=== design 1 ===
Design 1, signal metal coverage by tile:
Scale: 1 px per µm. 21 x 21 tiles, from white (low) to dark blue (high), scaled to the fullest tile. Values are wire area over tile area, all layers added.
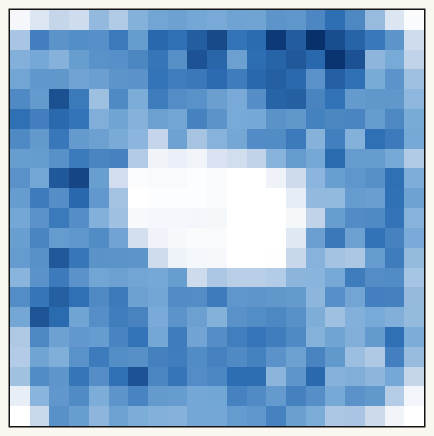

### config.mk
export PLATFORM = sky130hd
export DESIGN_NAME = cache_write_buffer
export DESIGN_NICKNAME = d
export VERILOG_FILES = /design/src/rtl/cache_write_buffer.sv
export SDC_FILE = /design/constraint.sdc
export NUM_CORES = 2
export LEC_CHECK = 0
export ABC_AREA = 1
export CAP_MARGIN = 20
export CORE_AREA = 2 2 412 414
export DETAILED_ROUTE_END_ITERATION = 12
export DIE_AREA = 0 0 414 416
export PLACE_DENSITY_LB_ADDON = 0.1
export SLEW_MARGIN = 20
export SYNTH_ARGS = -nofsm -noshare
export SYNTH_HDL_FRONTEND = slang
export SYNTH_SLANG_ARGS = --single-unit
export TNS_END_PERCENT = 20
### constraint.sdc
create_clock -name clk -period 15.1 [get_ports clk]
set_input_delay 3.775 -clock clk [delete_from_list [all_inputs] [get_ports clk]]
set_output_delay 3.775 -clock clk [all_outputs]
set_load 0.02 [all_outputs]
### src/rtl/cache_write_buffer.sv
// Line-granular write-back buffer between the data cache and main_mem.
// Define WB_COALESCE_EN to merge writes into a matching buffered entry instead of appending.
module cache_write_buffer #(
  parameter int LINE_ADDR_LEN = 3,
  parameter int ADDR_LEN      = 9,
  parameter int DEPTH         = 4
) (
  input  logic                                 clk,
  input  logic                                 rst,
  input  logic [ADDR_LEN-1:0]                  up_addr,
  input  logic                                 up_rd_req,
  output logic [32*(1<<LINE_ADDR_LEN)-1:0]     up_rd_line,
  input  logic                                 up_wr_req,
  input  logic [32*(1<<LINE_ADDR_LEN)-1:0]     up_wr_line,
  output logic                                 up_gnt,
  output logic [ADDR_LEN-1:0]                  mem_addr,
  output logic                                 mem_rd_req,
  input  logic [32*(1<<LINE_ADDR_LEN)-1:0]     mem_rd_line,
  output logic                                 mem_wr_req,
  output logic [32*(1<<LINE_ADDR_LEN)-1:0]     mem_wr_line,
  input  logic                                 mem_gnt,
  output logic [$clog2(DEPTH):0]               buf_count
);
  localparam int LINE_W = 32 * (1 << LINE_ADDR_LEN);
  localparam int PTR_W  = $clog2(DEPTH);
  localparam int CNT_W  = $clog2(DEPTH) + 1;

  typedef enum logic [1:0] {M_IDLE, M_READ, M_DRAIN} state_t;

  state_t                state_q, state_d;
  logic [DEPTH-1:0]      valid_q;
  logic [ADDR_LEN-1:0]   addr_q [DEPTH];
  logic [LINE_W-1:0]     line_q [DEPTH];
  logic [PTR_W-1:0]      head_q, tail_q;
  logic [CNT_W-1:0]      count_q;
  logic [ADDR_LEN-1:0]   rd_addr_q;

  logic                  rd_hit, wr_coal;
  logic [PTR_W-1:0]      rd_hit_idx, wr_coal_idx;
  logic                  rd_take, rd_hit_go, rd_miss_go;
  logic                  wr_take, wr_coal_go, push, pop;

  function automatic logic [PTR_W-1:0] ptr_at(input logic [PTR_W-1:0] base, input int off);
    int s;
    s = int'(base) + off;
    if (s >= DEPTH) s -= DEPTH;
    return PTR_W'(s);
  endfunction

  // Walk head -> tail so the last match seen is the youngest.
  always_comb begin
    rd_hit      = 1'b0;
    rd_hit_idx  = '0;
    wr_coal     = 1'b0;
    wr_coal_idx = '0;
    for (int i = 0; i < DEPTH; i++) begin
      if (valid_q[ptr_at(head_q, i)] && addr_q[ptr_at(head_q, i)] == up_addr) begin
        rd_hit     = 1'b1;
        rd_hit_idx = ptr_at(head_q, i);
`ifdef WB_COALESCE_EN
        if (!(i == 0 && state_q == M_DRAIN)) begin
          wr_coal     = 1'b1;
          wr_coal_idx = ptr_at(head_q, i);
        end
`endif
      end
    end
  end

  always_comb begin
    rd_take    = !up_gnt && up_rd_req && state_q != M_READ;
    rd_hit_go  = rd_take && rd_hit;
    rd_miss_go = rd_take && !rd_hit && state_q == M_IDLE;
    pop        = state_q == M_DRAIN && mem_gnt;
    wr_take    = !up_gnt && up_wr_req && !up_rd_req;
    wr_coal_go = wr_take && wr_coal;
    push       = wr_take && !wr_coal && (count_q != CNT_W'(DEPTH) || pop);
  end

  always_comb begin
    state_d = state_q;
    case (state_q)
      M_IDLE: begin
        if (rd_miss_go)             state_d = M_READ;
        else if (count_q != '0)     state_d = M_DRAIN;
      end
      M_READ:  if (mem_gnt) state_d = M_IDLE;
      M_DRAIN: if (mem_gnt) state_d = M_IDLE;
      default: state_d = M_IDLE;
    endcase
  end

  always_ff @(posedge clk or posedge rst) begin
    if (rst) begin
      state_q    <= M_IDLE;
      valid_q    <= '0;
      head_q     <= '0;
      tail_q     <= '0;
      count_q    <= '0;
      rd_addr_q  <= '0;
      up_gnt     <= 1'b0;
      up_rd_line <= '0;
    end else begin
      state_q <= state_d;
      up_gnt  <= rd_hit_go || push || wr_coal_go || (state_q == M_READ && mem_gnt);
      if (rd_miss_go) rd_addr_q <= up_addr;
      if (rd_hit_go)                        up_rd_line <= line_q[rd_hit_idx];
      else if (state_q == M_READ && mem_gnt) up_rd_line <= mem_rd_line;
      // Pop before push so a simultaneous pop/push on a full ring keeps the slot valid.
      if (pop) begin
        valid_q[head_q] <= 1'b0;
        head_q          <= ptr_at(head_q, 1);
      end
      if (push) begin
        valid_q[tail_q] <= 1'b1;
        tail_q          <= ptr_at(tail_q, 1);
      end
      count_q <= count_q + CNT_W'(push) - CNT_W'(pop);
    end
  end

  always_ff @(posedge clk) begin
    if (push) begin
      addr_q[tail_q] <= up_addr;
      line_q[tail_q] <= up_wr_line;
    end else if (wr_coal_go) begin
      line_q[wr_coal_idx] <= up_wr_line;
    end
  end

  assign mem_rd_req  = state_q == M_READ;
  assign mem_wr_req  = state_q == M_DRAIN;
  assign mem_addr    = (state_q == M_READ)  ? rd_addr_q :
                       (state_q == M_DRAIN) ? addr_q[head_q] : '0;
  assign mem_wr_line = (state_q == M_DRAIN) ? line_q[head_q] : '0;
  assign buf_count   = count_q;

endmodule

=== design 2 ===
**config.mk**
```make
export PLATFORM = sky130hd
export DESIGN_NAME = dispense_decoder_flat
export DESIGN_NICKNAME = d
export VERILOG_FILES = /design/src/rtl/dispense_decoder_if.sv /design/src/rtl/dispense_decoder.sv /design/src/flat_wrapper.sv
export SDC_FILE = /design/constraint.sdc
export NUM_CORES = 1
export LEC_CHECK = 0
export CAP_MARGIN = 20
export CELL_PAD_IN_SITES_DETAIL_PLACEMENT = 0
export CELL_PAD_IN_SITES_GLOBAL_PLACEMENT = 1
export CORE_ASPECT_RATIO = 0.8
export CORE_UTILIZATION = 33
export DETAILED_ROUTE_END_ITERATION = 16
export PLACE_DENSITY = 0.77
export SLEW_MARGIN = 5
export SYNTH_ARGS = -nofsm -noshare
export SYNTH_HDL_FRONTEND = slang
export SYNTH_SLANG_ARGS = --single-unit
```
**constraint.sdc**
```tcl
create_clock -name clk -period 1.2 [get_ports clk]
set_input_delay 0.12 -clock clk [delete_from_list [all_inputs] [get_ports clk]]
set_output_delay 0.12 -clock clk [all_outputs]
set_load 0.1 [all_outputs]
```
**src/rtl/dispense_decoder_if.sv**
```systemverilog
// Request channel of the dispense decoder: product index offered over valid/ready, plus a cancel line.
// The controller side drives the request and abort; the decoder side returns ready.
interface dispense_decoder_if #(
    parameter int N = 2
);
    logic         req_valid;
    logic [N-1:0] req_sel;
    logic         req_ready;
    logic         abort;

    modport master (
        output req_valid,
        output req_sel,
        output abort,
        input  req_ready
    );

    modport slave (
        input  req_valid,
        input  req_sel,
        input  abort,
        output req_ready
    );
endinterface

```
**src/rtl/dispense_decoder.sv**
```systemverilog
// Timed one-hot dispense decoder: IDLE -> ACTIVE (PULSE_CYCLES) -> GAP (GAP_CYCLES) -> IDLE.
// Optional saturating completed-dispense counter enabled by defining DISPENSE_CNT_EN.
module dispense_decoder #(
    parameter int N            = 2,
    parameter int NUM_ITEMS    = 2**N,
    parameter int PULSE_CYCLES = 4,
    parameter int GAP_CYCLES   = 2,
    parameter int CNT_W        = 8
) (
    input  logic                clk,
    input  logic                rst_n,
    dispense_decoder_if.slave   req,
    output logic [2**N-1:0]     out,
    output logic                busy,
    output logic                done,
    output logic                err
`ifdef DISPENSE_CNT_EN
    ,
    output logic [CNT_W-1:0]    dispense_count
`endif
);

    localparam int W     = 2**N;
    localparam int MAX_T = (PULSE_CYCLES > GAP_CYCLES) ? PULSE_CYCLES : GAP_CYCLES;
    localparam int TW    = $clog2(MAX_T + 1);

    // Timers count down to zero, so they are loaded with length-1.
    localparam logic [TW-1:0] PULSE_LOAD = TW'(PULSE_CYCLES - 1);
    localparam logic [TW-1:0] GAP_LOAD   = TW'((GAP_CYCLES > 0) ? GAP_CYCLES - 1 : 0);
    localparam logic [N:0]    ITEM_LIMIT = (N + 1)'(NUM_ITEMS);

    if (CNT_W < 1 || PULSE_CYCLES < 1 || GAP_CYCLES < 0 || NUM_ITEMS < 1 || NUM_ITEMS > W) begin : g_param_check
        $error("dispense_decoder: illegal parameter combination");
    end

    typedef enum logic [1:0] {
        IDLE   = 2'd0,
        ACTIVE = 2'd1,
        GAP    = 2'd2
    } state_t;

    state_t          state_reg, state_next;
    logic [TW-1:0]   timer_reg, timer_next;
    logic [W-1:0]    out_reg,   out_next;
    logic            done_reg,  done_next;
    logic            err_reg,   err_next;
    logic [W-1:0]    sel_onehot;
    logic            sel_in_range;
    logic            accept;

    genvar gi;
    generate
        for (gi = 0; gi < W; gi++) begin : g_decode
            assign sel_onehot[gi] = (req.req_sel == N'(gi));
        end
    endgenerate

    assign sel_in_range  = ({1'b0, req.req_sel} < ITEM_LIMIT);
    assign req.req_ready = (state_reg == IDLE) && !req.abort;
    assign accept        = req.req_valid && req.req_ready;

    always_ff @(posedge clk or negedge rst_n) begin
        if (!rst_n) begin
            state_reg <= IDLE;
            timer_reg <= '0;
            out_reg   <= '0;
            done_reg  <= 1'b0;
            err_reg   <= 1'b0;
        end else begin
            state_reg <= state_next;
            timer_reg <= timer_next;
            out_reg   <= out_next;
            done_reg  <= done_next;
            err_reg   <= err_next;
        end
    end

    // out_next defaults to zero so the drive can only survive by being held in ACTIVE.
    always_comb begin
        state_next = state_reg;
        timer_next = timer_reg;
        out_next   = '0;
        done_next  = 1'b0;
        err_next   = 1'b0;
        case (state_reg)
            IDLE: begin
                if (accept) begin
                    if (sel_in_range) begin
                        state_next = ACTIVE;
                        out_next   = sel_onehot;
                        timer_next = PULSE_LOAD;
                    end else begin
                        err_next = 1'b1;
                    end
                end
            end
            ACTIVE: begin
                if (req.abort) begin
                    state_next = IDLE;
                    timer_next = '0;
                end else if (timer_reg == '0) begin
                    done_next = 1'b1;
                    if (GAP_CYCLES > 0) begin
                        state_next = GAP;
                        timer_next = GAP_LOAD;
                    end else begin
                        state_next = IDLE;
                    end
                end else begin
                    out_next   = out_reg;
                    timer_next = timer_reg - TW'(1);
                end
            end
            GAP: begin
                if (req.abort || timer_reg == '0) begin
                    state_next = IDLE;
                    timer_next = '0;
                end else begin
                    timer_next = timer_reg - TW'(1);
                end
            end
            default: begin
                state_next = IDLE;
                timer_next = '0;
            end
        endcase
    end

    assign out  = out_reg;
    assign busy = (state_reg != IDLE);
    assign done = done_reg;
    assign err  = err_reg;

`ifdef DISPENSE_CNT_EN
    logic [CNT_W-1:0] count_reg, count_next;

    // Counts alongside the done pulse so the new value is visible while done is high.
    always_comb begin
        count_next = count_reg;
        if (done_next && (count_reg != {CNT_W{1'b1}}))
            count_next = count_reg + CNT_W'(1);
    end

    always_ff @(posedge clk or negedge rst_n) begin
        if (!rst_n)
            count_reg <= '0;
        else
            count_reg <= count_next;
    end

    assign dispense_count = count_reg;
`endif

endmodule

```
**src/flat_wrapper.sv**
```systemverilog
// flat-port wrapper written by rule: the top's interface ports become plain ports
module dispense_decoder_flat 
#(
    parameter int N            = 2,
    parameter int NUM_ITEMS    = 2**N,
    parameter int PULSE_CYCLES = 4,
    parameter int GAP_CYCLES   = 2,
    parameter int CNT_W        = 8
)
  (clk, rst_n, out, busy, done, err, req_req_valid, req_req_sel, req_abort, req_req_ready);
  dispense_decoder_if #(.N(N)) req_i ();
  input  logic clk;
  input  logic rst_n;
  output logic [2**N-1:0] out;
  output logic busy;
  output logic done;
  output logic err;
  input wire logic [$bits(req_i.req_valid)-1:0] req_req_valid;
  input wire logic [$bits(req_i.req_sel)-1:0] req_req_sel;
  input wire logic [$bits(req_i.abort)-1:0] req_abort;
  output wire logic [$bits(req_i.req_ready)-1:0] req_req_ready;
  assign req_i.req_valid = req_req_valid;
  assign req_i.req_sel = req_req_sel;
  assign req_i.abort = req_abort;
  assign req_req_ready = req_i.req_ready;
  dispense_decoder #(.N(N), .NUM_ITEMS(NUM_ITEMS), .PULSE_CYCLES(PULSE_CYCLES), .GAP_CYCLES(GAP_CYCLES), .CNT_W(CNT_W)) u_core (.clk(clk), .rst_n(rst_n), .req(req_i), .out(out), .busy(busy), .done(done), .err(err));
endmodule
```
Design 1, I/O nets highlighted:
Scale: 1 px per µm.
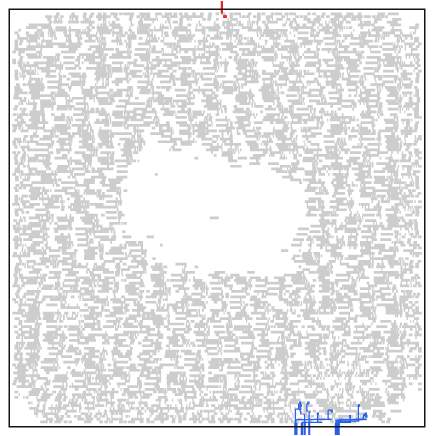
legend:
  red:
    port: rst
    bits: 1
    direction: input
    edge: north
    end_cells: 1
    buffers: 1
    wire: 5.60 µm
  blue:
    port: mem_addr
    bits: 9
    direction: output
    edge: south
    end_cells: 9
    buffers: 9
    wire: 319 µm
Port Buf Inserts: 1052
I/O pin count: 1053

## Picture notes: 'signal metal coverage by tile' of design 1
fullest tile: 0.47
emptiest ninth of the die: centre
nearly empty tiles: 4.8%
tiles over half the peak: 65%
mean over tiles: 0.24

==> out/summary.txt, design 1 <==
core area: 168000 µm²
die height: 416 µm
Crit. Startpoint: head_q[0]$_DFFE_PP0P_
final hold violation count: 0
CTS tree: built
status: finished, final reports clean
logic share of the area: 27.1%
Final setup violation count: 0
crit path max fanout: 164
final std cells w/o fill: 10400
Synth Area in XOR/XNOR: 0.109%
max reg flops: 1024
Tot Pwr: 15.2 mW
most used cell, CP: nor2_1
Clock H-tree levels: 4
Post-CTS Hold Fix Bufs: 0
Simple Share, Synth: 27.5%
Synth area leader: edfxtp_1
HPWL Detailed: 149000 µm
Final WS setup: 5.79 ns
WHS: 0.482 ns
P_clk: 3.81 mW
VDD IR-drop max: 0.145 mV
NonClk Buf Share: 13.8%
Placed Cells incl. Taps: 10100
DRC Markers: 0
initial antenna violation count: 74
Max Fclk: 0.107 GHz
met3 routed WL: 18900 µm
CP Launch Type: flop
Chip Area, Yosys: 64400 µm²
Slew @ Worst Pin: 1.17 ns
Post-synth ARST share: 20.8%
worst endpoint required time: 11.32 ns
Detail Route Antenna Nets: 0
Period minus WS final: 9.31 ns
clock buffer depth: 3
maximum capacitance violations: 0
Post-synth EDFFs: 1060
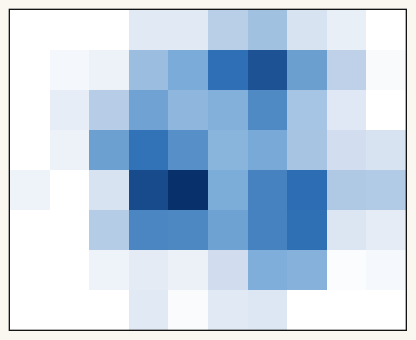
Design 2: signal metal coverage by tile
Scale: 8 px per µm. 10 x 8 tiles, from white (low) to dark blue (high), scaled to the fullest tile. Values are wire area over tile area, all layers added.
nearly empty tiles: 25%
emptiest ninth of the die: south-west
densest ninth of the die: centre
fullest tile: 0.40
tiles over half the peak: 21%

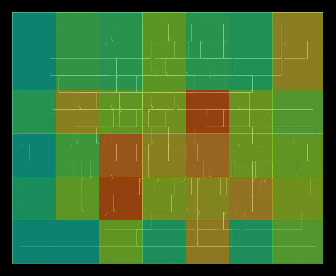
Design 2: congestion heat map
met1 Track Usage GR: 20.5%
M2 GR Usage: 24.3%
DR WL/cell: 13.7 µm
Final Util: 58.4%
GRT met3 Usage: 4.55%

==> out/summary.txt, design 2 <==
status: finished with violations
failing checks: negative setup slack
Tapcell Cnt: 22
Final setup violation count: 8
DR vias: 494
Period minus WS final: 1.28 ns
Final WS setup: -0.0846 ns
Combinational Power Share: 62.5%
# rows: 13
FP Util: 35.8%
final std cells w/o fill: 100
max reg flops: 4
Synth area leader: dfrtp_1
register share after synthesis: 42.1%
#MultiIn Comb: 36
chip area: 1980 µm²
Crit path depth: 5
global-route wire length before repair: 2110 µm
Avg Inst Size Synth: 11.2 µm²
busiest layer in global routing: met2
met3 routed WL: 49 µm
Cell Int Power: 1.09 mW
Reg2Reg Launch Point: u_core.state_reg[0]$_DFFE_PN0P_
clock transition at the registers of the reported paths: 0.06 ns
pre-CTS WS: -0.181 ns
OpenROAD warnings: 30
Top Metal Used: met4
Final clock-cell share: 2.33%
Worst setup EP type: flop
Placed Cells incl. Taps: 93
Post-synth EDFFs: 0
logic share of the area: 35.8%
largest net degree at the start of global routing: 11
maximum capacitance violations: 0
Chip Area, Yosys: 594 µm²
metal2 WL: 660 µm
CTS Sinks: 10
I/O pin count: 14
drt total wl: 1370 µm

==> gallery <==
Routed clock nets over the placement.
Plate I
Scale: 1 px per µm.
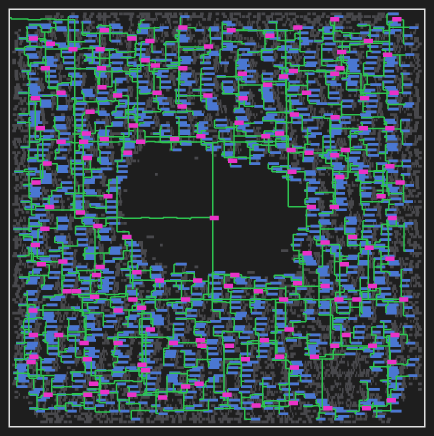
Plate II
Scale: 10 px per µm.
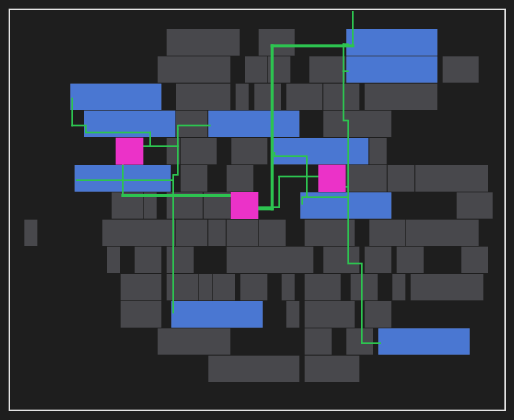
Plate II comes from design 2.
Plate I comes from design 1.
The one with the largest die is Plate I.
The one with the most sequential cells is Plate I.

Key to Plate I:
legend:
  blue:
    item: flip-flops
    count: 1339
  magenta:
    item: cells driving clock nets
    count: 152
  green:
    item: clock wires
    length: 17500 µm
routed clock nets: 153


=== design 3 ===
Design 3, congestion heat map:
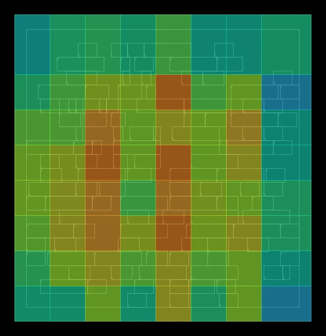

`src/rtl/demux_pair_pkg.sv`:
```
// Shared definitions for the lane demultiplexer: FSM state encodings and
// default sizing parameters.
package demux_pair_pkg;

  // Lane-pair assembly states.
  typedef enum logic {
    WAIT0 = 1'b0,  // no lane-0 byte held
    WAIT1 = 1'b1   // lane-0 byte held, waiting for its lane-1 partner
  } state_e;

  localparam int unsigned DEFAULT_DATA_WIDTH   = 8;
  localparam int unsigned DEFAULT_HOLD_TIMEOUT = 4;
  localparam int unsigned DEFAULT_CNT_WIDTH    = 3;

endpackage : demux_pair_pkg

```
`src/rtl/demux_pair.sv`:
```
// demux_pair: rebuilds two parallel lanes from a serialized byte stream that
// alternates lane 0, lane 1. Each lane-0/lane-1 pair is emitted on the same
// cycle. A lane-0 byte left without a partner for HOLD_TIMEOUT idle cycles
// is flushed alone and flagged with orphan, so a broken stream cannot stall.
//
// Ports:
//   clk          rising-edge clock
//   reset_L      asynchronous active-low reset
//   data_in      serialized byte
//   valid_in     data_in valid this cycle
//   data_out_0   lane-0 byte (holds last value)
//   valid_out_0  one-cycle pulse, data_out_0 valid
//   data_out_1   lane-1 byte (holds last value)
//   valid_out_1  one-cycle pulse, data_out_1 valid
//   orphan       one-cycle pulse, lane-0 byte flushed without partner
module demux_pair
  import demux_pair_pkg::*;
#(
  parameter int unsigned DATA_WIDTH   = DEFAULT_DATA_WIDTH,
  parameter int unsigned HOLD_TIMEOUT = DEFAULT_HOLD_TIMEOUT,
  parameter int unsigned CNT_WIDTH    = DEFAULT_CNT_WIDTH
) (
  input  logic                  clk,
  input  logic                  reset_L,
  input  logic [DATA_WIDTH-1:0] data_in,
  input  logic                  valid_in,
  output logic [DATA_WIDTH-1:0] data_out_0,
  output logic                  valid_out_0,
  output logic [DATA_WIDTH-1:0] data_out_1,
  output logic                  valid_out_1,
  output logic                  orphan
);

  // A zero timeout disables the flush; the counter then just saturates.
  localparam logic                 TIMEOUT_EN = (HOLD_TIMEOUT != 0);
  localparam logic [CNT_WIDTH-1:0] LAST_CNT   =
    TIMEOUT_EN ? CNT_WIDTH'(HOLD_TIMEOUT - 1) : '0;
  localparam logic [CNT_WIDTH-1:0] CNT_MAX    = '1;

  state_e                  state_q, state_d;
  logic [DATA_WIDTH-1:0]   hold_q, hold_d;
  logic [CNT_WIDTH-1:0]    cnt_q, cnt_d;
  logic [DATA_WIDTH-1:0]   data_out_0_d, data_out_1_d;
  logic                    valid_out_0_d, valid_out_1_d, orphan_d;

  // Next-state and next-output logic.
  always_comb begin
    state_d       = state_q;
    hold_d        = hold_q;
    cnt_d         = cnt_q;
    data_out_0_d  = data_out_0;
    data_out_1_d  = data_out_1;
    valid_out_0_d = 1'b0;
    valid_out_1_d = 1'b0;
    orphan_d      = 1'b0;

    case (state_q)
      WAIT0: begin
        if (valid_in) begin
          hold_d  = data_in;
          cnt_d   = '0;
          state_d = WAIT1;
        end
      end
      WAIT1: begin
        // An arriving partner always wins over a timeout on the same cycle.
        if (valid_in) begin
          data_out_0_d  = hold_q;
          data_out_1_d  = data_in;
          valid_out_0_d = 1'b1;
          valid_out_1_d = 1'b1;
          state_d       = WAIT0;
        end else if (TIMEOUT_EN && (cnt_q == LAST_CNT)) begin
          data_out_0_d  = hold_q;
          valid_out_0_d = 1'b1;
          orphan_d      = 1'b1;
          state_d       = WAIT0;
        end else if (cnt_q != CNT_MAX) begin
          cnt_d = cnt_q + 1'b1;
        end
      end
    endcase
  end

  // State, hold register, counter and output registers.
  always_ff @(posedge clk or negedge reset_L) begin
    if (!reset_L) begin
      state_q     <= WAIT0;
      hold_q      <= '0;
      cnt_q       <= '0;
      data_out_0  <= '0;
      data_out_1  <= '0;
      valid_out_0 <= 1'b0;
      valid_out_1 <= 1'b0;
      orphan      <= 1'b0;
    end else begin
      state_q     <= state_d;
      hold_q      <= hold_d;
      cnt_q       <= cnt_d;
      data_out_0  <= data_out_0_d;
      data_out_1  <= data_out_1_d;
      valid_out_0 <= valid_out_0_d;
      valid_out_1 <= valid_out_1_d;
      orphan      <= orphan_d;
    end
  end

endmodule : demux_pair

```
`config.mk`:
```
export PLATFORM = sky130hd
export DESIGN_NAME = demux_pair
export DESIGN_NICKNAME = d
export VERILOG_FILES = /design/src/rtl/demux_pair_pkg.sv /design/src/rtl/demux_pair.sv
export SDC_FILE = /design/constraint.sdc
export NUM_CORES = 1
export LEC_CHECK = 0
export ABC_AREA = 0
export CAP_MARGIN = 20
export CORE_AREA = 2 2 56 58
export CTS_BUF_LIST = sky130_fd_sc_hd__clkbuf_8
export CTS_CLUSTER_DIAMETER = 30
export DETAILED_ROUTE_END_ITERATION = 8
export DIE_AREA = 0 0 58 60
export GPL_ROUTABILITY_DRIVEN = 0
export PLACE_DENSITY_LB_ADDON = 0.1
export RECOVER_POWER = 100
export SLEW_MARGIN = 20
export SYNTH_ARGS = -nofsm -noshare
export SYNTH_HDL_FRONTEND = slang
export SYNTH_SLANG_ARGS = --single-unit
```
`constraint.sdc`:
```
create_clock -name clk -period 3.3 [get_ports clk]
set_input_delay 0.66 -clock clk [delete_from_list [all_inputs] [get_ports clk]]
set_output_delay 0.66 -clock clk [all_outputs]
set_load 0.02 [all_outputs]
```
=== design 4 ===
## src/rtl/clock_div_prog.sv

```systemverilog
// clock_div_prog: bank of independent programmable clock dividers.
// Each channel counts 0..A and then wraps, so its period is A+1 cycles.
// A new divisor is written into a shadow register and only takes effect
// at the next period start, which keeps every output period glitch-free.
// Outputs are registered and derived from the post-edge channel state.
//
// state    | meaning
// ---------+--------------------------------------------------------
// ST_IDLE  | channel stopped: counter held at 0, clk_out/tick low
// ST_RUN   | channel counting 0..A; period start when the counter wraps
module clock_div_prog #(
  parameter int p_nchan     = 4,
  parameter int p_width     = 12,
  parameter int p_reset_div = 4095,
  localparam int p_cw       = (p_nchan > 1) ? $clog2(p_nchan) : 1
) (
  input  logic               clk_in,
  input  logic               rst,
  input  logic [p_nchan-1:0] en,
  input  logic               wr_en,
  input  logic [p_cw-1:0]    wr_chan,
  input  logic [p_width-1:0] wr_div,
  input  logic [p_nchan-1:0] mode,
  output logic [p_nchan-1:0] clk_out,
  output logic [p_nchan-1:0] tick,
  output logic [p_nchan-1:0] pend
);

  typedef enum logic {ST_IDLE, ST_RUN} state_t;

  localparam logic [p_width-1:0] RstDiv = p_width'(p_reset_div);

  for (genvar g = 0; g < p_nchan; g++) begin : g_chan
    logic [p_width-1:0] s_q, s_d;
    logic [p_width-1:0] a_q, a_d;
    logic [p_width-1:0] c_q, c_d;
    state_t             st_q, st_d;
    logic               pend_q, pend_d;
    logic               clk_q, clk_d;
    logic               tick_q, tick_d;
    logic               wr_hit;

    // Channel numbers that do not exist never match, so out-of-range
    // writes fall through without touching any channel.
    assign wr_hit = wr_en && (32'(wr_chan) == 32'(g));

    // Next-state and next-output computation for one channel.
    always_comb begin
      s_d    = s_q;
      a_d    = a_q;
      c_d    = c_q;
      st_d   = st_q;
      pend_d = pend_q;
      if (!en[g]) begin
        st_d = ST_IDLE;
        c_d  = '0;
      end else if (st_q == ST_IDLE || c_q == a_q) begin
        // Period start: adopt the shadow divisor as it stood before this edge.
        st_d   = ST_RUN;
        c_d    = '0;
        a_d    = s_q;
        pend_d = 1'b0;
      end else begin
        c_d = c_q + p_width'(1);
      end
      // A write on a period-start edge wins over the clear, so the new
      // value stays pending until the following period start.
      if (wr_hit) begin
        s_d    = wr_div;
        pend_d = 1'b1;
      end
      tick_d = (st_d == ST_RUN) && (c_d == '0);
      if (st_d != ST_RUN) begin
        clk_d = 1'b0;
      end else if (mode[g]) begin
        clk_d = (c_d == '0);
      end else begin
        clk_d = (c_d <= (a_d >> 1));
      end
    end

    // Channel registers with synchronous reset.
    always_ff @(posedge clk_in) begin
      if (rst) begin
        s_q    <= RstDiv;
        a_q    <= RstDiv;
        c_q    <= '0;
        st_q   <= ST_IDLE;
        pend_q <= 1'b0;
        clk_q  <= 1'b0;
        tick_q <= 1'b0;
      end else begin
        s_q    <= s_d;
        a_q    <= a_d;
        c_q    <= c_d;
        st_q   <= st_d;
        pend_q <= pend_d;
        clk_q  <= clk_d;
        tick_q <= tick_d;
      end
    end

    assign clk_out[g] = clk_q;
    assign tick[g]    = tick_q;
    assign pend[g]    = pend_q;
  end

endmodule

```

## config.mk

```make
export PLATFORM = sky130hd
export DESIGN_NAME = clock_div_prog
export DESIGN_NICKNAME = d
export VERILOG_FILES = /design/src/rtl/clock_div_prog.sv
export SDC_FILE = /design/constraint.sdc
export NUM_CORES = 1
export LEC_CHECK = 0
export CORE_ASPECT_RATIO = 0.8
export CORE_MARGIN = 4
export CORE_UTILIZATION = 45
export DETAILED_ROUTE_END_ITERATION = 7
export HOLD_SLACK_MARGIN = 0.03
export PLACE_DENSITY_LB_ADDON = 0.12
export SYNTH_ARGS = -nofsm -noshare
export SYNTH_HDL_FRONTEND = slang
export SYNTH_SLANG_ARGS = --single-unit
export TNS_END_PERCENT = 20
```

## constraint.sdc

```tcl
create_clock -name clk_in -period 3 [get_ports clk_in]
set_input_delay 0.45 -clock clk_in [delete_from_list [all_inputs] [get_ports clk_in]]
set_output_delay 0.45 -clock clk_in [all_outputs]
set_load 0.03 [all_outputs]
```

Design 4, routed clock nets over the placement:
Scale: 3 px per µm.
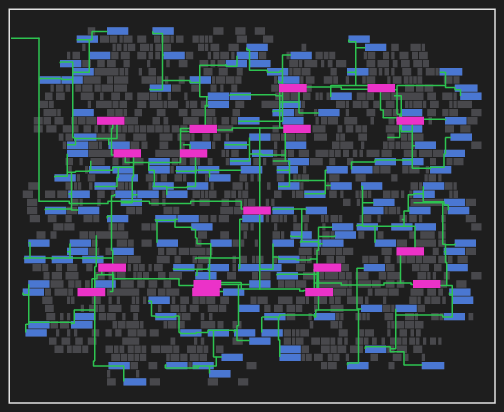
legend:
  magenta:
    item: cells driving clock nets
    count: 17
  green:
    item: clock wires
    length: 2100 µm
  blue:
    item: flip-flops
    count: 160
flops lie: spread over the die
routed clock nets: 18
clock share of power: 48.0%
P_clk: 2.43 mW

==> out/summary.txt, design 4 <==
Cell Int Power: 3.94 mW
Late-Pin Clk Latency: 0.42 ns
DR WL/cell: 15.6 µm
Flop pwr share: 44.1%
Crit path max-delay family: AND-OR/OR-AND gates
logic share of the area: 48.8%
status: finished, final reports clean
Top cell area share: 37.8%
Top Metal Used: met5
worst hold stages: 2
area fraction in compound gates: 8.49%
Max Slew Vio Count: 0
Placed Cells incl. Taps: 1245
pre-CTS WS: -0.0169 ns
most used cell, CP: o22ai_1
Final setup violation count: 0
Top cells excl fill/tap: 154 x dfxtp_1, 110 x nor2_1, 99 x nand2_1, 78 x xnor2_1, 71 x buf_4
Congestion Overflow GR: 0
Reg2Reg Launch Point: g_chan[3].c_q[10]$_SDFF_PP0_
final hold violation count: 0
core area: 18300 µm²
Seq/total area: 31.8%
Synth flops: 160
Rel. slew slack: 61.8%
Final Util: 55.1%
PD cells: 501 nW/µm²
CTS Sinks: 160
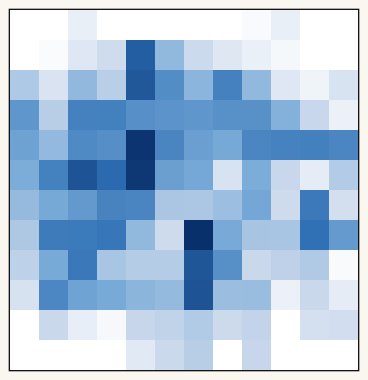
Design 3: signal metal coverage by tile
Scale: 6 px per µm. 12 x 12 tiles, from white (low) to dark blue (high), scaled to the fullest tile. Values are wire area over tile area, all layers added.
nearly empty tiles: 15%
mean over tiles: 0.099
densest ninth of the die: west
tiles over half the peak: 34%
fullest tile: 0.28
drt total wl: 2110 µm
DR vias: 764
DR WL/cell: 14.2 µm

## Picture notes: 'congestion heat map' of design 3
M2 GR Usage: 22.6%
met1 Track Usage GR: 16.1%
GRT met3 Usage: 6.28%

==> out/summary.txt, design 3 <==
status: finished with violations
failing checks: max-capacitance violations, max-slew violations
Final clock-cell share: 5.29%
Flop pwr share: 43.0%
Tapcell Cnt: 33
Post-CTS Hold Fix Bufs: 0
post-CTS setup buffer count: 0
Avg Inst Size Synth: 15.2 µm²
NonClk Buf Share: 17.8%
Max Slew Vio Count: 32
DR iter-0 viols: 7
maximum capacitance violations: 1
CP Launch Type: primary input
Port Buf Inserts: 29
area fraction in compound gates: 6.24%
Worst setup EP type: async pin
DRC Markers: 0
Rel. slew slack: -5.97%
Final setup violation count: 0
Crit path max-delay family: buffers and inverters
vias in the first global route: 796
Top cells excl fill/tap: 31 x dfrtp_1, 25 x mux2_2, 21 x dlygate4sd3_1, 8 x clkdlybuf4s50_1, 6 x clkbuf_8
global-route wire length before repair: 3530 µm
register area: 776 µm²
comb pwr: 466 µW
cells on worst reg2reg path: 4
pre-CTS WS: 1.00 ns

=== design 5 ===
Design 5, signal metal coverage by tile:
Scale: 8 px per µm. 8 x 9 tiles, from white (low) to dark blue (high), scaled to the fullest tile. Values are wire area over tile area, all layers added.
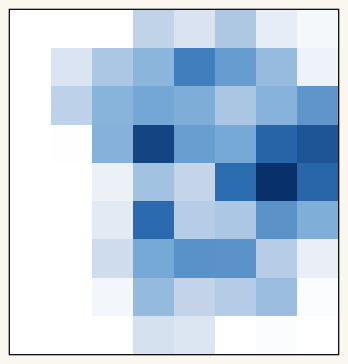

===== src/rtl/conv_encoder_pkg.sv =====
// conv_encoder_pkg: shared constants and types for the convolutional encoder.
// Provides the default code geometry (K=7, R=2) and the NASA (171,133) octal
// generator polynomials as ready-made constants.
// The optional synchronous clear port on the top is enabled by defining the
// macro CONV_ENCODER_CLR_EN.
package conv_encoder_pkg;

    // Default constraint length and number of generator polynomials.
    localparam int CONV_K = 7;
    localparam int CONV_R = 2;

    // One generator polynomial at the default constraint length.
    // Bit CONV_K-1 taps the current input bit, bit 0 taps the oldest bit.
    typedef logic [CONV_K-1:0] poly_t;

    // NASA K=7 code: 171 octal and 133 octal.
    localparam poly_t G0 = 7'b1111001;
    localparam poly_t G1 = 7'b1011011;

    // Parity of the taps selected by one polynomial.
    function automatic logic tap_parity(input poly_t sr, input poly_t g);
        return ^(sr & g);
    endfunction

endpackage


===== src/rtl/conv_encoder_branch.sv =====
// conv_encoder_branch: one polynomial branch of the convolutional encoder.
// Ports: sr - tap vector {current bit, history}; g - generator polynomial;
//        p  - parity of the taps that g selects.
module conv_encoder_branch #(
    parameter int K = 7
) (
    input  logic [K-1:0] sr,
    input  logic [K-1:0] g,
    output logic         p
);

    assign p = ^(sr & g);

endmodule


===== src/rtl/conv_encoder.sv =====
// conv_encoder: rate-1/R, constraint-length-K feed-forward convolutional
// encoder. One information bit per valid cycle in, R coded bits one clock
// later out; the generator polynomials are run-time inputs.
// Ports: clk, rst_n (async, active low), G[R] polynomials, dv_in/din input
//        strobe and bit, dv_out/dout registered coded bits.
// Optional: define CONV_ENCODER_CLR_EN to add a synchronous clear input clr
//        that wipes the history and output and drops the bit in that cycle.
module conv_encoder
    import conv_encoder_pkg::*;
#(
    parameter int K = CONV_K,
    parameter int R = CONV_R
) (
    input  logic         clk,
    input  logic         rst_n,
`ifdef CONV_ENCODER_CLR_EN
    input  logic         clr,
`endif
    input  logic [K-1:0] G [R-1:0],
    input  logic         dv_in,
    input  logic         din,
    output logic         dv_out,
    output logic [R-1:0] dout
);

    // hist_q[K-2] is the most recently accepted bit, hist_q[0] the oldest.
    logic [K-2:0] hist_q, hist_d;
    logic [R-1:0] dout_q, dout_d;
    logic         dv_q, dv_d;

    logic [K-1:0] sr;
    logic [R-1:0] par;

    assign sr = {din, hist_q};

    for (genvar i = 0; i < R; i++) begin : g_branch
        conv_encoder_branch #(
            .K (K)
        ) u_branch (
            .sr (sr),
            .g  (G[i]),
            .p  (par[i])
        );
    end

    always_comb begin
        hist_d = hist_q;
        dout_d = dout_q;
        dv_d   = 1'b0;
        if (dv_in) begin
            hist_d = sr[K-1:1];
            dout_d = par;
            dv_d   = 1'b1;
        end
`ifdef CONV_ENCODER_CLR_EN
        // Clear wins over a bit presented in the same cycle.
        if (clr) begin
            hist_d = '0;
            dout_d = '0;
            dv_d   = 1'b0;
        end
`endif
    end

    always_ff @(posedge clk or negedge rst_n) begin
        if (!rst_n) begin
            hist_q <= '0;
            dout_q <= '0;
            dv_q   <= 1'b0;
        end else begin
            hist_q <= hist_d;
            dout_q <= dout_d;
            dv_q   <= dv_d;
        end
    end

    assign dv_out = dv_q;
    assign dout   = dout_q;

endmodule


===== config.mk =====
export PLATFORM = sky130hd
export DESIGN_NAME = conv_encoder
export DESIGN_NICKNAME = d
export VERILOG_FILES = /design/src/rtl/conv_encoder_pkg.sv /design/src/rtl/conv_encoder_branch.sv /design/src/rtl/conv_encoder.sv
export SDC_FILE = /design/constraint.sdc
export NUM_CORES = 1
export LEC_CHECK = 0
export CORE_AREA = 2 2 39 41
export DETAILED_ROUTE_END_ITERATION = 8
export DIE_AREA = 0 0 41 43
export PLACE_DENSITY = 0.72
export RECOVER_POWER = 100
export SLEW_MARGIN = 40
export SYNTH_ARGS = -nofsm -noshare
export SYNTH_HDL_FRONTEND = slang
export SYNTH_SLANG_ARGS = --single-unit
export TNS_END_PERCENT = 30

===== constraint.sdc =====
create_clock -name clk -period 2 [get_ports clk]
set_input_delay 0.2 -clock clk [delete_from_list [all_inputs] [get_ports clk]]
set_output_delay 0.2 -clock clk [all_outputs]
set_load 0.03 [all_outputs]

=== design 6 ===
$ cat src/rtl/uart_receiver.sv
// UART receive path: 2-flop synchroniser, start/data/parity/stop FSM on a 16x-style oversample tick.
// Result registers update on the stop-sample edge, so donerx is visible the cycle after; no backpressure.
module uart_receiver #(
  parameter int DATA_BITS  = 8,
  parameter int PARITY_EN  = 1,
  parameter int OVERSAMPLE = 16
) (
  input  logic                 clk1,
  input  logic                 rst,
  input  logic                 baud_rtick,
  input  logic                 rx,
  output logic [DATA_BITS-1:0] rx_data,
  output logic                 donerx,
  output logic                 parity_err,
  output logic                 frame_err,
  output logic                 busy
);

  localparam int CW = $clog2(OVERSAMPLE);
  localparam int IW = $clog2(DATA_BITS);
  localparam logic [CW-1:0] CNT_MID  = CW'(OVERSAMPLE / 2 - 1);
  localparam logic [CW-1:0] CNT_LAST = CW'(OVERSAMPLE - 1);
  localparam logic [IW-1:0] IDX_LAST = IW'(DATA_BITS - 1);
  localparam logic          PAR_ON   = (PARITY_EN != 0);

  typedef enum logic [2:0] {IDLE, START, DATA, PARITY, STOP} state_t;

  logic                 sync1_q, sync2_q;
  logic                 rx_s;
  state_t               state_q, state_d;
  logic [CW-1:0]        cnt_q, cnt_d;
  logic [IW-1:0]        idx_q, idx_d;
  logic [DATA_BITS-1:0] shift_q, shift_d;
  logic                 par_q, par_d;
  logic [DATA_BITS-1:0] rx_data_q, rx_data_d;
  logic                 perr_q, perr_d;
  logic                 ferr_q, ferr_d;
  logic                 done_q, done_d;

  assign rx_s = sync2_q;

  always_ff @(posedge clk1) begin
    if (rst) begin
      sync1_q   <= 1'b1;
      sync2_q   <= 1'b1;
      state_q   <= IDLE;
      cnt_q     <= '0;
      idx_q     <= '0;
      shift_q   <= '0;
      par_q     <= 1'b0;
      rx_data_q <= '0;
      perr_q    <= 1'b0;
      ferr_q    <= 1'b0;
      done_q    <= 1'b0;
    end else begin
      sync1_q   <= rx;
      sync2_q   <= sync1_q;
      state_q   <= state_d;
      cnt_q     <= cnt_d;
      idx_q     <= idx_d;
      shift_q   <= shift_d;
      par_q     <= par_d;
      rx_data_q <= rx_data_d;
      perr_q    <= perr_d;
      ferr_q    <= ferr_d;
      done_q    <= done_d;
    end
  end

  always_comb begin
    state_d   = state_q;
    cnt_d     = cnt_q;
    idx_d     = idx_q;
    shift_d   = shift_q;
    par_d     = par_q;
    rx_data_d = rx_data_q;
    perr_d    = perr_q;
    ferr_d    = ferr_q;
    done_d    = 1'b0;
    case (state_q)
      IDLE: begin
        if (!rx_s) begin
          state_d = START;
          cnt_d   = '0;
        end
      end
      START: begin
        // Counting from the falling edge puts every later sample near mid-bit.
        if (baud_rtick) begin
          if (cnt_q == CNT_MID) begin
            if (!rx_s) begin
              state_d = DATA;
              cnt_d   = '0;
              idx_d   = '0;
            end else begin
              state_d = IDLE;
            end
          end else begin
            cnt_d = cnt_q + CW'(1);
          end
        end
      end
      DATA: begin
        if (baud_rtick) begin
          if (cnt_q == CNT_LAST) begin
            shift_d[idx_q] = rx_s;
            cnt_d          = '0;
            idx_d          = idx_q + IW'(1);
            if (idx_q == IDX_LAST) begin
              state_d = PAR_ON ? PARITY : STOP;
            end
          end else begin
            cnt_d = cnt_q + CW'(1);
          end
        end
      end
      PARITY: begin
        if (baud_rtick) begin
          if (cnt_q == CNT_LAST) begin
            par_d   = rx_s;
            cnt_d   = '0;
            state_d = STOP;
          end else begin
            cnt_d = cnt_q + CW'(1);
          end
        end
      end
      STOP: begin
        // Leave at mid-stop so a back-to-back start edge is caught.
        if (baud_rtick) begin
          if (cnt_q == CNT_LAST) begin
            state_d   = IDLE;
            cnt_d     = '0;
            rx_data_d = shift_q;
            perr_d    = PAR_ON & (par_q ^ (^shift_q));
            ferr_d    = ~rx_s;
            done_d    = 1'b1;
          end else begin
            cnt_d = cnt_q + CW'(1);
          end
        end
      end
      default: state_d = IDLE;
    endcase
  end

  assign rx_data    = rx_data_q;
  assign donerx     = done_q;
  assign parity_err = perr_q;
  assign frame_err  = ferr_q;
  assign busy       = (state_q != IDLE);

endmodule

$ cat config.mk
export PLATFORM = sky130hd
export DESIGN_NAME = uart_receiver
export DESIGN_NICKNAME = d
export VERILOG_FILES = /design/src/rtl/uart_receiver.sv
export SDC_FILE = /design/constraint.sdc
export NUM_CORES = 1
export LEC_CHECK = 0
export CAP_MARGIN = 20
export CORE_UTILIZATION = 55
export CTS_CLUSTER_SIZE = 10
export DETAILED_ROUTE_END_ITERATION = 8
export GPL_TIMING_DRIVEN = 1
export PLACE_DENSITY = 0.77
export SLEW_MARGIN = 20
export SYNTH_ARGS = -nofsm -noshare
export SYNTH_HDL_FRONTEND = slang
export SYNTH_SLANG_ARGS = --single-unit
$ cat constraint.sdc
create_clock -name clk1 -period 2.19 [get_ports clk1]
set_input_delay 0.438 -clock clk1 [delete_from_list [all_inputs] [get_ports clk1]]
set_output_delay 0.438 -clock clk1 [all_outputs]
set_load 0.01 [all_outputs]
Design 6, I/O nets highlighted:
Scale: 8 px per µm.
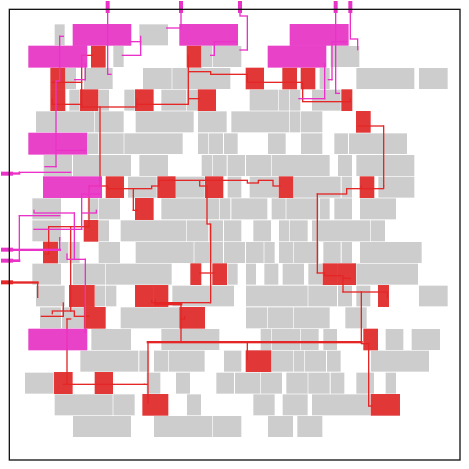
legend:
  magenta:
    port: rx_data
    bits: 8
    direction: output
    edge: 5 north, 3 west
    end_cells: 8
    buffers: 8
    wire: 151 µm
  red:
    port: rst
    bits: 1
    direction: input
    edge: west
    end_cells: 36
    buffers: 3
    wire: 291 µm
Port Buf Inserts: 15
I/O pin count: 16

==> out/summary.txt, design 6 <==
Period minus WS final: 2.06 ns
pre-CTS WS: 0.00761 ns
Combinational Power Share: 4.4%
Simple Share, Synth: 30.6%
Placed Cells incl. Taps: 223
GRT met3 Usage: 6.05%
CTS resizes: 0
Slew @ Worst Pin: 0.472 ns
status: finished, final reports clean
Reg2Reg Launch Point: cnt_q[0]$_SDFFE_PP0P_
# rows: 19
Detail Route Antenna Nets: 0
Final setup violation count: 0
FF-to-FF End: idx_q[2]$_SDFFE_PP0P_
Top cells excl fill/tap: 29 x dfxtp_1, 26 x nand2_1, 16 x a21oi_1, 15 x clkdlybuf4s50_1, 14 x nand3_1
Tapcell Cnt: 31
Clock H-tree levels: 2
highest cell delay on the worst timing path: 0.49 ns
OpenROAD warnings: 26
Post-synth ARST share: 0%
Crit. Startpoint: state_q[0]$_SDFFE_PP0P_
CTS Sinks: 32
Synth flops: 32
Worst Clk Skew: 0.0113 ns
Synth mux share: 4.97%
Antenna Cells: 0
Avg Inst Size Synth: 8.86 µm²
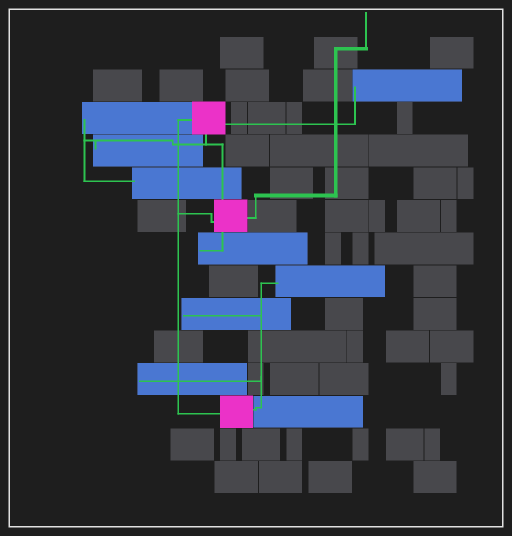
Design 5: routed clock nets over the placement
Scale: 12 px per µm.
legend:
  green:
    item: clock wires
    length: 145 µm
  magenta:
    item: cells driving clock nets
    count: 3
  blue:
    item: flip-flops
    count: 9
routed clock nets: 4
Worst Clk Skew: 0.00820 ns
P_clk: 140 µW

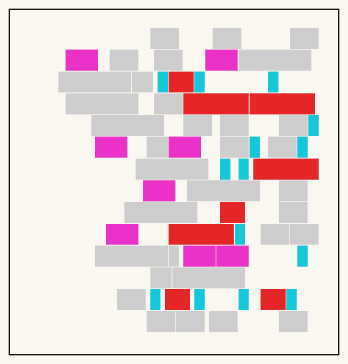
Design 5: selected gate families
Scale: 8 px per µm.
legend:
  red:
    family: XOR/XNOR gates
    cells: 8
    most_used: xnor3_1
  cyan:
    family: NAND gates
    cells: 14
    most_used: nand2_1
  magenta:
    family: multiplexers
    cells: 8
    most_used: mux2_2

## Picture notes: 'signal metal coverage by tile' of design 5
fullest tile: 0.32
emptiest ninth of the die: south-west
densest ninth of the die: east
mean over tiles: 0.093
nearly empty tiles: 29%

==> out/summary.txt, design 5 <==
Netlist Area Pre-Place: 500 µm²
Top reg by flops: hist_q
GRT met3 Usage: 3.66%
Congestion Overflow GR: 0
CTS tree: built
largest net degree at the start of global routing: 10
met3 routed WL: 85 µm
chip area: 1760 µm²
VDD IR-drop max: 0.475 mV
pre-CTS WS: 0.159 ns
Chip Area, Yosys: 500 µm²
number of signal-net buffers in the layout: 20
register share after synthesis: 45.0%
drt first pass iters: 2
clock share of power: 19.6%
Clock H-tree levels: 1
Top cells excl fill/tap: 15 x clkdlybuf4s50_1, 14 x nand2_1, 9 x dfrtp_1, 7 x mux2_2, 5 x dlygate4sd3_1
Placed Cells incl. Taps: 75
cells on worst reg2reg path: 4
share of post-route cells with drive strength above 1: 15.9%
die height: 43 µm
Gate Area: 268 µm²
met1 Track Usage GR: 14.2%
Final Util: 53.4%
CTS resizes: 0
status: finished, final reports clean
unrepaired setup endpoints after global routing: false
FF-to-FF setup slack: 0.36 ns
nonclk inv count: 0
Crit. Startpoint: hist_q[2]$_DFFE_PN0P_
Flop pwr share: 37.6%
global-route wire length before repair: 1510 µm
Cell Int Power: 502 µW
Mapped Nets: 58
#MultiIn Comb: 30
die x size: 41 µm
Critical path buffers and inverters: 0

=== design 7 ===
Design 7, selected gate families:
Scale: 2 px per µm.
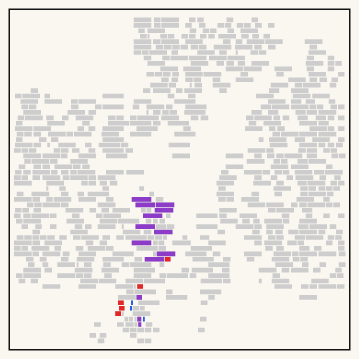

`src/rtl/demux_writeback.sv`:
```
// Purpose : write-side demux for the bitty datapath; queues tagged result writes and
//           commits them in order into reg0..reg7, immediate and def_val.
// Latency : one cycle minimum (accept on edge N, earliest commit on edge N+1), no bypass.
// Backpressure: wr_ready = queue not full, from registered count only; commit_en low stalls commits.
// Ports   : clk/rst_n (async active-low); wr_valid/wr_ready/wr_sel/wr_data write handshake;
//           commit_en head-commit enable; clear_err clears sticky err_sel;
//           reg0..reg7/immediate/def_val bank outputs; busy = queue non-empty.
module demux_writeback #(
  parameter int DATA_W = 16,
  parameter int DEPTH  = 2
) (
  input  logic              clk,
  input  logic              rst_n,
  input  logic              wr_valid,
  output logic              wr_ready,
  input  logic [3:0]        wr_sel,
  input  logic [DATA_W-1:0] wr_data,
  input  logic              commit_en,
  input  logic              clear_err,
  output logic [DATA_W-1:0] reg0,
  output logic [DATA_W-1:0] reg1,
  output logic [DATA_W-1:0] reg2,
  output logic [DATA_W-1:0] reg3,
  output logic [DATA_W-1:0] reg4,
  output logic [DATA_W-1:0] reg5,
  output logic [DATA_W-1:0] reg6,
  output logic [DATA_W-1:0] reg7,
  output logic [DATA_W-1:0] immediate,
  output logic [DATA_W-1:0] def_val,
  output logic              busy,
  output logic              err_sel
);

  localparam int PW   = (DEPTH > 1) ? $clog2(DEPTH) : 1;
  localparam int CW   = $clog2(DEPTH + 1);
  localparam int NDST = 10;  // reg0..reg7, immediate (8), def_val (9)
  localparam logic [CW-1:0] FULL = CW'(DEPTH);
  localparam logic [PW-1:0] LAST = PW'(DEPTH - 1);

  logic [3:0]        r_q_sel [DEPTH];
  logic [DATA_W-1:0] r_q_dat [DEPTH];
  logic [PW-1:0]     r_wptr;
  logic [PW-1:0]     r_rptr;
  logic [CW-1:0]     r_count;
  logic [DATA_W-1:0] r_bank  [NDST];
  logic              r_err;

  logic              w_acc;
  logic              w_inv;
  logic              w_push;
  logic              w_pop;
  logic [3:0]        w_head_sel;
  logic [DATA_W-1:0] w_head_dat;

  // Ready depends only on the registered count: a same-cycle pop does not reopen a full queue.
  assign wr_ready   = (r_count != FULL);
  assign w_acc      = wr_valid & wr_ready;
  assign w_inv      = (wr_sel > 4'd9);
  // Invalid selects complete the handshake but are dropped instead of queued.
  assign w_push     = w_acc & ~w_inv;
  assign w_pop      = commit_en & (r_count != '0);
  assign w_head_sel = r_q_sel[r_rptr];
  assign w_head_dat = r_q_dat[r_rptr];

  // Queue payload needs no reset: occupancy is tracked by r_count/pointers.
  always_ff @(posedge clk) begin
    if (w_push) begin
      r_q_sel[r_wptr] <= wr_sel;
      r_q_dat[r_wptr] <= wr_data;
    end
  end

  always_ff @(posedge clk or negedge rst_n) begin
    if (!rst_n) begin
      r_wptr  <= '0;
      r_rptr  <= '0;
      r_count <= '0;
      r_err   <= 1'b0;
      for (int i = 0; i < NDST; i++) r_bank[i] <= '0;
    end else begin
      if (w_push) r_wptr <= (r_wptr == LAST) ? '0 : r_wptr + PW'(1);
      if (w_pop)  r_rptr <= (r_rptr == LAST) ? '0 : r_rptr + PW'(1);

      case ({w_push, w_pop})
        2'b10:   r_count <= r_count + CW'(1);
        2'b01:   r_count <= r_count - CW'(1);
        default: r_count <= r_count;
      endcase

      // Set beats clear when an invalid write lands on the same edge.
      if (w_acc && w_inv) r_err <= 1'b1;
      else if (clear_err) r_err <= 1'b0;

      for (int i = 0; i < NDST; i++) begin
        if (w_pop && (w_head_sel == 4'(i))) r_bank[i] <= w_head_dat;
      end
    end
  end

  assign reg0      = r_bank[0];
  assign reg1      = r_bank[1];
  assign reg2      = r_bank[2];
  assign reg3      = r_bank[3];
  assign reg4      = r_bank[4];
  assign reg5      = r_bank[5];
  assign reg6      = r_bank[6];
  assign reg7      = r_bank[7];
  assign immediate = r_bank[8];
  assign def_val   = r_bank[9];
  assign busy      = (r_count != '0);
  assign err_sel   = r_err;

endmodule

```
`config.mk`:
```
export PLATFORM = sky130hd
export DESIGN_NAME = demux_writeback
export DESIGN_NICKNAME = d
export VERILOG_FILES = /design/src/rtl/demux_writeback.sv
export SDC_FILE = /design/constraint.sdc
export NUM_CORES = 1
export LEC_CHECK = 0
export CORE_MARGIN = 1.5
export CORE_UTILIZATION = 29
export CTS_CLUSTER_SIZE = 12
export DETAILED_ROUTE_END_ITERATION = 8
export MAX_ROUTING_LAYER = met4
export SKIP_CTS_REPAIR_TIMING = 1
export SLEW_MARGIN = 20
export SYNTH_ARGS = -nofsm -noshare
export SYNTH_HDL_FRONTEND = slang
export SYNTH_SLANG_ARGS = --single-unit
```
`constraint.sdc`:
```
create_clock -name clk -period 6.45 [get_ports clk]
set_clock_uncertainty 0.15 [all_clocks]
set_input_delay 0.645 -clock clk [delete_from_list [all_inputs] [get_ports clk]]
set_output_delay 0.645 -clock clk [all_outputs]
set_load 0.01 [all_outputs]
```
=== design 8 ===
File: src/rtl/daq_pkg.sv
// Shared definitions for the DAQ page ring: page-size encodings, scheduler
// states and the page-count helper.
package daq_pkg;

    localparam logic [1:0] PAGE_512  = 2'd0;
    localparam logic [1:0] PAGE_1024 = 2'd1;
    localparam logic [1:0] PAGE_2048 = 2'd2;

    localparam int unsigned MAX_PAGES = 64;

    typedef enum logic [1:0] {
        SCHED_RUN   = 2'd0,
        SCHED_DRAIN = 2'd1,
        SCHED_APPLY = 2'd2
    } sched_state_e;

    // Encoding 3 is an alias of the largest page size.
    function automatic logic [1:0] norm_size(input logic [1:0] size);
        return (size == 2'd3) ? PAGE_2048 : size;
    endfunction

    function automatic int unsigned page_count(input logic [1:0] size);
        return MAX_PAGES >> norm_size(size);
    endfunction

endpackage

File: src/rtl/daq_page_ring_inc.sv
// Next value of one ring pointer (modulo page count) and its buffer-address
// overlay, i.e. the page id shifted into address bits [14:9].
module daq_page_ring_inc
    import daq_pkg::*;
#(
    parameter int ID_W = 6
) (
    input  logic [ID_W-1:0] id,
    input  logic [1:0]      page_size,
    input  logic            advance,
    input  logic            zero,
    output logic [ID_W-1:0] id_nxt,
    output logic [ID_W-1:0] overlay_nxt
);

    logic [ID_W-1:0] mask;

    assign mask = ID_W'(page_count(page_size) - 1);

    // NOTE: every output gets a default first so no path through the block
    // leaves it unassigned; that is what keeps a latch from being inferred.
    always_comb begin
        id_nxt = id;
        if (zero) begin
            id_nxt = '0;
        end else if (advance) begin
            id_nxt = (id + 1'b1) & mask;
        end
        overlay_nxt = id_nxt << page_size;
    end

endmodule

File: src/rtl/daq_page_scheduler.sv
// Page ring owner for the DAQ event buffer: write/read page allocation,
// occupancy flags, drop counting and drained page-size changes.
module daq_page_scheduler
    import daq_pkg::*;
#(
    parameter int ID_W  = 6,
    parameter int CNT_W = 16
) (
    input  logic             clk,
    input  logic             reset,
    input  logic             clear,
    input  logic [1:0]       page_size_req,
    input  logic             cfg_req,
    output logic             cfg_ack,
    output logic [1:0]       page_size,
    input  logic             wr_done,
    input  logic             rd_done,
    output logic [ID_W-1:0]  w_buf_id,
    output logic [ID_W-1:0]  r_buf_id,
    output logic [ID_W-1:0]  w_overlay,
    output logic [ID_W-1:0]  r_overlay,
    output logic [ID_W-1:0]  nevents,
    output logic             full,
    output logic             empty,
    output logic             draining,
    output logic [CNT_W-1:0] drop_count,
    output logic             underflow
);

    sched_state_e     state_q, state_d;
    logic [1:0]       pend_size_q, pend_size_d;
    logic [1:0]       page_size_q, page_size_d;
    logic [ID_W-1:0]  w_id_q, w_id_d, r_id_q, r_id_d;
    logic [ID_W-1:0]  w_ovl_q, w_ovl_d, r_ovl_q, r_ovl_d;
    logic [ID_W-1:0]  nevents_q, nevents_d, mask_d;
    logic             full_q, full_d, empty_q, empty_d;
    logic [CNT_W-1:0] drop_q, drop_d;
    logic             underflow_q, underflow_d;
    logic             cfg_ack_q, cfg_ack_d, draining_q, draining_d;
    logic             wr_adv, wr_drop, rd_adv, rd_take, ids_zero;

    daq_page_ring_inc #(.ID_W(ID_W)) u_w_ring (
        .id(w_id_q), .page_size(page_size_q), .advance(wr_adv), .zero(ids_zero),
        .id_nxt(w_id_d), .overlay_nxt(w_ovl_d)
    );

    daq_page_ring_inc #(.ID_W(ID_W)) u_r_ring (
        .id(r_id_q), .page_size(page_size_q), .advance(rd_adv), .zero(ids_zero),
        .id_nxt(r_id_d), .overlay_nxt(r_ovl_d)
    );

    always_comb begin
        state_d     = state_q;
        pend_size_d = pend_size_q;
        page_size_d = page_size_q;
        drop_d      = drop_q;
        underflow_d = underflow_q;
        wr_adv      = 1'b0;
        wr_drop     = 1'b0;
        rd_adv      = 1'b0;
        rd_take     = 1'b0;
        ids_zero    = 1'b0;

        if (clear) begin
            state_d     = SCHED_RUN;
            ids_zero    = 1'b1;
            drop_d      = '0;
            underflow_d = 1'b0;
        end else begin
            unique case (state_q)
                SCHED_RUN: begin
                    wr_adv  = wr_done & ~full_q;
                    wr_drop = wr_done & full_q;
                    rd_take = 1'b1;
                    if (cfg_req) begin
                        pend_size_d = page_size_req;
                        state_d     = SCHED_DRAIN;
                    end
                end
                SCHED_DRAIN: begin
                    wr_drop = wr_done;
                    rd_take = 1'b1;
                    if (cfg_req) pend_size_d = page_size_req;
                    // Writes are frozen here, so the ring empties exactly when
                    // the last remaining page is read back.
                    if (empty_q || (rd_done && nevents_q == ID_W'(1))) begin
                        state_d = SCHED_APPLY;
                    end
                end
                SCHED_APPLY: begin
                    page_size_d = norm_size(pend_size_q);
                    ids_zero    = 1'b1;
                    wr_drop     = wr_done;
                    state_d     = SCHED_RUN;
                end
                default: state_d = SCHED_RUN;
            endcase

            if (rd_take) begin
                rd_adv = rd_done & ~empty_q;
                if (rd_done && empty_q) underflow_d = 1'b1;
            end
            if (wr_drop && drop_q != '1) drop_d = drop_q + 1'b1;
        end

        cfg_ack_d  = ~clear && (state_q == SCHED_APPLY);
        draining_d = (state_d == SCHED_DRAIN);
    end

    always_comb begin
        mask_d    = ID_W'(page_count(page_size_d) - 1);
        nevents_d = (w_id_d - r_id_d) & mask_d;
        full_d    = (((w_id_d + 1'b1) & mask_d) == r_id_d);
        empty_d   = (w_id_d == r_id_d);
    end

    // NOTE: state registers use non-blocking assignments so every flop samples
    // pre-edge values, independent of the order the blocks are evaluated in.
    always_ff @(posedge clk or posedge reset) begin
        if (reset) begin
            state_q     <= SCHED_RUN;
            pend_size_q <= PAGE_512;
            page_size_q <= PAGE_512;
            w_id_q      <= '0;
            r_id_q      <= '0;
            w_ovl_q     <= '0;
            r_ovl_q     <= '0;
            nevents_q   <= '0;
            full_q      <= 1'b0;
            empty_q     <= 1'b1;
            drop_q      <= '0;
            underflow_q <= 1'b0;
            cfg_ack_q   <= 1'b0;
            draining_q  <= 1'b0;
        end else begin
            state_q     <= state_d;
            pend_size_q <= pend_size_d;
            page_size_q <= page_size_d;
            w_id_q      <= w_id_d;
            r_id_q      <= r_id_d;
            w_ovl_q     <= w_ovl_d;
            r_ovl_q     <= r_ovl_d;
            nevents_q   <= nevents_d;
            full_q      <= full_d;
            empty_q     <= empty_d;
            drop_q      <= drop_d;
            underflow_q <= underflow_d;
            cfg_ack_q   <= cfg_ack_d;
            draining_q  <= draining_d;
        end
    end

    assign cfg_ack    = cfg_ack_q;
    assign page_size  = page_size_q;
    assign w_buf_id   = w_id_q;
    assign r_buf_id   = r_id_q;
    assign w_overlay  = w_ovl_q;
    assign r_overlay  = r_ovl_q;
    assign nevents    = nevents_q;
    assign full       = full_q;
    assign empty      = empty_q;
    assign draining   = draining_q;
    assign drop_count = drop_q;
    assign underflow  = underflow_q;

endmodule

File: config.mk
export PLATFORM = sky130hd
export DESIGN_NAME = daq_page_scheduler
export DESIGN_NICKNAME = d
export VERILOG_FILES = /design/src/rtl/daq_pkg.sv /design/src/rtl/daq_page_ring_inc.sv /design/src/rtl/daq_page_scheduler.sv
export SDC_FILE = /design/constraint.sdc
export NUM_CORES = 1
export LEC_CHECK = 0
export ABC_AREA = 1
export CAP_MARGIN = 20
export CORE_MARGIN = 4
export CORE_UTILIZATION = 53
export CTS_CLUSTER_SIZE = 12
export DETAILED_ROUTE_END_ITERATION = 7
export GPL_ROUTABILITY_DRIVEN = 0
export PLACE_DENSITY = 0.85
export SYNTH_ARGS = -nofsm -noshare
export SYNTH_HDL_FRONTEND = slang
export SYNTH_SLANG_ARGS = --single-unit
File: constraint.sdc
create_clock -name clk -period 3.7 [get_ports clk]
set_clock_uncertainty 0.2 [all_clocks]
set_input_delay 0.925 -clock clk [delete_from_list [all_inputs] [get_ports clk]]
set_output_delay 0.925 -clock clk [all_outputs]
set_load 0.1 [all_outputs]
=== design 9 ===
File: src/rtl/gear_sel_pkg.sv
// gear_sel_pkg: switch bit indices, gear one-hot codes, default debounce length, priority encoder
package gear_sel_pkg;
  localparam int SW_D = 0;
  localparam int SW_N = 1;
  localparam int SW_R = 2;
  localparam int SW_P = 3;
  localparam logic [3:0] GEAR_P = 4'b1000;
  localparam logic [3:0] GEAR_R = 4'b0100;
  localparam logic [3:0] GEAR_N = 4'b0010;
  localparam logic [3:0] GEAR_D = 4'b0001;
  localparam int DEBOUNCE_DEFAULT = 16;
  function automatic logic [3:0] prio_gear(input logic [3:0] sw);
    return sw[SW_P] ? GEAR_P : sw[SW_R] ? GEAR_R : sw[SW_N] ? GEAR_N : sw[SW_D] ? GEAR_D : 4'b0000;
  endfunction
endpackage

File: src/rtl/sw_debounce_bit.sv
// sw_debounce_bit: two-flop synchroniser plus run-length debouncer for one switch
//   clk, reset (async, active-high); raw: bouncy async switch; clean: debounced level
module sw_debounce_bit
  import gear_sel_pkg::*;
#(
  parameter int DEBOUNCE_CYCLES = DEBOUNCE_DEFAULT
) (
  input  logic clk,
  input  logic reset,
  input  logic raw,
  output logic clean
);
  localparam int CNT_W = $clog2(DEBOUNCE_CYCLES);
  localparam logic [CNT_W-1:0] LAST = CNT_W'(DEBOUNCE_CYCLES - 1);
  logic s1, s2;
  logic [CNT_W-1:0] cnt;
  // cnt counts consecutive cycles s2 differs from clean; any return to clean restarts it
  always_ff @(posedge clk or posedge reset)
    if (reset) begin
      s1 <= 1'b0;
      s2 <= 1'b0;
      cnt <= '0;
      clean <= 1'b0;
    end else begin
      s1 <= raw;
      s2 <= s1;
      cnt <= (s2 == clean || cnt == LAST) ? '0 : cnt + CNT_W'(1);
      clean <= (s2 != clean && cnt == LAST) ? s2 : clean;
    end
endmodule

File: src/rtl/gear_sel_conditioner.sv
// gear_sel_conditioner: debounces {P,R,N,D} switches and qualifies them to one gear request
//   clk, reset (async, active-high); sw_raw[3:0] {P,R,N,D} raw switches
//   sw_clean: debounced levels; sw_out: one-hot or 0000 gear request
//   sel_valid: sw_out reflects a legal selection; sel_change: 1-cycle pulse on sw_out change
//   SW_MULTI_REJECT_EN: multi-bit patterns rejected instead of priority-encoded P>R>N>D
module gear_sel_conditioner
  import gear_sel_pkg::*;
#(
  parameter int DEBOUNCE_CYCLES = DEBOUNCE_DEFAULT
) (
  input  logic       clk,
  input  logic       reset,
  input  logic [3:0] sw_raw,
  output logic [3:0] sw_clean,
  output logic [3:0] sw_out,
  output logic       sel_valid,
  output logic       sel_change
);
  logic [3:0] out_next;
  logic valid_next;
  for (genvar i = 0; i < 4; i++) begin : g_bit
    sw_debounce_bit #(.DEBOUNCE_CYCLES(DEBOUNCE_CYCLES)) u_bit (
      .clk(clk),
      .reset(reset),
      .raw(sw_raw[i]),
      .clean(sw_clean[i])
    );
  end
  // all-zero is the break-before-make gap: keep the last gear, flag it not valid
  always_comb begin
`ifdef SW_MULTI_REJECT_EN
    out_next = $onehot(sw_clean) ? sw_clean : sw_out;
    valid_next = $onehot(sw_clean);
`else
    out_next = (sw_clean == 4'b0000) ? sw_out : prio_gear(sw_clean);
    valid_next = |sw_clean;
`endif
  end
  always_ff @(posedge clk or posedge reset)
    if (reset) begin
      sw_out <= 4'b0000;
      sel_valid <= 1'b0;
      sel_change <= 1'b0;
    end else begin
      sw_out <= out_next;
      sel_valid <= valid_next;
      sel_change <= out_next != sw_out;
    end
endmodule

File: config.mk
export PLATFORM = sky130hd
export DESIGN_NAME = gear_sel_conditioner
export DESIGN_NICKNAME = d
export VERILOG_FILES = /design/src/rtl/gear_sel_pkg.sv /design/src/rtl/sw_debounce_bit.sv /design/src/rtl/gear_sel_conditioner.sv
export SDC_FILE = /design/constraint.sdc
export NUM_CORES = 1
export LEC_CHECK = 0
export ABC_CLOCK_PERIOD_IN_PS = 1310
export CAP_MARGIN = 0
export CORE_UTILIZATION = 30
export CTS_BUF_LIST = sky130_fd_sc_hd__clkbuf_8 sky130_fd_sc_hd__clkbuf_16
export DETAILED_ROUTE_END_ITERATION = 12
export SLEW_MARGIN = 20
export SYNTH_ARGS = -nofsm -noshare
export SYNTH_HDL_FRONTEND = slang
export SYNTH_HIERARCHICAL = 1
export SYNTH_SLANG_ARGS = --single-unit
export TNS_END_PERCENT = 5
File: constraint.sdc
create_clock -name clk -period 1.31 [get_ports clk]
set_input_delay 0.131 -clock clk [delete_from_list [all_inputs] [get_ports clk]]
set_output_delay 0.131 -clock clk [all_outputs]
set_load 0.01 [all_outputs]
=== design 10 ===
===== src/rtl/uart_tx_buffered_pkg.sv =====
// Shared UART framing constants, transmitter state type and baud-timing helpers.
// Also consumed by the serial receive path.
package uart_tx_buffered_pkg;

    localparam logic        UART_START_BIT = 1'b0;
    localparam logic        UART_STOP_BIT  = 1'b1;
    localparam int unsigned UART_DATA_BITS = 8;
    localparam int unsigned UART_FRAME_W   = UART_DATA_BITS + 2;

    typedef enum logic [1:0] {
        ST_IDLE  = 2'd0,
        ST_START = 2'd1,
        ST_DATA  = 2'd2,
        ST_STOP  = 2'd3
    } uart_state_e;

    function automatic int unsigned symbol_edge_time(input int unsigned clock_freq,
                                                     input int unsigned baud_rate);
        return clock_freq / baud_rate;
    endfunction

    function automatic int unsigned cnt_width(input int unsigned symbol_cycles);
        return (symbol_cycles > 1) ? $clog2(symbol_cycles) : 1;
    endfunction

endpackage


===== src/rtl/sync_fifo.sv =====
// Single-clock FIFO with first-word fall-through read port.
// Full/empty come from the occupancy count; pointers wrap at DEPTH (power of two).
module sync_fifo
    import uart_tx_buffered_pkg::*;
#(
    parameter int WIDTH = 8,
    parameter int DEPTH = 4,
    localparam int AW   = $clog2(DEPTH)
) (
    input  logic             clk,
    input  logic             rst_n,
    input  logic             wr_en,
    input  logic [WIDTH-1:0] din,
    output logic             full,
    input  logic             rd_en,
    output logic [WIDTH-1:0] dout,
    output logic             empty,
    output logic [AW:0]      count
);

    localparam logic [AW:0] CNT_FULL = (AW + 1)'(DEPTH);

    logic [WIDTH-1:0] mem_q [DEPTH];
    logic [WIDTH-1:0] mem_d [DEPTH];
    logic [AW-1:0]    wr_ptr_q, wr_ptr_d;
    logic [AW-1:0]    rd_ptr_q, rd_ptr_d;
    logic [AW:0]      count_q, count_d;
    logic             do_wr, do_rd;

    assign full  = (count_q == CNT_FULL);
    assign empty = (count_q == '0);
    assign count = count_q;
    assign dout  = mem_q[rd_ptr_q];

    // A write is refused while full even if a read frees a slot on the same edge.
    assign do_wr = wr_en && !full;
    assign do_rd = rd_en && !empty;

    always_comb begin
        mem_d    = mem_q;
        wr_ptr_d = wr_ptr_q;
        rd_ptr_d = rd_ptr_q;
        count_d  = count_q;
        if (do_wr) begin
            mem_d[wr_ptr_q] = din;
            wr_ptr_d        = wr_ptr_q + 1'b1;
        end
        if (do_rd) begin
            rd_ptr_d = rd_ptr_q + 1'b1;
        end
        case ({do_wr, do_rd})
            2'b10:   count_d = count_q + 1'b1;
            2'b01:   count_d = count_q - 1'b1;
            default: count_d = count_q;
        endcase
    end

    always_ff @(posedge clk) begin
        if (!rst_n) begin
            wr_ptr_q <= '0;
            rd_ptr_q <= '0;
            count_q  <= '0;
        end else begin
            wr_ptr_q <= wr_ptr_d;
            rd_ptr_q <= rd_ptr_d;
            count_q  <= count_d;
        end
    end

    always_ff @(posedge clk) begin
        mem_q <= mem_d;
    end

endmodule


===== src/rtl/uart_tx_buffered.sv =====
// Buffered 8N1 UART transmitter: ready/valid byte intake into a small FIFO,
// serialised LSB first at BAUD_RATE onto a registered, idle-high line.
module uart_tx_buffered
    import uart_tx_buffered_pkg::*;
#(
    parameter int CLOCK_FREQ = 50_000_000,
    parameter int BAUD_RATE  = 115_200,
    parameter int FIFO_DEPTH = 4
) (
    input  logic                          clk,
    input  logic                          rst_n,
    input  logic [7:0]                    data_in,
    input  logic                          data_in_valid,
    output logic                          data_in_ready,
    output logic                          serial_out,
    output logic                          tx_busy,
    output logic [$clog2(FIFO_DEPTH):0]   fifo_count
);

    localparam int unsigned SYMBOL_EDGE_TIME = symbol_edge_time(CLOCK_FREQ, BAUD_RATE);
    localparam int unsigned CNT_W            = cnt_width(SYMBOL_EDGE_TIME);
    localparam logic [CNT_W-1:0] CNT_LAST    = CNT_W'(SYMBOL_EDGE_TIME - 1);
    localparam logic [2:0]       IDX_LAST    = 3'(UART_DATA_BITS - 1);

    logic       fifo_full, fifo_empty, fifo_pop, push;
    logic [7:0] fifo_dout;

    uart_state_e             state_q, state_d;
    logic [CNT_W-1:0]        cnt_q, cnt_d;
    logic [2:0]              idx_q, idx_d;
    logic [UART_FRAME_W-1:0] shift_q, shift_d;
    logic                    serial_out_q, serial_out_d;
    logic                    tx_busy_q, tx_busy_d;
    logic                    bit_end;

    assign data_in_ready = !fifo_full;
    assign push          = data_in_valid && data_in_ready;
    assign serial_out    = serial_out_q;
    assign tx_busy       = tx_busy_q;

    sync_fifo #(
        .WIDTH (8),
        .DEPTH (FIFO_DEPTH)
    ) u_fifo (
        .clk   (clk),
        .rst_n (rst_n),
        .wr_en (push),
        .din   (data_in),
        .full  (fifo_full),
        .rd_en (fifo_pop),
        .dout  (fifo_dout),
        .empty (fifo_empty),
        .count (fifo_count)
    );

    assign bit_end = (cnt_q == CNT_LAST);

    always_comb begin
        state_d  = state_q;
        cnt_d    = cnt_q;
        idx_d    = idx_q;
        shift_d  = shift_q;
        fifo_pop = 1'b0;
        // Line and busy flag are registered copies of the current state, so the
        // pin lags the state by one cycle and never glitches.
        serial_out_d = (state_q == ST_IDLE) ? UART_STOP_BIT : shift_q[0];
        tx_busy_d    = (state_q != ST_IDLE);

        case (state_q)
            ST_IDLE: begin
                if (!fifo_empty) begin
                    fifo_pop = 1'b1;
                    shift_d  = {UART_STOP_BIT, fifo_dout, UART_START_BIT};
                    cnt_d    = '0;
                    state_d  = ST_START;
                end
            end
            ST_START: begin
                if (bit_end) begin
                    cnt_d   = '0;
                    idx_d   = '0;
                    shift_d = {UART_STOP_BIT, shift_q[UART_FRAME_W-1:1]};
                    state_d = ST_DATA;
                end else begin
                    cnt_d = cnt_q + 1'b1;
                end
            end
            ST_DATA: begin
                if (bit_end) begin
                    cnt_d   = '0;
                    shift_d = {UART_STOP_BIT, shift_q[UART_FRAME_W-1:1]};
                    if (idx_q == IDX_LAST) begin
                        state_d = ST_STOP;
                    end else begin
                        idx_d = idx_q + 1'b1;
                    end
                end else begin
                    cnt_d = cnt_q + 1'b1;
                end
            end
            ST_STOP: begin
                if (bit_end) begin
                    cnt_d = '0;
                    // Chain straight into the next start bit when more data waits.
                    if (!fifo_empty) begin
                        fifo_pop = 1'b1;
                        shift_d  = {UART_STOP_BIT, fifo_dout, UART_START_BIT};
                        state_d  = ST_START;
                    end else begin
                        state_d = ST_IDLE;
                    end
                end else begin
                    cnt_d = cnt_q + 1'b1;
                end
            end
            default: state_d = ST_IDLE;
        endcase
    end

    always_ff @(posedge clk) begin
        if (!rst_n) begin
            state_q      <= ST_IDLE;
            cnt_q        <= '0;
            idx_q        <= '0;
            shift_q      <= '1;
            serial_out_q <= UART_STOP_BIT;
            tx_busy_q    <= 1'b0;
        end else begin
            state_q      <= state_d;
            cnt_q        <= cnt_d;
            idx_q        <= idx_d;
            shift_q      <= shift_d;
            serial_out_q <= serial_out_d;
            tx_busy_q    <= tx_busy_d;
        end
    end

endmodule


===== config.mk =====
export PLATFORM = sky130hd
export DESIGN_NAME = uart_tx_buffered
export DESIGN_NICKNAME = d
export VERILOG_FILES = /design/src/rtl/uart_tx_buffered_pkg.sv /design/src/rtl/sync_fifo.sv /design/src/rtl/uart_tx_buffered.sv
export SDC_FILE = /design/constraint.sdc
export NUM_CORES = 1
export LEC_CHECK = 0
export ABC_AREA = 1
export CORE_MARGIN = 4
export CORE_UTILIZATION = 40
export DETAILED_ROUTE_END_ITERATION = 7
export HOLD_SLACK_MARGIN = 0.03
export SYNTH_ARGS = -nofsm -noshare
export SYNTH_HDL_FRONTEND = slang
export SYNTH_SLANG_ARGS = --single-unit

===== constraint.sdc =====
create_clock -name clk -period 2.9 [get_ports clk]
set_clock_uncertainty 0.1 [all_clocks]
set_input_delay 0.58 -clock clk [delete_from_list [all_inputs] [get_ports clk]]
set_output_delay 0.58 -clock clk [all_outputs]
set_load 0.01 [all_outputs]


## Gallery

Congestion heat map.
shot_01.png
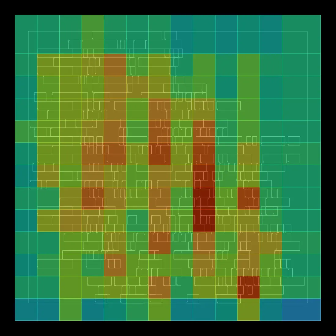
shot_02.png
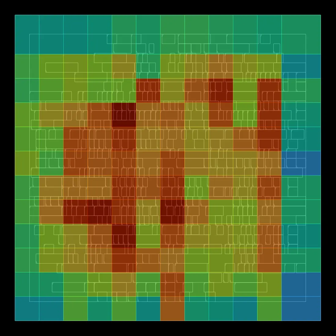
shot_03.png
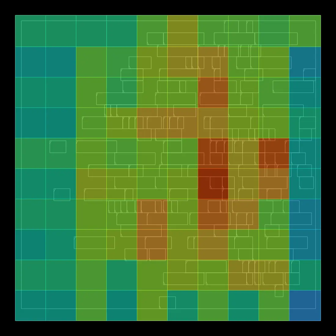
shot_04.png
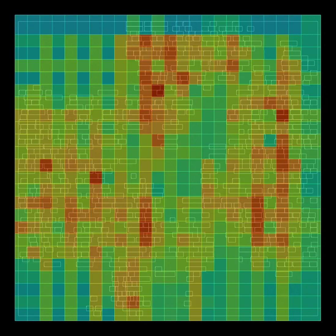
- design 9 = shot_03.png
- design 8 = shot_02.png
- design 10 = shot_01.png
- design 7 = shot_04.png

Design 10, routed clock nets over the placement:
Scale: 4 px per µm.
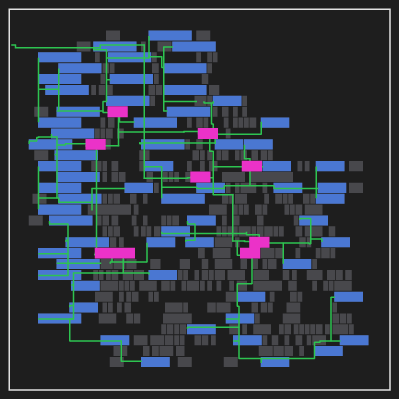
legend:
  magenta:
    item: cells driving clock nets
    count: 9
  green:
    item: clock wires
    length: 828 µm
  blue:
    item: flip-flops
    count: 64
routed clock nets: 10
flops lie: spread over the die

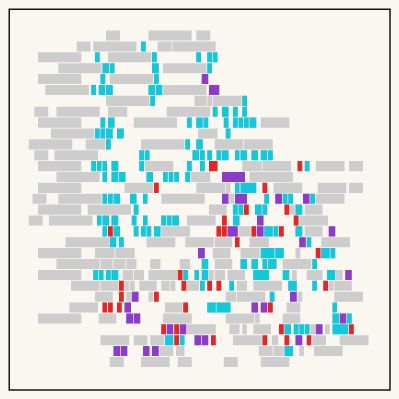
Design 10: selected gate families
Scale: 4 px per µm.
legend:
  purple:
    family: inverting AOI/OAI gates
    cells: 32
    most_used: a21oi_1
  red:
    family: inverters
    cells: 37
    most_used: inv_1
  cyan:
    family: NAND gates
    cells: 145
    most_used: nand2_1
logic share of the area: 34.6%
Top cell excl fill/tap: nand2_1

==> out/summary.txt, design 10 <==
period utilization: 85.0%
yosys warning tally: 0
pre-CTS WS: 0.471 ns
Rel. slew slack: 65.9%
RD Place Congestion: 0.768
Placed Cells incl. Taps: 447
crit path max fanout: 6
comb pwr: 1.28 mW
Gate Area: 1220 µm²
status: finished, final reports clean
share of post-route cells with drive strength above 1: 13.2%
GRT met3 Usage: 3.11%
Post-Synthesis Cells: 333
Worst Hold Class: flop to flop
met1 Track Usage GR: 17.1%
# rows: 31
Worst setup EP type: flop
Post-synth ARST share: 0%
Adders+Majority by Area: 6.48%
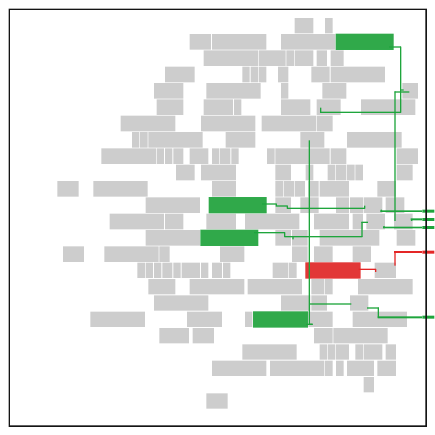
Design 9: I/O nets highlighted
Scale: 6 px per µm.
legend:
  red:
    port: sel_change
    bits: 1
    direction: output
    edge: east
    end_cells: 1
    buffers: 1
    wire: 9.70 µm
  green:
    port: sw_clean
    bits: 4
    direction: output
    edge: east
    end_cells: 4
    buffers: 5
    wire: 156 µm
Port Buf Inserts: 15
I/O pin count: 16

==> out/summary.txt, design 9 <==
met3 routed WL: 100 µm
Top cells excl fill/tap: 31 x dfrtp_1, 19 x nor2_1, 12 x inv_1, 9 x buf_4
#MultiIn Comb: 69
yosys warning tally: 6
Simple Share, Synth: 14.8%
Tapcell Cnt: 52
Synth flops: 34
highest cell delay on the worst timing path: 0.42 ns
arrival time worst endpoint: 1.45 ns
status: finished, final reports clean
Tot Pwr: 2.03 mW
fin area: 1790 µm²
Worst Hold Class: primary input to async pin
Adders+Majority by Area: 3.69%
P_seq: 1.13 mW
Rel. slew slack: 82.2%
FP Util: 31.1%
Top cell excl fill/tap: dfrtp_1
OpenROAD warnings: 27
Flop pwr share: 55.4%
CTS tree: built
Chip Area, Yosys: 1360 µm²
Slew @ Worst Pin: 0.266 ns
DR WL/cell: 11.7 µm
crit path max fanout: 3
max reg flops: 16
placed cell areas: 1600 µm²
Largest cell class: flip-flops and latches
number of signal-net buffers in the layout: 25
Max Fclk: 0.778 GHz
Area growth syn-to-layout: 32.0%
DR vias: 879
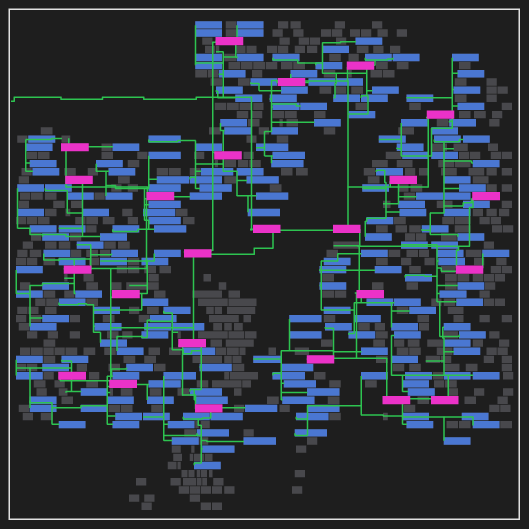
Design 7: routed clock nets over the placement
Scale: 3 px per µm.
legend:
  green:
    item: clock wires
    length: 2640 µm
  blue:
    item: flip-flops
    count: 205
  magenta:
    item: cells driving clock nets
    count: 24
routed clock nets: 25
flops lie: spread over the die
P_clk: 1.31 mW
clock share of power: 22.7%
Late-Pin Clk Latency: 0.51 ns

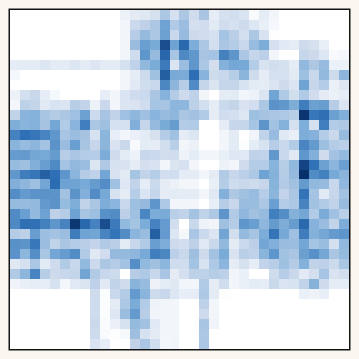
Design 7: signal metal coverage by tile
Scale: 2 px per µm. 34 x 34 tiles, from white (low) to dark blue (high), scaled to the fullest tile. Values are wire area over tile area, all layers added.
tiles over half the peak: 14%
emptiest ninth of the die: north-west
densest ninth of the die: west
mean over tiles: 0.12
fullest tile: 0.47
drt total wl: 21100 µm
DR WL/cell: 20.4 µm
DR vias: 4591

About 'selected gate families' of design 7:
legend:
  purple:
    family: inverting AOI/OAI gates
    cells: 13
    most_used: a2111oi_4
  red:
    family: XOR/XNOR gates
    cells: 5
    most_used: xnor2_1
  blue:
    family: inverters
    cells: 3
    most_used: inv_1
logic share of the area: 23.1%
Top cell excl fill/tap: clkdlybuf4s50_1
final std cells w/o fill: 1035

==> out/summary.txt, design 7 <==
status: finished, final reports clean
Max Fclk: 0.330 GHz
clock buf count: 33
Setup TNS: 0 ns
Cell Int Power: 3.97 mW
CTS Root Cell: clkbuf_16
highest cell delay on the worst timing path: 0.98 ns
register share after synthesis: 66.3%
met1 Track Usage GR: 19.3%
CTS Sinks: 205
Clock H-tree levels: 1
I/O pin count: 188
yosys warning tally: 0
Top cells excl fill/tap: 186 x clkdlybuf4s50_1, 164 x dfrtp_1, 158 x mux2_2, 40 x edfxtp_1, 25 x clkbuf_16
Post-synth ARST share: 80.5%
Pleak: 4.53 nW
M2 GR Usage: 24.4%
Combinational Power Share: 38.8%
initial antenna violation count: 0
Crit. Startpoint: r_rptr$_DFFE_PN0P_
Chip Area, Yosys: 8040 µm²
Gate Area: 2570 µm²
Netlist Area Pre-Place: 8040 µm²
CP Launch Type: flop
met3 routed WL: 1680 µm
clock transition at the registers of the reported paths: 0.06 ns
Slowest-stage cell, CP: a221oi_4
VDD IR-drop max: 0.280 mV
WHS: 0.0427 ns
arrival time worst endpoint: 3.26 ns
Synth area leader: dfrtp_1
share of post-route cells with drive strength above 1: 36.3%
Flop pwr share: 38.5%
Mapped Nets: 468
Top Metal Used: met4
GRT met3 Usage: 4.78%
fin area: 11100 µm²
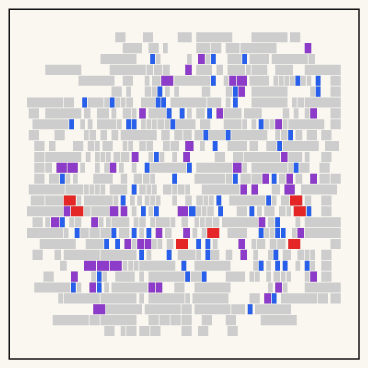
Design 8: selected gate families
Scale: 4 px per µm.
legend:
  blue:
    family: inverters
    cells: 74
    most_used: inv_1
  purple:
    family: inverting AOI/OAI gates
    cells: 51
    most_used: o21ai_0
  red:
    family: XOR/XNOR gates
    cells: 7
    most_used: xor2_1
final std cells w/o fill: 586
Top cell excl fill/tap: nand2_1
logic share of the area: 38.2%

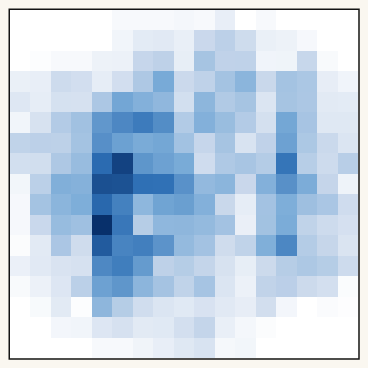
Design 8: signal metal coverage by tile
Scale: 4 px per µm. 17 x 17 tiles, from white (low) to dark blue (high), scaled to the fullest tile. Values are wire area over tile area, all layers added.
tiles over half the peak: 13%
mean over tiles: 0.19
nearly empty tiles: 14%
drt total wl: 8670 µm
DR WL/cell: 14.8 µm

==> out/summary.txt, design 8 <==
status: finished, final reports clean
Late-Pin Clk Latency: 0.34 ns
FF-to-FF End: nevents[5]$_DFF_PP0_
number of signal-net buffers in the layout: 70
Synth mux share: 0%
Max Fclk: 0.309 GHz
Cell Int Power: 1.42 mW
Worst Hold Class: flop to flop
#MultiIn Comb: 294
Sw Pwr: 1.84 mW
Post-CTS Hold Fix Bufs: 0
OpenROAD warnings: 29
ys cells: 432
Detail Route Antenna Nets: 0
Hold EP: drop_count[7]$_DFFE_PP0P_
busiest layer in global routing: met2
Final setup violation count: 0
worst hold stages: 1
Sw Share: 56.4%
NonClk Buf Share: 13.3%
register share after synthesis: 43.1%
Crit. Startpoint: clear
die x size: 87.1 µm
Clock H-tree levels: 3
Largest logic family: simple AND/OR/NAND/NOR gates
Netlist Area Pre-Place: 3310 µm²
I/O pin count: 61
Synth top cell by count: nand2_1
M2 GR Usage: 41.2%
GRT met3 Usage: 6.24%
Combinational Power Share: 56.8%
Pleak: 2.15 nW
Avg Inst Size Synth: 7.67 µm²
Crit path max-delay family: buffers and inverters
Synth Area in XOR/XNOR: 1.85%
CP Launch Type: primary input
Period minus WS final: 3.24 ns
area fraction in compound gates: 9.03%

=== design 11 ===
Design 11, signal metal coverage by tile:
Scale: 3 px per µm. 23 x 23 tiles, from white (low) to dark blue (high), scaled to the fullest tile. Values are wire area over tile area, all layers added.
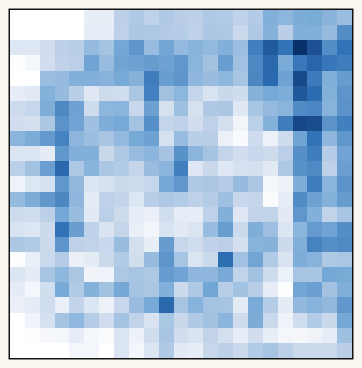

--- config.mk ---
export PLATFORM = sky130hd
export DESIGN_NAME = ram_avalon_arb
export DESIGN_NICKNAME = d
export VERILOG_FILES = /design/src/rtl/ram_avalon_arb.sv
export SDC_FILE = /design/constraint.sdc
export NUM_CORES = 1
export LEC_CHECK = 0
export CAP_MARGIN = 5
export CORE_AREA = 8 8 106 108
export CTS_CLUSTER_SIZE = 16
export DETAILED_ROUTE_END_ITERATION = 16
export DIE_AREA = 0 0 114 116
export PLACE_DENSITY_LB_ADDON = 0.05
export SKIP_CTS_REPAIR_TIMING = 1
export SYNTH_ARGS = -nofsm -noshare
export SYNTH_HDL_FRONTEND = slang
export SYNTH_SLANG_ARGS = --single-unit
--- constraint.sdc ---
create_clock -name clk -period 2.4 [get_ports clk]
set_clock_uncertainty 0.15 [all_clocks]
set_input_delay 0.48 -clock clk [delete_from_list [all_inputs] [get_ports clk]]
set_output_delay 0.48 -clock clk [all_outputs]
set_load 0.05 [all_outputs]
--- src/rtl/ram_avalon_arb.sv ---
`default_nettype none
// ============================================================================
// Module      : ram_avalon_arb
// Description : Two-master Avalon-MM arbiter/sequencer for a single-port,
//               byte-banked word RAM. Turns the RAM's combinational read into
//               a registered pipelined read with fixed latency 1.
// Revision    : 1.0 - initial release
// ============================================================================
module ram_avalon_arb #(
  parameter int a_width    = 7,
  parameter bit fixed_prio = 1'b0
) (
  input  logic                 clk,
  input  logic                 rst,
  // master 0
  input  logic [a_width+1:0]   m0_address,
  input  logic                 m0_read,
  input  logic                 m0_write,
  input  logic [31:0]          m0_writedata,
  input  logic [3:0]           m0_byteenable,
  output logic                 m0_waitrequest,
  output logic [31:0]          m0_readdata,
  output logic                 m0_readdatavalid,
  // master 1
  input  logic [a_width+1:0]   m1_address,
  input  logic                 m1_read,
  input  logic                 m1_write,
  input  logic [31:0]          m1_writedata,
  input  logic [3:0]           m1_byteenable,
  output logic                 m1_waitrequest,
  output logic [31:0]          m1_readdata,
  output logic                 m1_readdatavalid,
  // RAM side
  output logic [a_width-1:0]   ram_addr,
  output logic [3:0]           ram_we,
  output logic [31:0]          ram_wd,
  input  logic [31:0]          ram_rd
);

  logic        w_req0;
  logic        w_req1;
  logic        w_gnt0;
  logic        w_gnt1;
  logic        w_rd0;
  logic        w_rd1;
  logic        w_unused;

  logic        r_last_grant;
  logic [31:0] r_m0_readdata;
  logic [31:0] r_m1_readdata;
  logic        r_m0_readdatavalid;
  logic        r_m1_readdatavalid;

  // Byte-offset bits are meaningless for a word RAM.
  assign w_unused = ^{m0_address[1:0], m1_address[1:0]};

  assign w_req0 = m0_read | m0_write;
  assign w_req1 = m1_read | m1_write;

  // Read + write together is treated as a write, so no read data follows.
  assign w_rd0 = w_gnt0 & m0_read & ~m0_write;
  assign w_rd1 = w_gnt1 & m1_read & ~m1_write;

  // Same-cycle grant: lone requester wins; on contention fixed priority or
  // the master that was not granted last.
  always_comb begin
    w_gnt0 = 1'b0;
    w_gnt1 = 1'b0;
    if (!rst) begin
      if (w_req0 && w_req1) begin
        if (fixed_prio || r_last_grant) begin
          w_gnt0 = 1'b1;
        end else begin
          w_gnt1 = 1'b1;
        end
      end else begin
        w_gnt0 = w_req0;
        w_gnt1 = w_req1;
      end
    end
  end

  assign m0_waitrequest = w_req0 & ~w_gnt0;
  assign m1_waitrequest = w_req1 & ~w_gnt1;

  // RAM is driven by the granted master; m0's address is presented when idle.
  assign ram_addr = w_gnt1 ? m1_address[a_width+1:2] : m0_address[a_width+1:2];
  assign ram_wd   = w_gnt1 ? m1_writedata : m0_writedata;
  assign ram_we   = (w_gnt0 && m0_write) ? m0_byteenable :
                    (w_gnt1 && m1_write) ? m1_byteenable : 4'b0000;

  // Remember the last granted master; reset to 1 so m0 wins first contention.
  always_ff @(posedge clk) begin
    if (rst) begin
      r_last_grant <= 1'b1;
    end else if (w_gnt0) begin
      r_last_grant <= 1'b0;
    end else if (w_gnt1) begin
      r_last_grant <= 1'b1;
    end
  end

  // Master 0 read pipeline: capture RAM data on a granted read, pulse valid.
  always_ff @(posedge clk) begin
    if (rst) begin
      r_m0_readdata      <= 32'h0;
      r_m0_readdatavalid <= 1'b0;
    end else begin
      r_m0_readdatavalid <= w_rd0;
      if (w_rd0) begin
        r_m0_readdata <= ram_rd;
      end
    end
  end

  // Master 1 read pipeline: capture RAM data on a granted read, pulse valid.
  always_ff @(posedge clk) begin
    if (rst) begin
      r_m1_readdata      <= 32'h0;
      r_m1_readdatavalid <= 1'b0;
    end else begin
      r_m1_readdatavalid <= w_rd1;
      if (w_rd1) begin
        r_m1_readdata <= ram_rd;
      end
    end
  end

  assign m0_readdata      = r_m0_readdata;
  assign m0_readdatavalid = r_m0_readdatavalid;
  assign m1_readdata      = r_m1_readdata;
  assign m1_readdatavalid = r_m1_readdatavalid;

endmodule
`default_nettype wire
=== design 12 ===
<file path="src/rtl/alu_pkg.sv">
// Shared constants, opcode and FSM encodings for the ALU front-end controller.
// Operand width, selector width and MUL/DIV iteration count live here.
package alu_pkg;

  localparam int DW    = 8;
  localparam int OPW   = 4;
  localparam int ITERS = DW;
  localparam int CW    = $clog2(ITERS);

  typedef enum logic [OPW-1:0] {
    OP_ADD    = 4'd0,
    OP_SUB    = 4'd1,
    OP_AND    = 4'd2,
    OP_OR     = 4'd3,
    OP_XOR    = 4'd4,
    OP_NOT    = 4'd5,
    OP_SHL    = 4'd6,
    OP_SHR    = 4'd7,
    OP_MUL    = 4'd8,
    OP_DIV    = 4'd9,
    OP_RSV_LO = 4'd10,
    OP_RSV_HI = 4'd15
  } op_e;

  typedef enum logic [2:0] {
    ST_IDLE = 3'd0,
    ST_ITER = 3'd1,
    ST_EXEC = 3'd2,
    ST_CAPT = 3'd3,
    ST_DONE = 3'd4
  } state_e;

  function automatic logic is_iter_op(input logic [OPW-1:0] op);
    return (op == OP_MUL) || (op == OP_DIV);
  endfunction

  // Slots 10..15 of the result mux carry nothing meaningful.
  function automatic logic is_illegal_op(input logic [OPW-1:0] op);
    return op >= OP_RSV_LO;
  endfunction

endpackage

</file>
<file path="src/rtl/alu_muldiv_iter.sv">
// Iterative unsigned multiplier (shift-add) and restoring divider, one step per cycle.
// start loads the operands; done is high during the last step.
module alu_muldiv_iter
  import alu_pkg::*;
(
  input  logic            clk,
  input  logic            rst_n,
  input  logic            start,
  input  logic            is_div,
  input  logic [DW-1:0]   a,
  input  logic [DW-1:0]   b,
  output logic            done,
  output logic            div0,
  output logic [2*DW-1:0] result
);

  logic            busy;
  logic            div_q;
  logic [DW-1:0]   a_q;
  logic [DW-1:0]   b_q;
  logic [2*DW-1:0] acc;
  logic [2*DW-1:0] mcand;
  logic [DW-1:0]   work;
  logic [DW-1:0]   rem;
  logic [CW-1:0]   count;

  logic [DW:0]     rem_sh;
  logic [DW+1:0]   trial;

  // Restoring step: shift next dividend bit into the remainder, try subtracting the divisor.
  always_comb begin
    rem_sh = {rem, work[DW-1]};
    trial  = {1'b0, rem_sh} - {2'b00, b_q};
  end

  always_ff @(posedge clk or negedge rst_n) begin
    if (!rst_n) begin
      busy  <= 1'b0;
      div_q <= 1'b0;
      a_q   <= '0;
      b_q   <= '0;
      acc   <= '0;
      mcand <= '0;
      work  <= '0;
      rem   <= '0;
      count <= '0;
    end else if (start) begin
      busy  <= 1'b1;
      div_q <= is_div;
      a_q   <= a;
      b_q   <= b;
      acc   <= '0;
      mcand <= {{DW{1'b0}}, a};
      work  <= is_div ? a : b;
      rem   <= '0;
      count <= '0;
    end else if (busy) begin
      if (!div_q) begin
        if (work[0]) begin
          acc <= acc + mcand;
        end
        mcand <= mcand << 1;
        work  <= work >> 1;
      end else if (!trial[DW+1]) begin
        rem  <= trial[DW-1:0];
        work <= {work[DW-2:0], 1'b1};
      end else begin
        rem  <= rem_sh[DW-1:0];
        work <= {work[DW-2:0], 1'b0};
      end
      if (done) begin
        busy  <= 1'b0;
        count <= '0;
      end else begin
        count <= count + 1'b1;
      end
    end
  end

  always_comb begin
    done = busy && (count == CW'(ITERS - 1));
    div0 = div_q && (b_q == '0);
    if (!div_q) begin
      result = acc;
    end else if (div0) begin
      result = {a_q, {DW{1'b1}}};
    end else begin
      result = {rem, work};
    end
  end

endmodule

</file>
<file path="src/rtl/alu_op_sequencer.sv">
// Front-end controller of the ALU: accepts one op per handshake, drives the result-mux
// selector, runs MUL/DIV iteratively and registers the mux output for the consumer.
module alu_op_sequencer
  import alu_pkg::*;
(
  input  logic            clk,
  input  logic            rst_n,
  input  logic            in_valid,
  output logic            in_ready,
  input  logic [DW-1:0]   in_a,
  input  logic [DW-1:0]   in_b,
  input  logic [OPW-1:0]  in_op,
  output logic [DW-1:0]   op_a,
  output logic [DW-1:0]   op_b,
  output logic [OPW-1:0]  selectors,
  output logic [2*DW-1:0] md_result,
  input  logic [2*DW-1:0] mux_out,
  output logic            out_valid,
  input  logic            out_ready,
  output logic [2*DW-1:0] out_result,
  output logic            out_err
);

  // Handshakes: a transfer happens on a rising edge where valid && ready; in_ready is
  // high only in IDLE, out_valid holds with stable data until out_ready takes it.
  state_e state;
  state_e state_next;

  logic accept;
  logic consume;
  logic md_start;
  logic md_done;
  logic md_div0;

  alu_muldiv_iter u_muldiv (
    .clk    (clk),
    .rst_n  (rst_n),
    .start  (md_start),
    .is_div (in_op == OP_DIV),
    .a      (in_a),
    .b      (in_b),
    .done   (md_done),
    .div0   (md_div0),
    .result (md_result)
  );

  always_ff @(posedge clk or negedge rst_n) begin
    if (!rst_n) begin
      state <= ST_IDLE;
    end else begin
      state <= state_next;
    end
  end

  always_comb begin
    state_next = state;
    case (state)
      ST_IDLE: if (accept) state_next = is_iter_op(in_op) ? ST_ITER : ST_EXEC;
      ST_ITER: if (md_done) state_next = ST_EXEC;
      ST_EXEC: state_next = ST_CAPT;
      ST_CAPT: state_next = ST_DONE;
      ST_DONE: if (out_ready) state_next = ST_IDLE;
      default: state_next = ST_IDLE;
    endcase
  end

  always_comb begin
    in_ready = (state == ST_IDLE);
    accept   = in_valid && in_ready;
    md_start = accept && is_iter_op(in_op);
    consume  = (state == ST_DONE) && out_ready;
  end

  // Operand/selector latches hold the last accepted op until the next accept.
  always_ff @(posedge clk or negedge rst_n) begin
    if (!rst_n) begin
      op_a       <= '0;
      op_b       <= '0;
      selectors  <= '0;
      out_result <= '0;
      out_err    <= 1'b0;
      out_valid  <= 1'b0;
    end else begin
      if (accept) begin
        op_a      <= in_a;
        op_b      <= in_b;
        selectors <= in_op;
      end
      if (state == ST_CAPT) begin
        out_result <= is_illegal_op(selectors) ? '0 : mux_out;
        out_err    <= is_illegal_op(selectors) || ((selectors == OP_DIV) && md_div0);
        out_valid  <= 1'b1;
      end else if (consume) begin
        out_valid <= 1'b0;
      end
    end
  end

endmodule

</file>
<file path="config.mk">
export PLATFORM = sky130hd
export DESIGN_NAME = alu_op_sequencer
export DESIGN_NICKNAME = d
export VERILOG_FILES = /design/src/rtl/alu_pkg.sv /design/src/rtl/alu_muldiv_iter.sv /design/src/rtl/alu_op_sequencer.sv
export SDC_FILE = /design/constraint.sdc
export NUM_CORES = 1
export LEC_CHECK = 0
export ABC_CLOCK_PERIOD_IN_PS = 2700
export CAP_MARGIN = 20
export CORE_MARGIN = 5
export CORE_UTILIZATION = 40
export DETAILED_ROUTE_END_ITERATION = 16
export PLACE_DENSITY = 0.66
export SETUP_SLACK_MARGIN = 0.1
export SYNTH_ARGS = -nofsm -noshare
export SYNTH_HDL_FRONTEND = slang
export SYNTH_HIERARCHICAL = 1
export SYNTH_SLANG_ARGS = --single-unit
</file>
<file path="constraint.sdc">
create_clock -name clk -period 2.7 [get_ports clk]
set_input_delay 0.675 -clock clk [delete_from_list [all_inputs] [get_ports clk]]
set_output_delay 0.675 -clock clk [all_outputs]
set_load 0.005 [all_outputs]
</file>

==> layout pictures side by side <==
Congestion heat map.
(a)
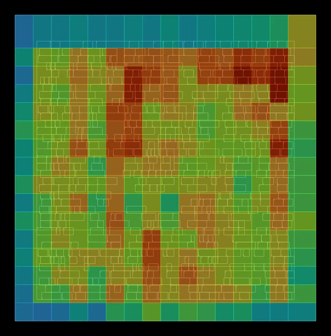
(b)
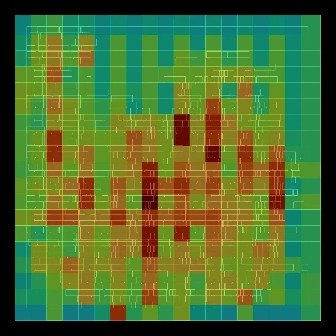
For design 12, see (b).
For design 11, see (a).
The one with the highest utilization is (a).

Design 12, I/O nets highlighted:
Scale: 4 px per µm.
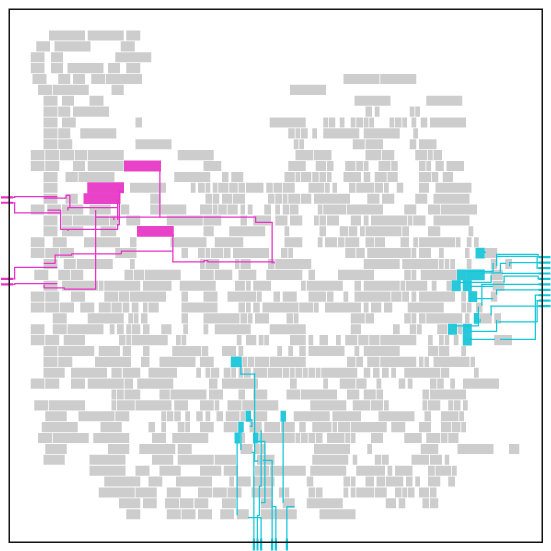
legend:
  magenta:
    port: selectors
    bits: 4
    direction: output
    edge: west
    end_cells: 4
    buffers: 4
    wire: 284 µm
  cyan:
    port: md_result
    bits: 16
    direction: output
    edge: 10 east, 6 south
    end_cells: 16
    buffers: 16
    wire: 401 µm

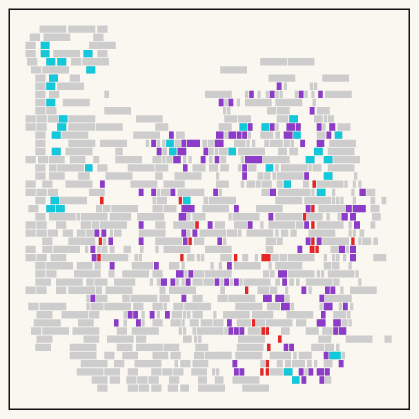
Design 12: selected gate families
Scale: 3 px per µm.
legend:
  red:
    family: inverters
    cells: 26
    most_used: inv_1
  cyan:
    family: AND-OR and OR-AND gates
    cells: 36
    most_used: a22o_1
  purple:
    family: inverting AOI/OAI gates
    cells: 127
    most_used: a21oi_1
logic share of the area: 40.4%
final std cells w/o fill: 901
Top cell excl fill/tap: dfrtp_1

==> out/summary.txt, design 12 <==
Worst Hold Class: primary input to async pin
nets: 775
chip area: 17600 µm²
Top Consumer: combinational logic
die height: 133 µm
Final Util: 50.4%
P_seq: 2.95 mW
RD Place Congestion: 0.874
Seq/total area: 36.5%
area fraction in compound gates: 17.2%
top cells by count: 110 x dfrtp_1, 84 x nand2_1, 51 x a21oi_1, 51 x nor2_1, 40 x o21ai_0
Flop pwr share: 35.8%
Crit path max-delay family: buffers and inverters
Largest cell class: logic gates
#MultiIn Comb: 447
status: finished, final reports clean
P_clk: 1.35 mW
Tot Pwr: 8.24 mW
fillers: 1362
Critical path buffers and inverters: 3
I/O pin count: 95
vias in the first global route: 5054
post-CTS setup buffer count: 1
Top cells excl fill/tap: 110 x dfrtp_1, 84 x nand2_1, 77 x clkdlybuf4s50_1, 51 x nor2_1, 50 x a21oi_1
Simple Share, Synth: 14.5%
clock buf count: 11
Crit Path Category: flop to output pin
Congestion Overflow GR: 0
drt total wl: 16000 µm
Reg2Reg Launch Point: u_muldiv/mcand[0]$_DFFE_PN0P_
Top cell area share: 45.6%
Top cells by area: dfrtp_1 46%, mux2_4 5.2%, nand2_1 5.2%
number of signal-net buffers in the layout: 114
CTS Root Cell: clkbuf_16
Synth mux share: 10.6%
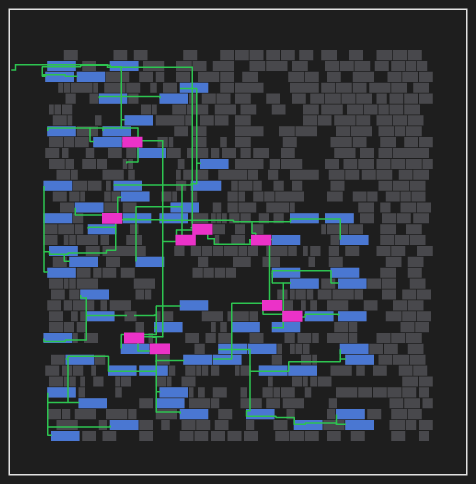
Design 11: routed clock nets over the placement
Scale: 4 px per µm.
legend:
  green:
    item: clock wires
    length: 923 µm
  magenta:
    item: cells driving clock nets
    count: 9
  blue:
    item: flip-flops
    count: 67
flops lie: spread over the die
P_clk: 938 µW
Late-Pin Clk Latency: 0.33 ns

Notes on 'signal metal coverage by tile' of design 11 above:
fullest tile: 0.50
densest ninth of the die: north-east
tiles over half the peak: 21%
GRT Total Usage: 19.8%
DR vias: 3381

==> out/summary.txt, design 11 <==
status: finished with violations
Netlist Area Pre-Place: 3260 µm²
Final WS setup: -0.0357 ns
placed cell areas: 5800 µm²
Crit path max-delay family: buffers and inverters
P_seq: 1.19 mW
area fraction in compound gates: 9.28%
Rel. slew slack: 63.6%
Final setup violation count: 27
vias in the first global route: 3432
Post-Synthesis Cells: 318
Largest cell class: buffers
Synth flops: 67
Cell Int Power: 2.22 mW
Final clock-cell share: 3.12%
# rows: 36
Gate Area: 1820 µm²
failing checks: negative setup slack
PD cells: 544 nW/µm²

=== design 13 ===
Design 13, congestion heat map:
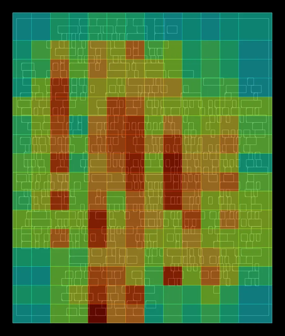
Design 13, I/O nets highlighted:
Scale: 4 px per µm.
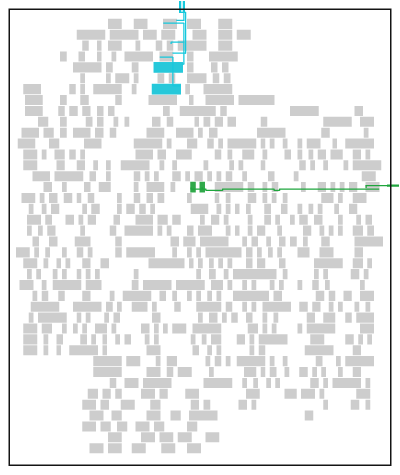
## src/rtl/otp_session_arbiter_pkg.sv

```systemverilog
// Shared types for the OTP session arbiter: controller states and session result codes.
package otp_arb_pkg;

    typedef enum logic [1:0] {
        IDLE    = 2'd0,
        GRANT   = 2'd1,
        SESSION = 2'd2,
        RELEASE = 2'd3
    } state_t;

    localparam logic [2:0] RES_NONE    = 3'd0;
    localparam logic [2:0] RES_UNLOCK  = 3'd1;
    localparam logic [2:0] RES_LOCKOUT = 3'd2;
    localparam logic [2:0] RES_EXPIRED = 3'd3;
    localparam logic [2:0] RES_ABORT   = 3'd4;
    localparam logic [2:0] RES_TIMEOUT = 3'd5;

endpackage

```

## src/rtl/otp_session_arbiter_if.sv

```systemverilog
// Terminal-side and authenticator-side signals of the OTP session arbiter.
interface otp_session_arbiter_if #(
    parameter int N_REQ = 4
);
    localparam int IW = $clog2(N_REQ);

    // req is a level held for the whole session; req_latch and auth_* are one-cycle strobes;
    // grant/auth_* outputs are registered and change only on the rising clock edge.
    logic [N_REQ-1:0]   req;
    logic [4*N_REQ-1:0] req_digit;
    logic [N_REQ-1:0]   req_latch;
    logic [N_REQ-1:0]   grant;
    logic [IW-1:0]      grant_id;
    logic               busy;
    logic               auth_rst_n;
    logic [3:0]         auth_digit;
    logic               auth_latch;
    logic               auth_unlock;
    logic               auth_reset_sys;
    logic               auth_expired;
    logic               result_valid;
    logic [2:0]         result_code;
    logic [IW-1:0]      result_id;

    modport master (
        output req, req_digit, req_latch, auth_unlock, auth_reset_sys, auth_expired,
        input  grant, grant_id, busy, auth_rst_n, auth_digit, auth_latch,
               result_valid, result_code, result_id
    );

    modport slave (
        input  req, req_digit, req_latch, auth_unlock, auth_reset_sys, auth_expired,
        output grant, grant_id, busy, auth_rst_n, auth_digit, auth_latch,
               result_valid, result_code, result_id
    );

endinterface

```

## src/rtl/otp_session_arbiter_rr_arbiter.sv

```systemverilog
// Combinational round-robin picker: first eligible lane after ptr_i, wrapping modulo N_REQ.
module rr_arbiter #(
    parameter int N_REQ = 4,
    parameter int IW    = $clog2(N_REQ)
) (
    input  logic [N_REQ-1:0] elig_i,
    input  logic [IW-1:0]    ptr_i,
    output logic [N_REQ-1:0] onehot_o,
    output logic [IW-1:0]    idx_o,
    output logic             any_o
);

    logic [IW-1:0] cand;

    always_comb begin
        onehot_o = '0;
        idx_o    = '0;
        any_o    = 1'b0;
        cand     = '0;
        for (int k = 1; k <= N_REQ; k++) begin
            cand = IW'((int'(ptr_i) + k) % N_REQ);
            if (!any_o && elig_i[cand]) begin
                any_o          = 1'b1;
                idx_o          = cand;
                onehot_o[cand] = 1'b1;
            end
        end
    end

endmodule

```

## src/rtl/otp_session_arbiter.sv

```systemverilog
// Shares one OTP authenticator between N_REQ keypad terminals, one round-robin session at a time.
module otp_session_arbiter
    import otp_arb_pkg::*;
#(
    parameter int N_REQ    = 4,
    parameter int IDLE_TMO = 1_000_000
) (
    input  logic                  clk,
    input  logic                  reset,
    otp_session_arbiter_if.slave  bus,
    output state_t                state_o
);

    localparam int IW = $clog2(N_REQ);
    localparam int CW = $clog2(IDLE_TMO + 1);
    localparam logic [CW-1:0] TMO_LAST = CW'(IDLE_TMO - 1);

    state_t           state_q;
    logic [N_REQ-1:0] grant_q;
    logic [IW-1:0]    grant_id_q;
    logic [IW-1:0]    ptr_q;
    logic [N_REQ-1:0] must_drop_q, must_drop_d;
    logic [CW-1:0]    idle_cnt_q;
    logic             busy_q;
    logic             auth_rst_n_q;
    logic [3:0]       auth_digit_q;
    logic             auth_latch_q;
    logic             result_valid_q;
    logic [2:0]       result_code_q;
    logic [IW-1:0]    result_id_q;

    logic [N_REQ-1:0] elig;
    logic [N_REQ-1:0] pick_onehot;
    logic [IW-1:0]    pick_idx;
    logic             pick_any;
    logic [3:0]       lane_digit;
    logic             lane_latch;
    logic             lane_req;
    logic [2:0]       end_code;

    assign elig = bus.req & ~must_drop_q;

    rr_arbiter #(.N_REQ(N_REQ), .IW(IW)) u_rr (
        .elig_i   (elig),
        .ptr_i    (ptr_q),
        .onehot_o (pick_onehot),
        .idx_o    (pick_idx),
        .any_o    (pick_any)
    );

    always_comb begin
        lane_digit = bus.req_digit[{grant_id_q, 2'b00} +: 4];
        lane_latch = bus.req_latch[grant_id_q];
        lane_req   = bus.req[grant_id_q];

        // Highest-priority end reason wins when several coincide.
        end_code = RES_NONE;
        if (bus.auth_unlock)              end_code = RES_UNLOCK;
        else if (bus.auth_reset_sys)      end_code = RES_LOCKOUT;
        else if (bus.auth_expired)        end_code = RES_EXPIRED;
        else if (!lane_req)               end_code = RES_ABORT;
        else if (idle_cnt_q == TMO_LAST)  end_code = RES_TIMEOUT;

        // A served lane stays ineligible until it has been seen with req low.
        must_drop_d = must_drop_q & bus.req;
        if (state_q == RELEASE) must_drop_d[grant_id_q] = 1'b1;
    end

    always_ff @(posedge clk) begin
        if (reset) begin
            state_q        <= IDLE;
            grant_q        <= '0;
            grant_id_q     <= '0;
            ptr_q          <= IW'(N_REQ - 1);
            must_drop_q    <= '0;
            idle_cnt_q     <= '0;
            busy_q         <= 1'b0;
            auth_rst_n_q   <= 1'b0;
            auth_digit_q   <= 4'd0;
            auth_latch_q   <= 1'b0;
            result_valid_q <= 1'b0;
            result_code_q  <= RES_NONE;
            result_id_q    <= '0;
        end else begin
            must_drop_q <= must_drop_d;
            case (state_q)
                IDLE: begin
                    if (pick_any) begin
                        grant_q    <= pick_onehot;
                        grant_id_q <= pick_idx;
                        busy_q     <= 1'b1;
                        state_q    <= GRANT;
                    end
                end
                GRANT: begin
                    idle_cnt_q   <= '0;
                    auth_rst_n_q <= 1'b1;
                    state_q      <= SESSION;
                end
                SESSION: begin
                    auth_digit_q <= lane_digit;
                    if (end_code != RES_NONE) begin
                        auth_latch_q   <= 1'b0;
                        auth_rst_n_q   <= 1'b0;
                        result_valid_q <= 1'b1;
                        result_code_q  <= end_code;
                        result_id_q    <= grant_id_q;
                        state_q        <= RELEASE;
                    end else begin
                        auth_latch_q <= lane_latch;
                        if (lane_latch)              idle_cnt_q <= '0;
                        else if (idle_cnt_q != '1)   idle_cnt_q <= idle_cnt_q + 1'b1;
                    end
                end
                RELEASE: begin
                    result_valid_q <= 1'b0;
                    result_code_q  <= RES_NONE;
                    result_id_q    <= '0;
                    ptr_q          <= grant_id_q;
                    grant_q        <= '0;
                    busy_q         <= 1'b0;
                    state_q        <= IDLE;
                end
                default: state_q <= IDLE;
            endcase
        end
    end

    assign bus.grant        = grant_q;
    assign bus.grant_id     = grant_id_q;
    assign bus.busy         = busy_q;
    assign bus.auth_rst_n   = auth_rst_n_q;
    assign bus.auth_digit   = auth_digit_q;
    assign bus.auth_latch   = auth_latch_q;
    assign bus.result_valid = result_valid_q;
    assign bus.result_code  = result_code_q;
    assign bus.result_id    = result_id_q;
    assign state_o          = state_q;

endmodule
```

## src/flat_wrapper.sv

```systemverilog
// flat-port wrapper written by rule: the top's interface ports become plain ports
module otp_session_arbiter_flat import otp_arb_pkg::*;
#(
    parameter int N_REQ    = 4,
    parameter int IDLE_TMO = 1_000_000
)
  (clk, reset, state_o, bus_req, bus_req_digit, bus_req_latch, bus_auth_unlock, bus_auth_reset_sys, bus_auth_expired, bus_grant, bus_grant_id, bus_busy, bus_auth_rst_n, bus_auth_digit, bus_auth_latch, bus_result_valid, bus_result_code, bus_result_id);
  otp_session_arbiter_if #(.N_REQ(N_REQ)) bus_i ();
  input  logic clk;
  input  logic reset;
  output state_t state_o;
  input wire logic [$bits(bus_i.req)-1:0] bus_req;
  input wire logic [$bits(bus_i.req_digit)-1:0] bus_req_digit;
  input wire logic [$bits(bus_i.req_latch)-1:0] bus_req_latch;
  input wire logic [$bits(bus_i.auth_unlock)-1:0] bus_auth_unlock;
  input wire logic [$bits(bus_i.auth_reset_sys)-1:0] bus_auth_reset_sys;
  input wire logic [$bits(bus_i.auth_expired)-1:0] bus_auth_expired;
  output wire logic [$bits(bus_i.grant)-1:0] bus_grant;
  output wire logic [$bits(bus_i.grant_id)-1:0] bus_grant_id;
  output wire logic [$bits(bus_i.busy)-1:0] bus_busy;
  output wire logic [$bits(bus_i.auth_rst_n)-1:0] bus_auth_rst_n;
  output wire logic [$bits(bus_i.auth_digit)-1:0] bus_auth_digit;
  output wire logic [$bits(bus_i.auth_latch)-1:0] bus_auth_latch;
  output wire logic [$bits(bus_i.result_valid)-1:0] bus_result_valid;
  output wire logic [$bits(bus_i.result_code)-1:0] bus_result_code;
  output wire logic [$bits(bus_i.result_id)-1:0] bus_result_id;
  assign bus_i.req = bus_req;
  assign bus_i.req_digit = bus_req_digit;
  assign bus_i.req_latch = bus_req_latch;
  assign bus_i.auth_unlock = bus_auth_unlock;
  assign bus_i.auth_reset_sys = bus_auth_reset_sys;
  assign bus_i.auth_expired = bus_auth_expired;
  assign bus_grant = bus_i.grant;
  assign bus_grant_id = bus_i.grant_id;
  assign bus_busy = bus_i.busy;
  assign bus_auth_rst_n = bus_i.auth_rst_n;
  assign bus_auth_digit = bus_i.auth_digit;
  assign bus_auth_latch = bus_i.auth_latch;
  assign bus_result_valid = bus_i.result_valid;
  assign bus_result_code = bus_i.result_code;
  assign bus_result_id = bus_i.result_id;
  otp_session_arbiter #(.N_REQ(N_REQ), .IDLE_TMO(IDLE_TMO)) u_core (.clk(clk), .reset(reset), .bus(bus_i), .state_o(state_o));
endmodule
```

## config.mk

```make
export PLATFORM = sky130hd
export DESIGN_NAME = otp_session_arbiter_flat
export DESIGN_NICKNAME = d
export VERILOG_FILES = /design/src/rtl/otp_session_arbiter_pkg.sv /design/src/rtl/otp_session_arbiter_if.sv /design/src/rtl/otp_session_arbiter_rr_arbiter.sv /design/src/rtl/otp_session_arbiter.sv /design/src/flat_wrapper.sv
export SDC_FILE = /design/constraint.sdc
export NUM_CORES = 1
export LEC_CHECK = 0
export ABC_AREA = 1
export CAP_MARGIN = 20
export CELL_PAD_IN_SITES_DETAIL_PLACEMENT = 1
export CELL_PAD_IN_SITES_GLOBAL_PLACEMENT = 2
export CORE_ASPECT_RATIO = 1.2
export CORE_UTILIZATION = 32
export DETAILED_ROUTE_END_ITERATION = 16
export MAX_ROUTING_LAYER = met4
export PLACE_DENSITY = 0.93
export SLEW_MARGIN = 15
export SYNTH_ARGS = -nofsm -noshare
export SYNTH_HDL_FRONTEND = slang
export SYNTH_HIERARCHICAL = 1
export SYNTH_SLANG_ARGS = --single-unit
```

## constraint.sdc

```tcl
create_clock -name clk -period 4.1 [get_ports clk]
set_input_delay 0.82 -clock clk [delete_from_list [all_inputs] [get_ports clk]]
set_output_delay 0.82 -clock clk [all_outputs]
set_load 0.05 [all_outputs]
```

==> out/summary.txt <==
die height: 114 µm
die x size: 95.0 µm
clock buffer depth: 2
Flop pwr share: 27.8%
Final WS setup: 1.41 ns
clock share of power: 17.4%
Simple Share, Synth: 44.7%
Synth area leader: dfxtp_1
OpenROAD warnings: 36
# rows: 40
max reg flops: 20
Slowest-stage cell, CP: clkdlybuf4s50_1
Largest logic family: simple AND/OR/NAND/NOR gates
register area: 941 µm²
P_clk: 494 µW
#MultiIn Comb: 378
Post-synth ARST share: 0%
flop count: 47
Largest cell class: logic gates
Crit Path Category: primary input to flop
status: finished, final reports clean
VDD IR-drop max: 0.331 mV
Clock H-tree levels: 2
nets: 585
ys cells: 495
Setup TNS: 0 ns
share of post-route cells with drive strength above 1: 15.8%
Tot Pwr: 2.83 mW
Post-Synthesis Cells: 495
period utilization: 65.7%
arrival time worst endpoint: 2.92 ns
FF-to-FF setup slack: 1.69 ns
GRT Total Usage: 20.9%
chip area: 10800 µm²
placed cell areas: 3920 µm²
Placed Cells incl. Taps: 662
number of signal-net buffers in the layout: 53
met3 routed WL: 146 µm
Combinational Power Share: 54.8%
NonClk Buf Share: 12.7%
crit path max fanout: 7
HPWL Detailed: 7790 µm
Area growth syn-to-layout: 23.2%
Synth Area in XOR/XNOR: 1.84%
Gate Area: 2080 µm²
About 'congestion heat map' of design 13:
Final Util: 40.7%
busiest layer in global routing: met2

About 'I/O nets highlighted' of design 13:
legend:
  cyan:
    port: bus_result_id
    bits: 2
    direction: output
    edge: north
    end_cells: 2
    buffers: 2
    wire: 50.5 µm
  green:
    port: bus_auth_expired
    bits: 1
    direction: input
    edge: east
    end_cells: 2
    buffers: 1
    wire: 54.9 µm
Port Buf Inserts: 49
I/O pin count: 50



==> screenshots <==
I/O nets highlighted.
panel A
Scale: 3 px per µm.
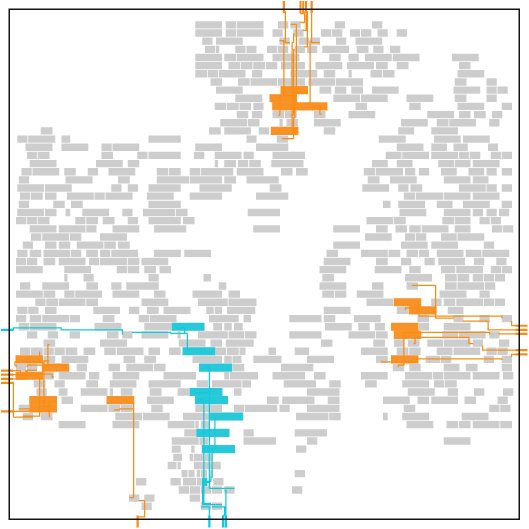
panel B
Scale: 8 px per µm.
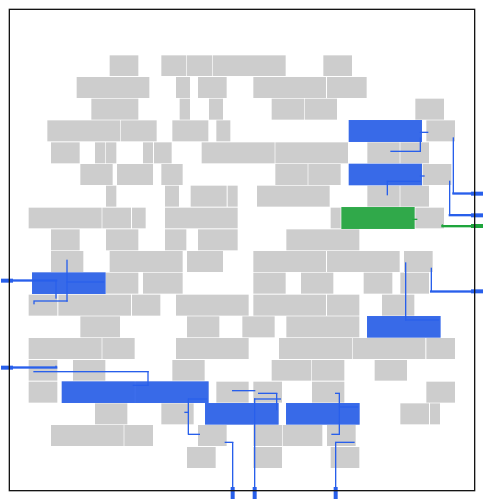
panel C
Scale: 12 px per µm.
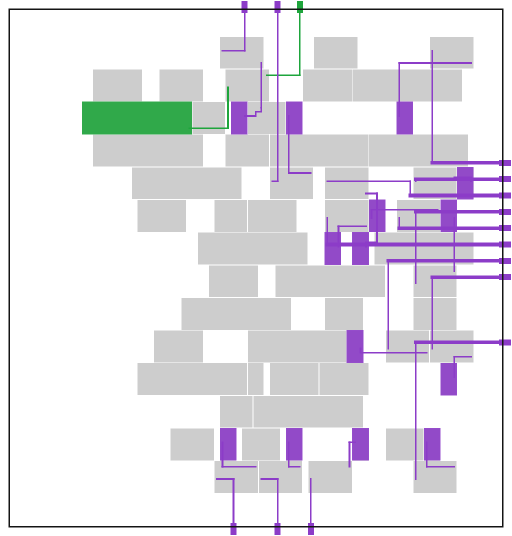
panel D
Scale: 4 px per µm.
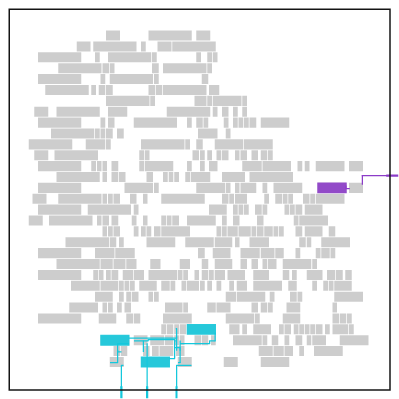
panel E
Scale: 4 px per µm.
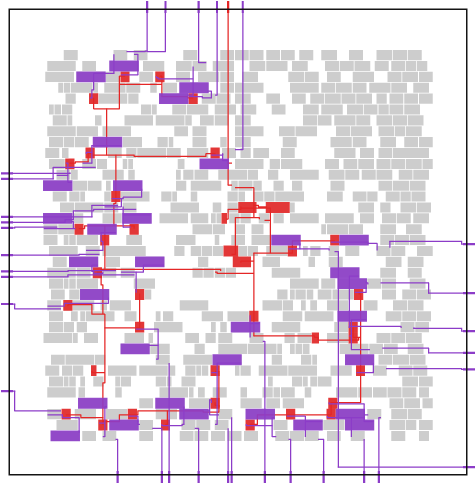
panel F
Scale: 6 px per µm.
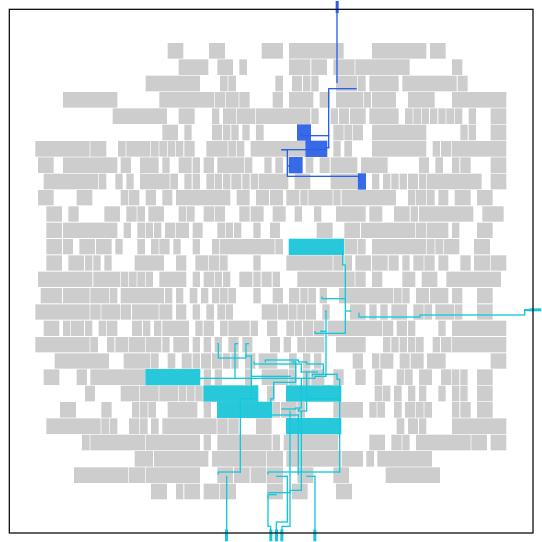
The one with the largest die is panel A.
The one with the fewest cells is panel C.
Panel F comes from design 8.
Panel B comes from design 3.
Panel D comes from design 10.
Panel A comes from design 7.
Panel C comes from design 5.
Panel E comes from design 11.


## Gallery

Selected gate families.
image #1
Scale: 3 px per µm.
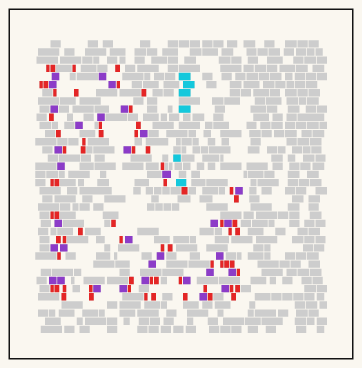
image #2
Scale: 8 px per µm.
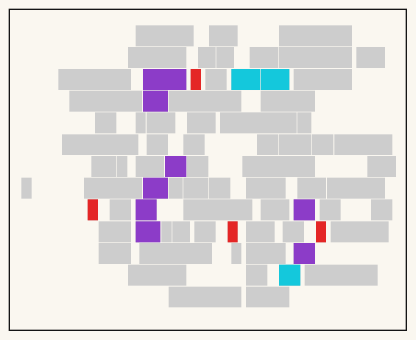
image #3
Scale: 3 px per µm.
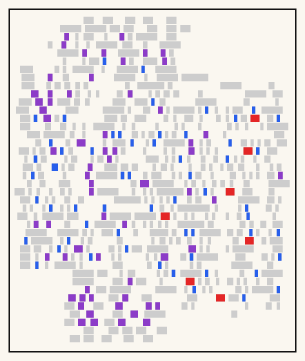
image #4
Scale: 6 px per µm.
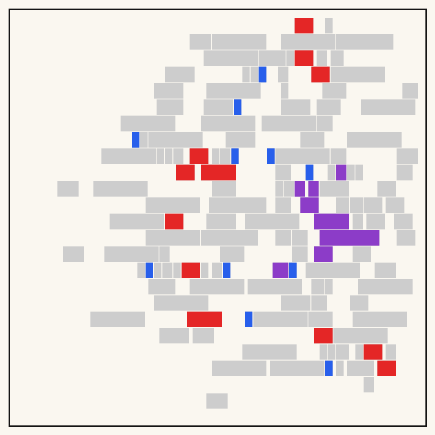
image #5
Scale: 6 px per µm.
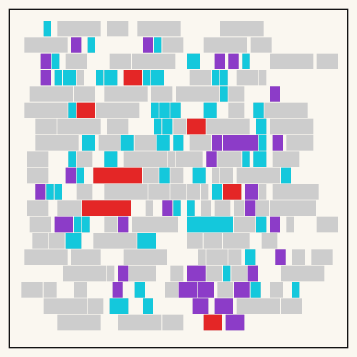
image #6
Scale: 2 px per µm.
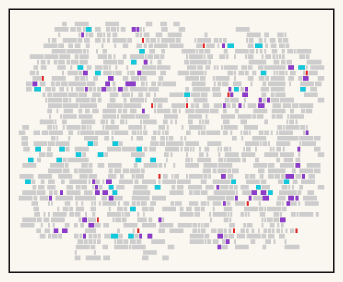
- most cells: image #6
For design 6, see image #5.
For design 13, see image #3.
For design 11, see image #1.
For design 9, see image #4.
For design 4, see image #6.
For design 2, see image #2.

Key to image #2:
legend:
  red:
    family: inverters
    cells: 4
    most_used: inv_2
  cyan:
    family: AND-OR and OR-AND gates
    cells: 3
    most_used: a32o_1
  purple:
    family: inverting AOI/OAI gates
    cells: 8
    most_used: o211ai_1

Power and IR drop assume default switching activity.
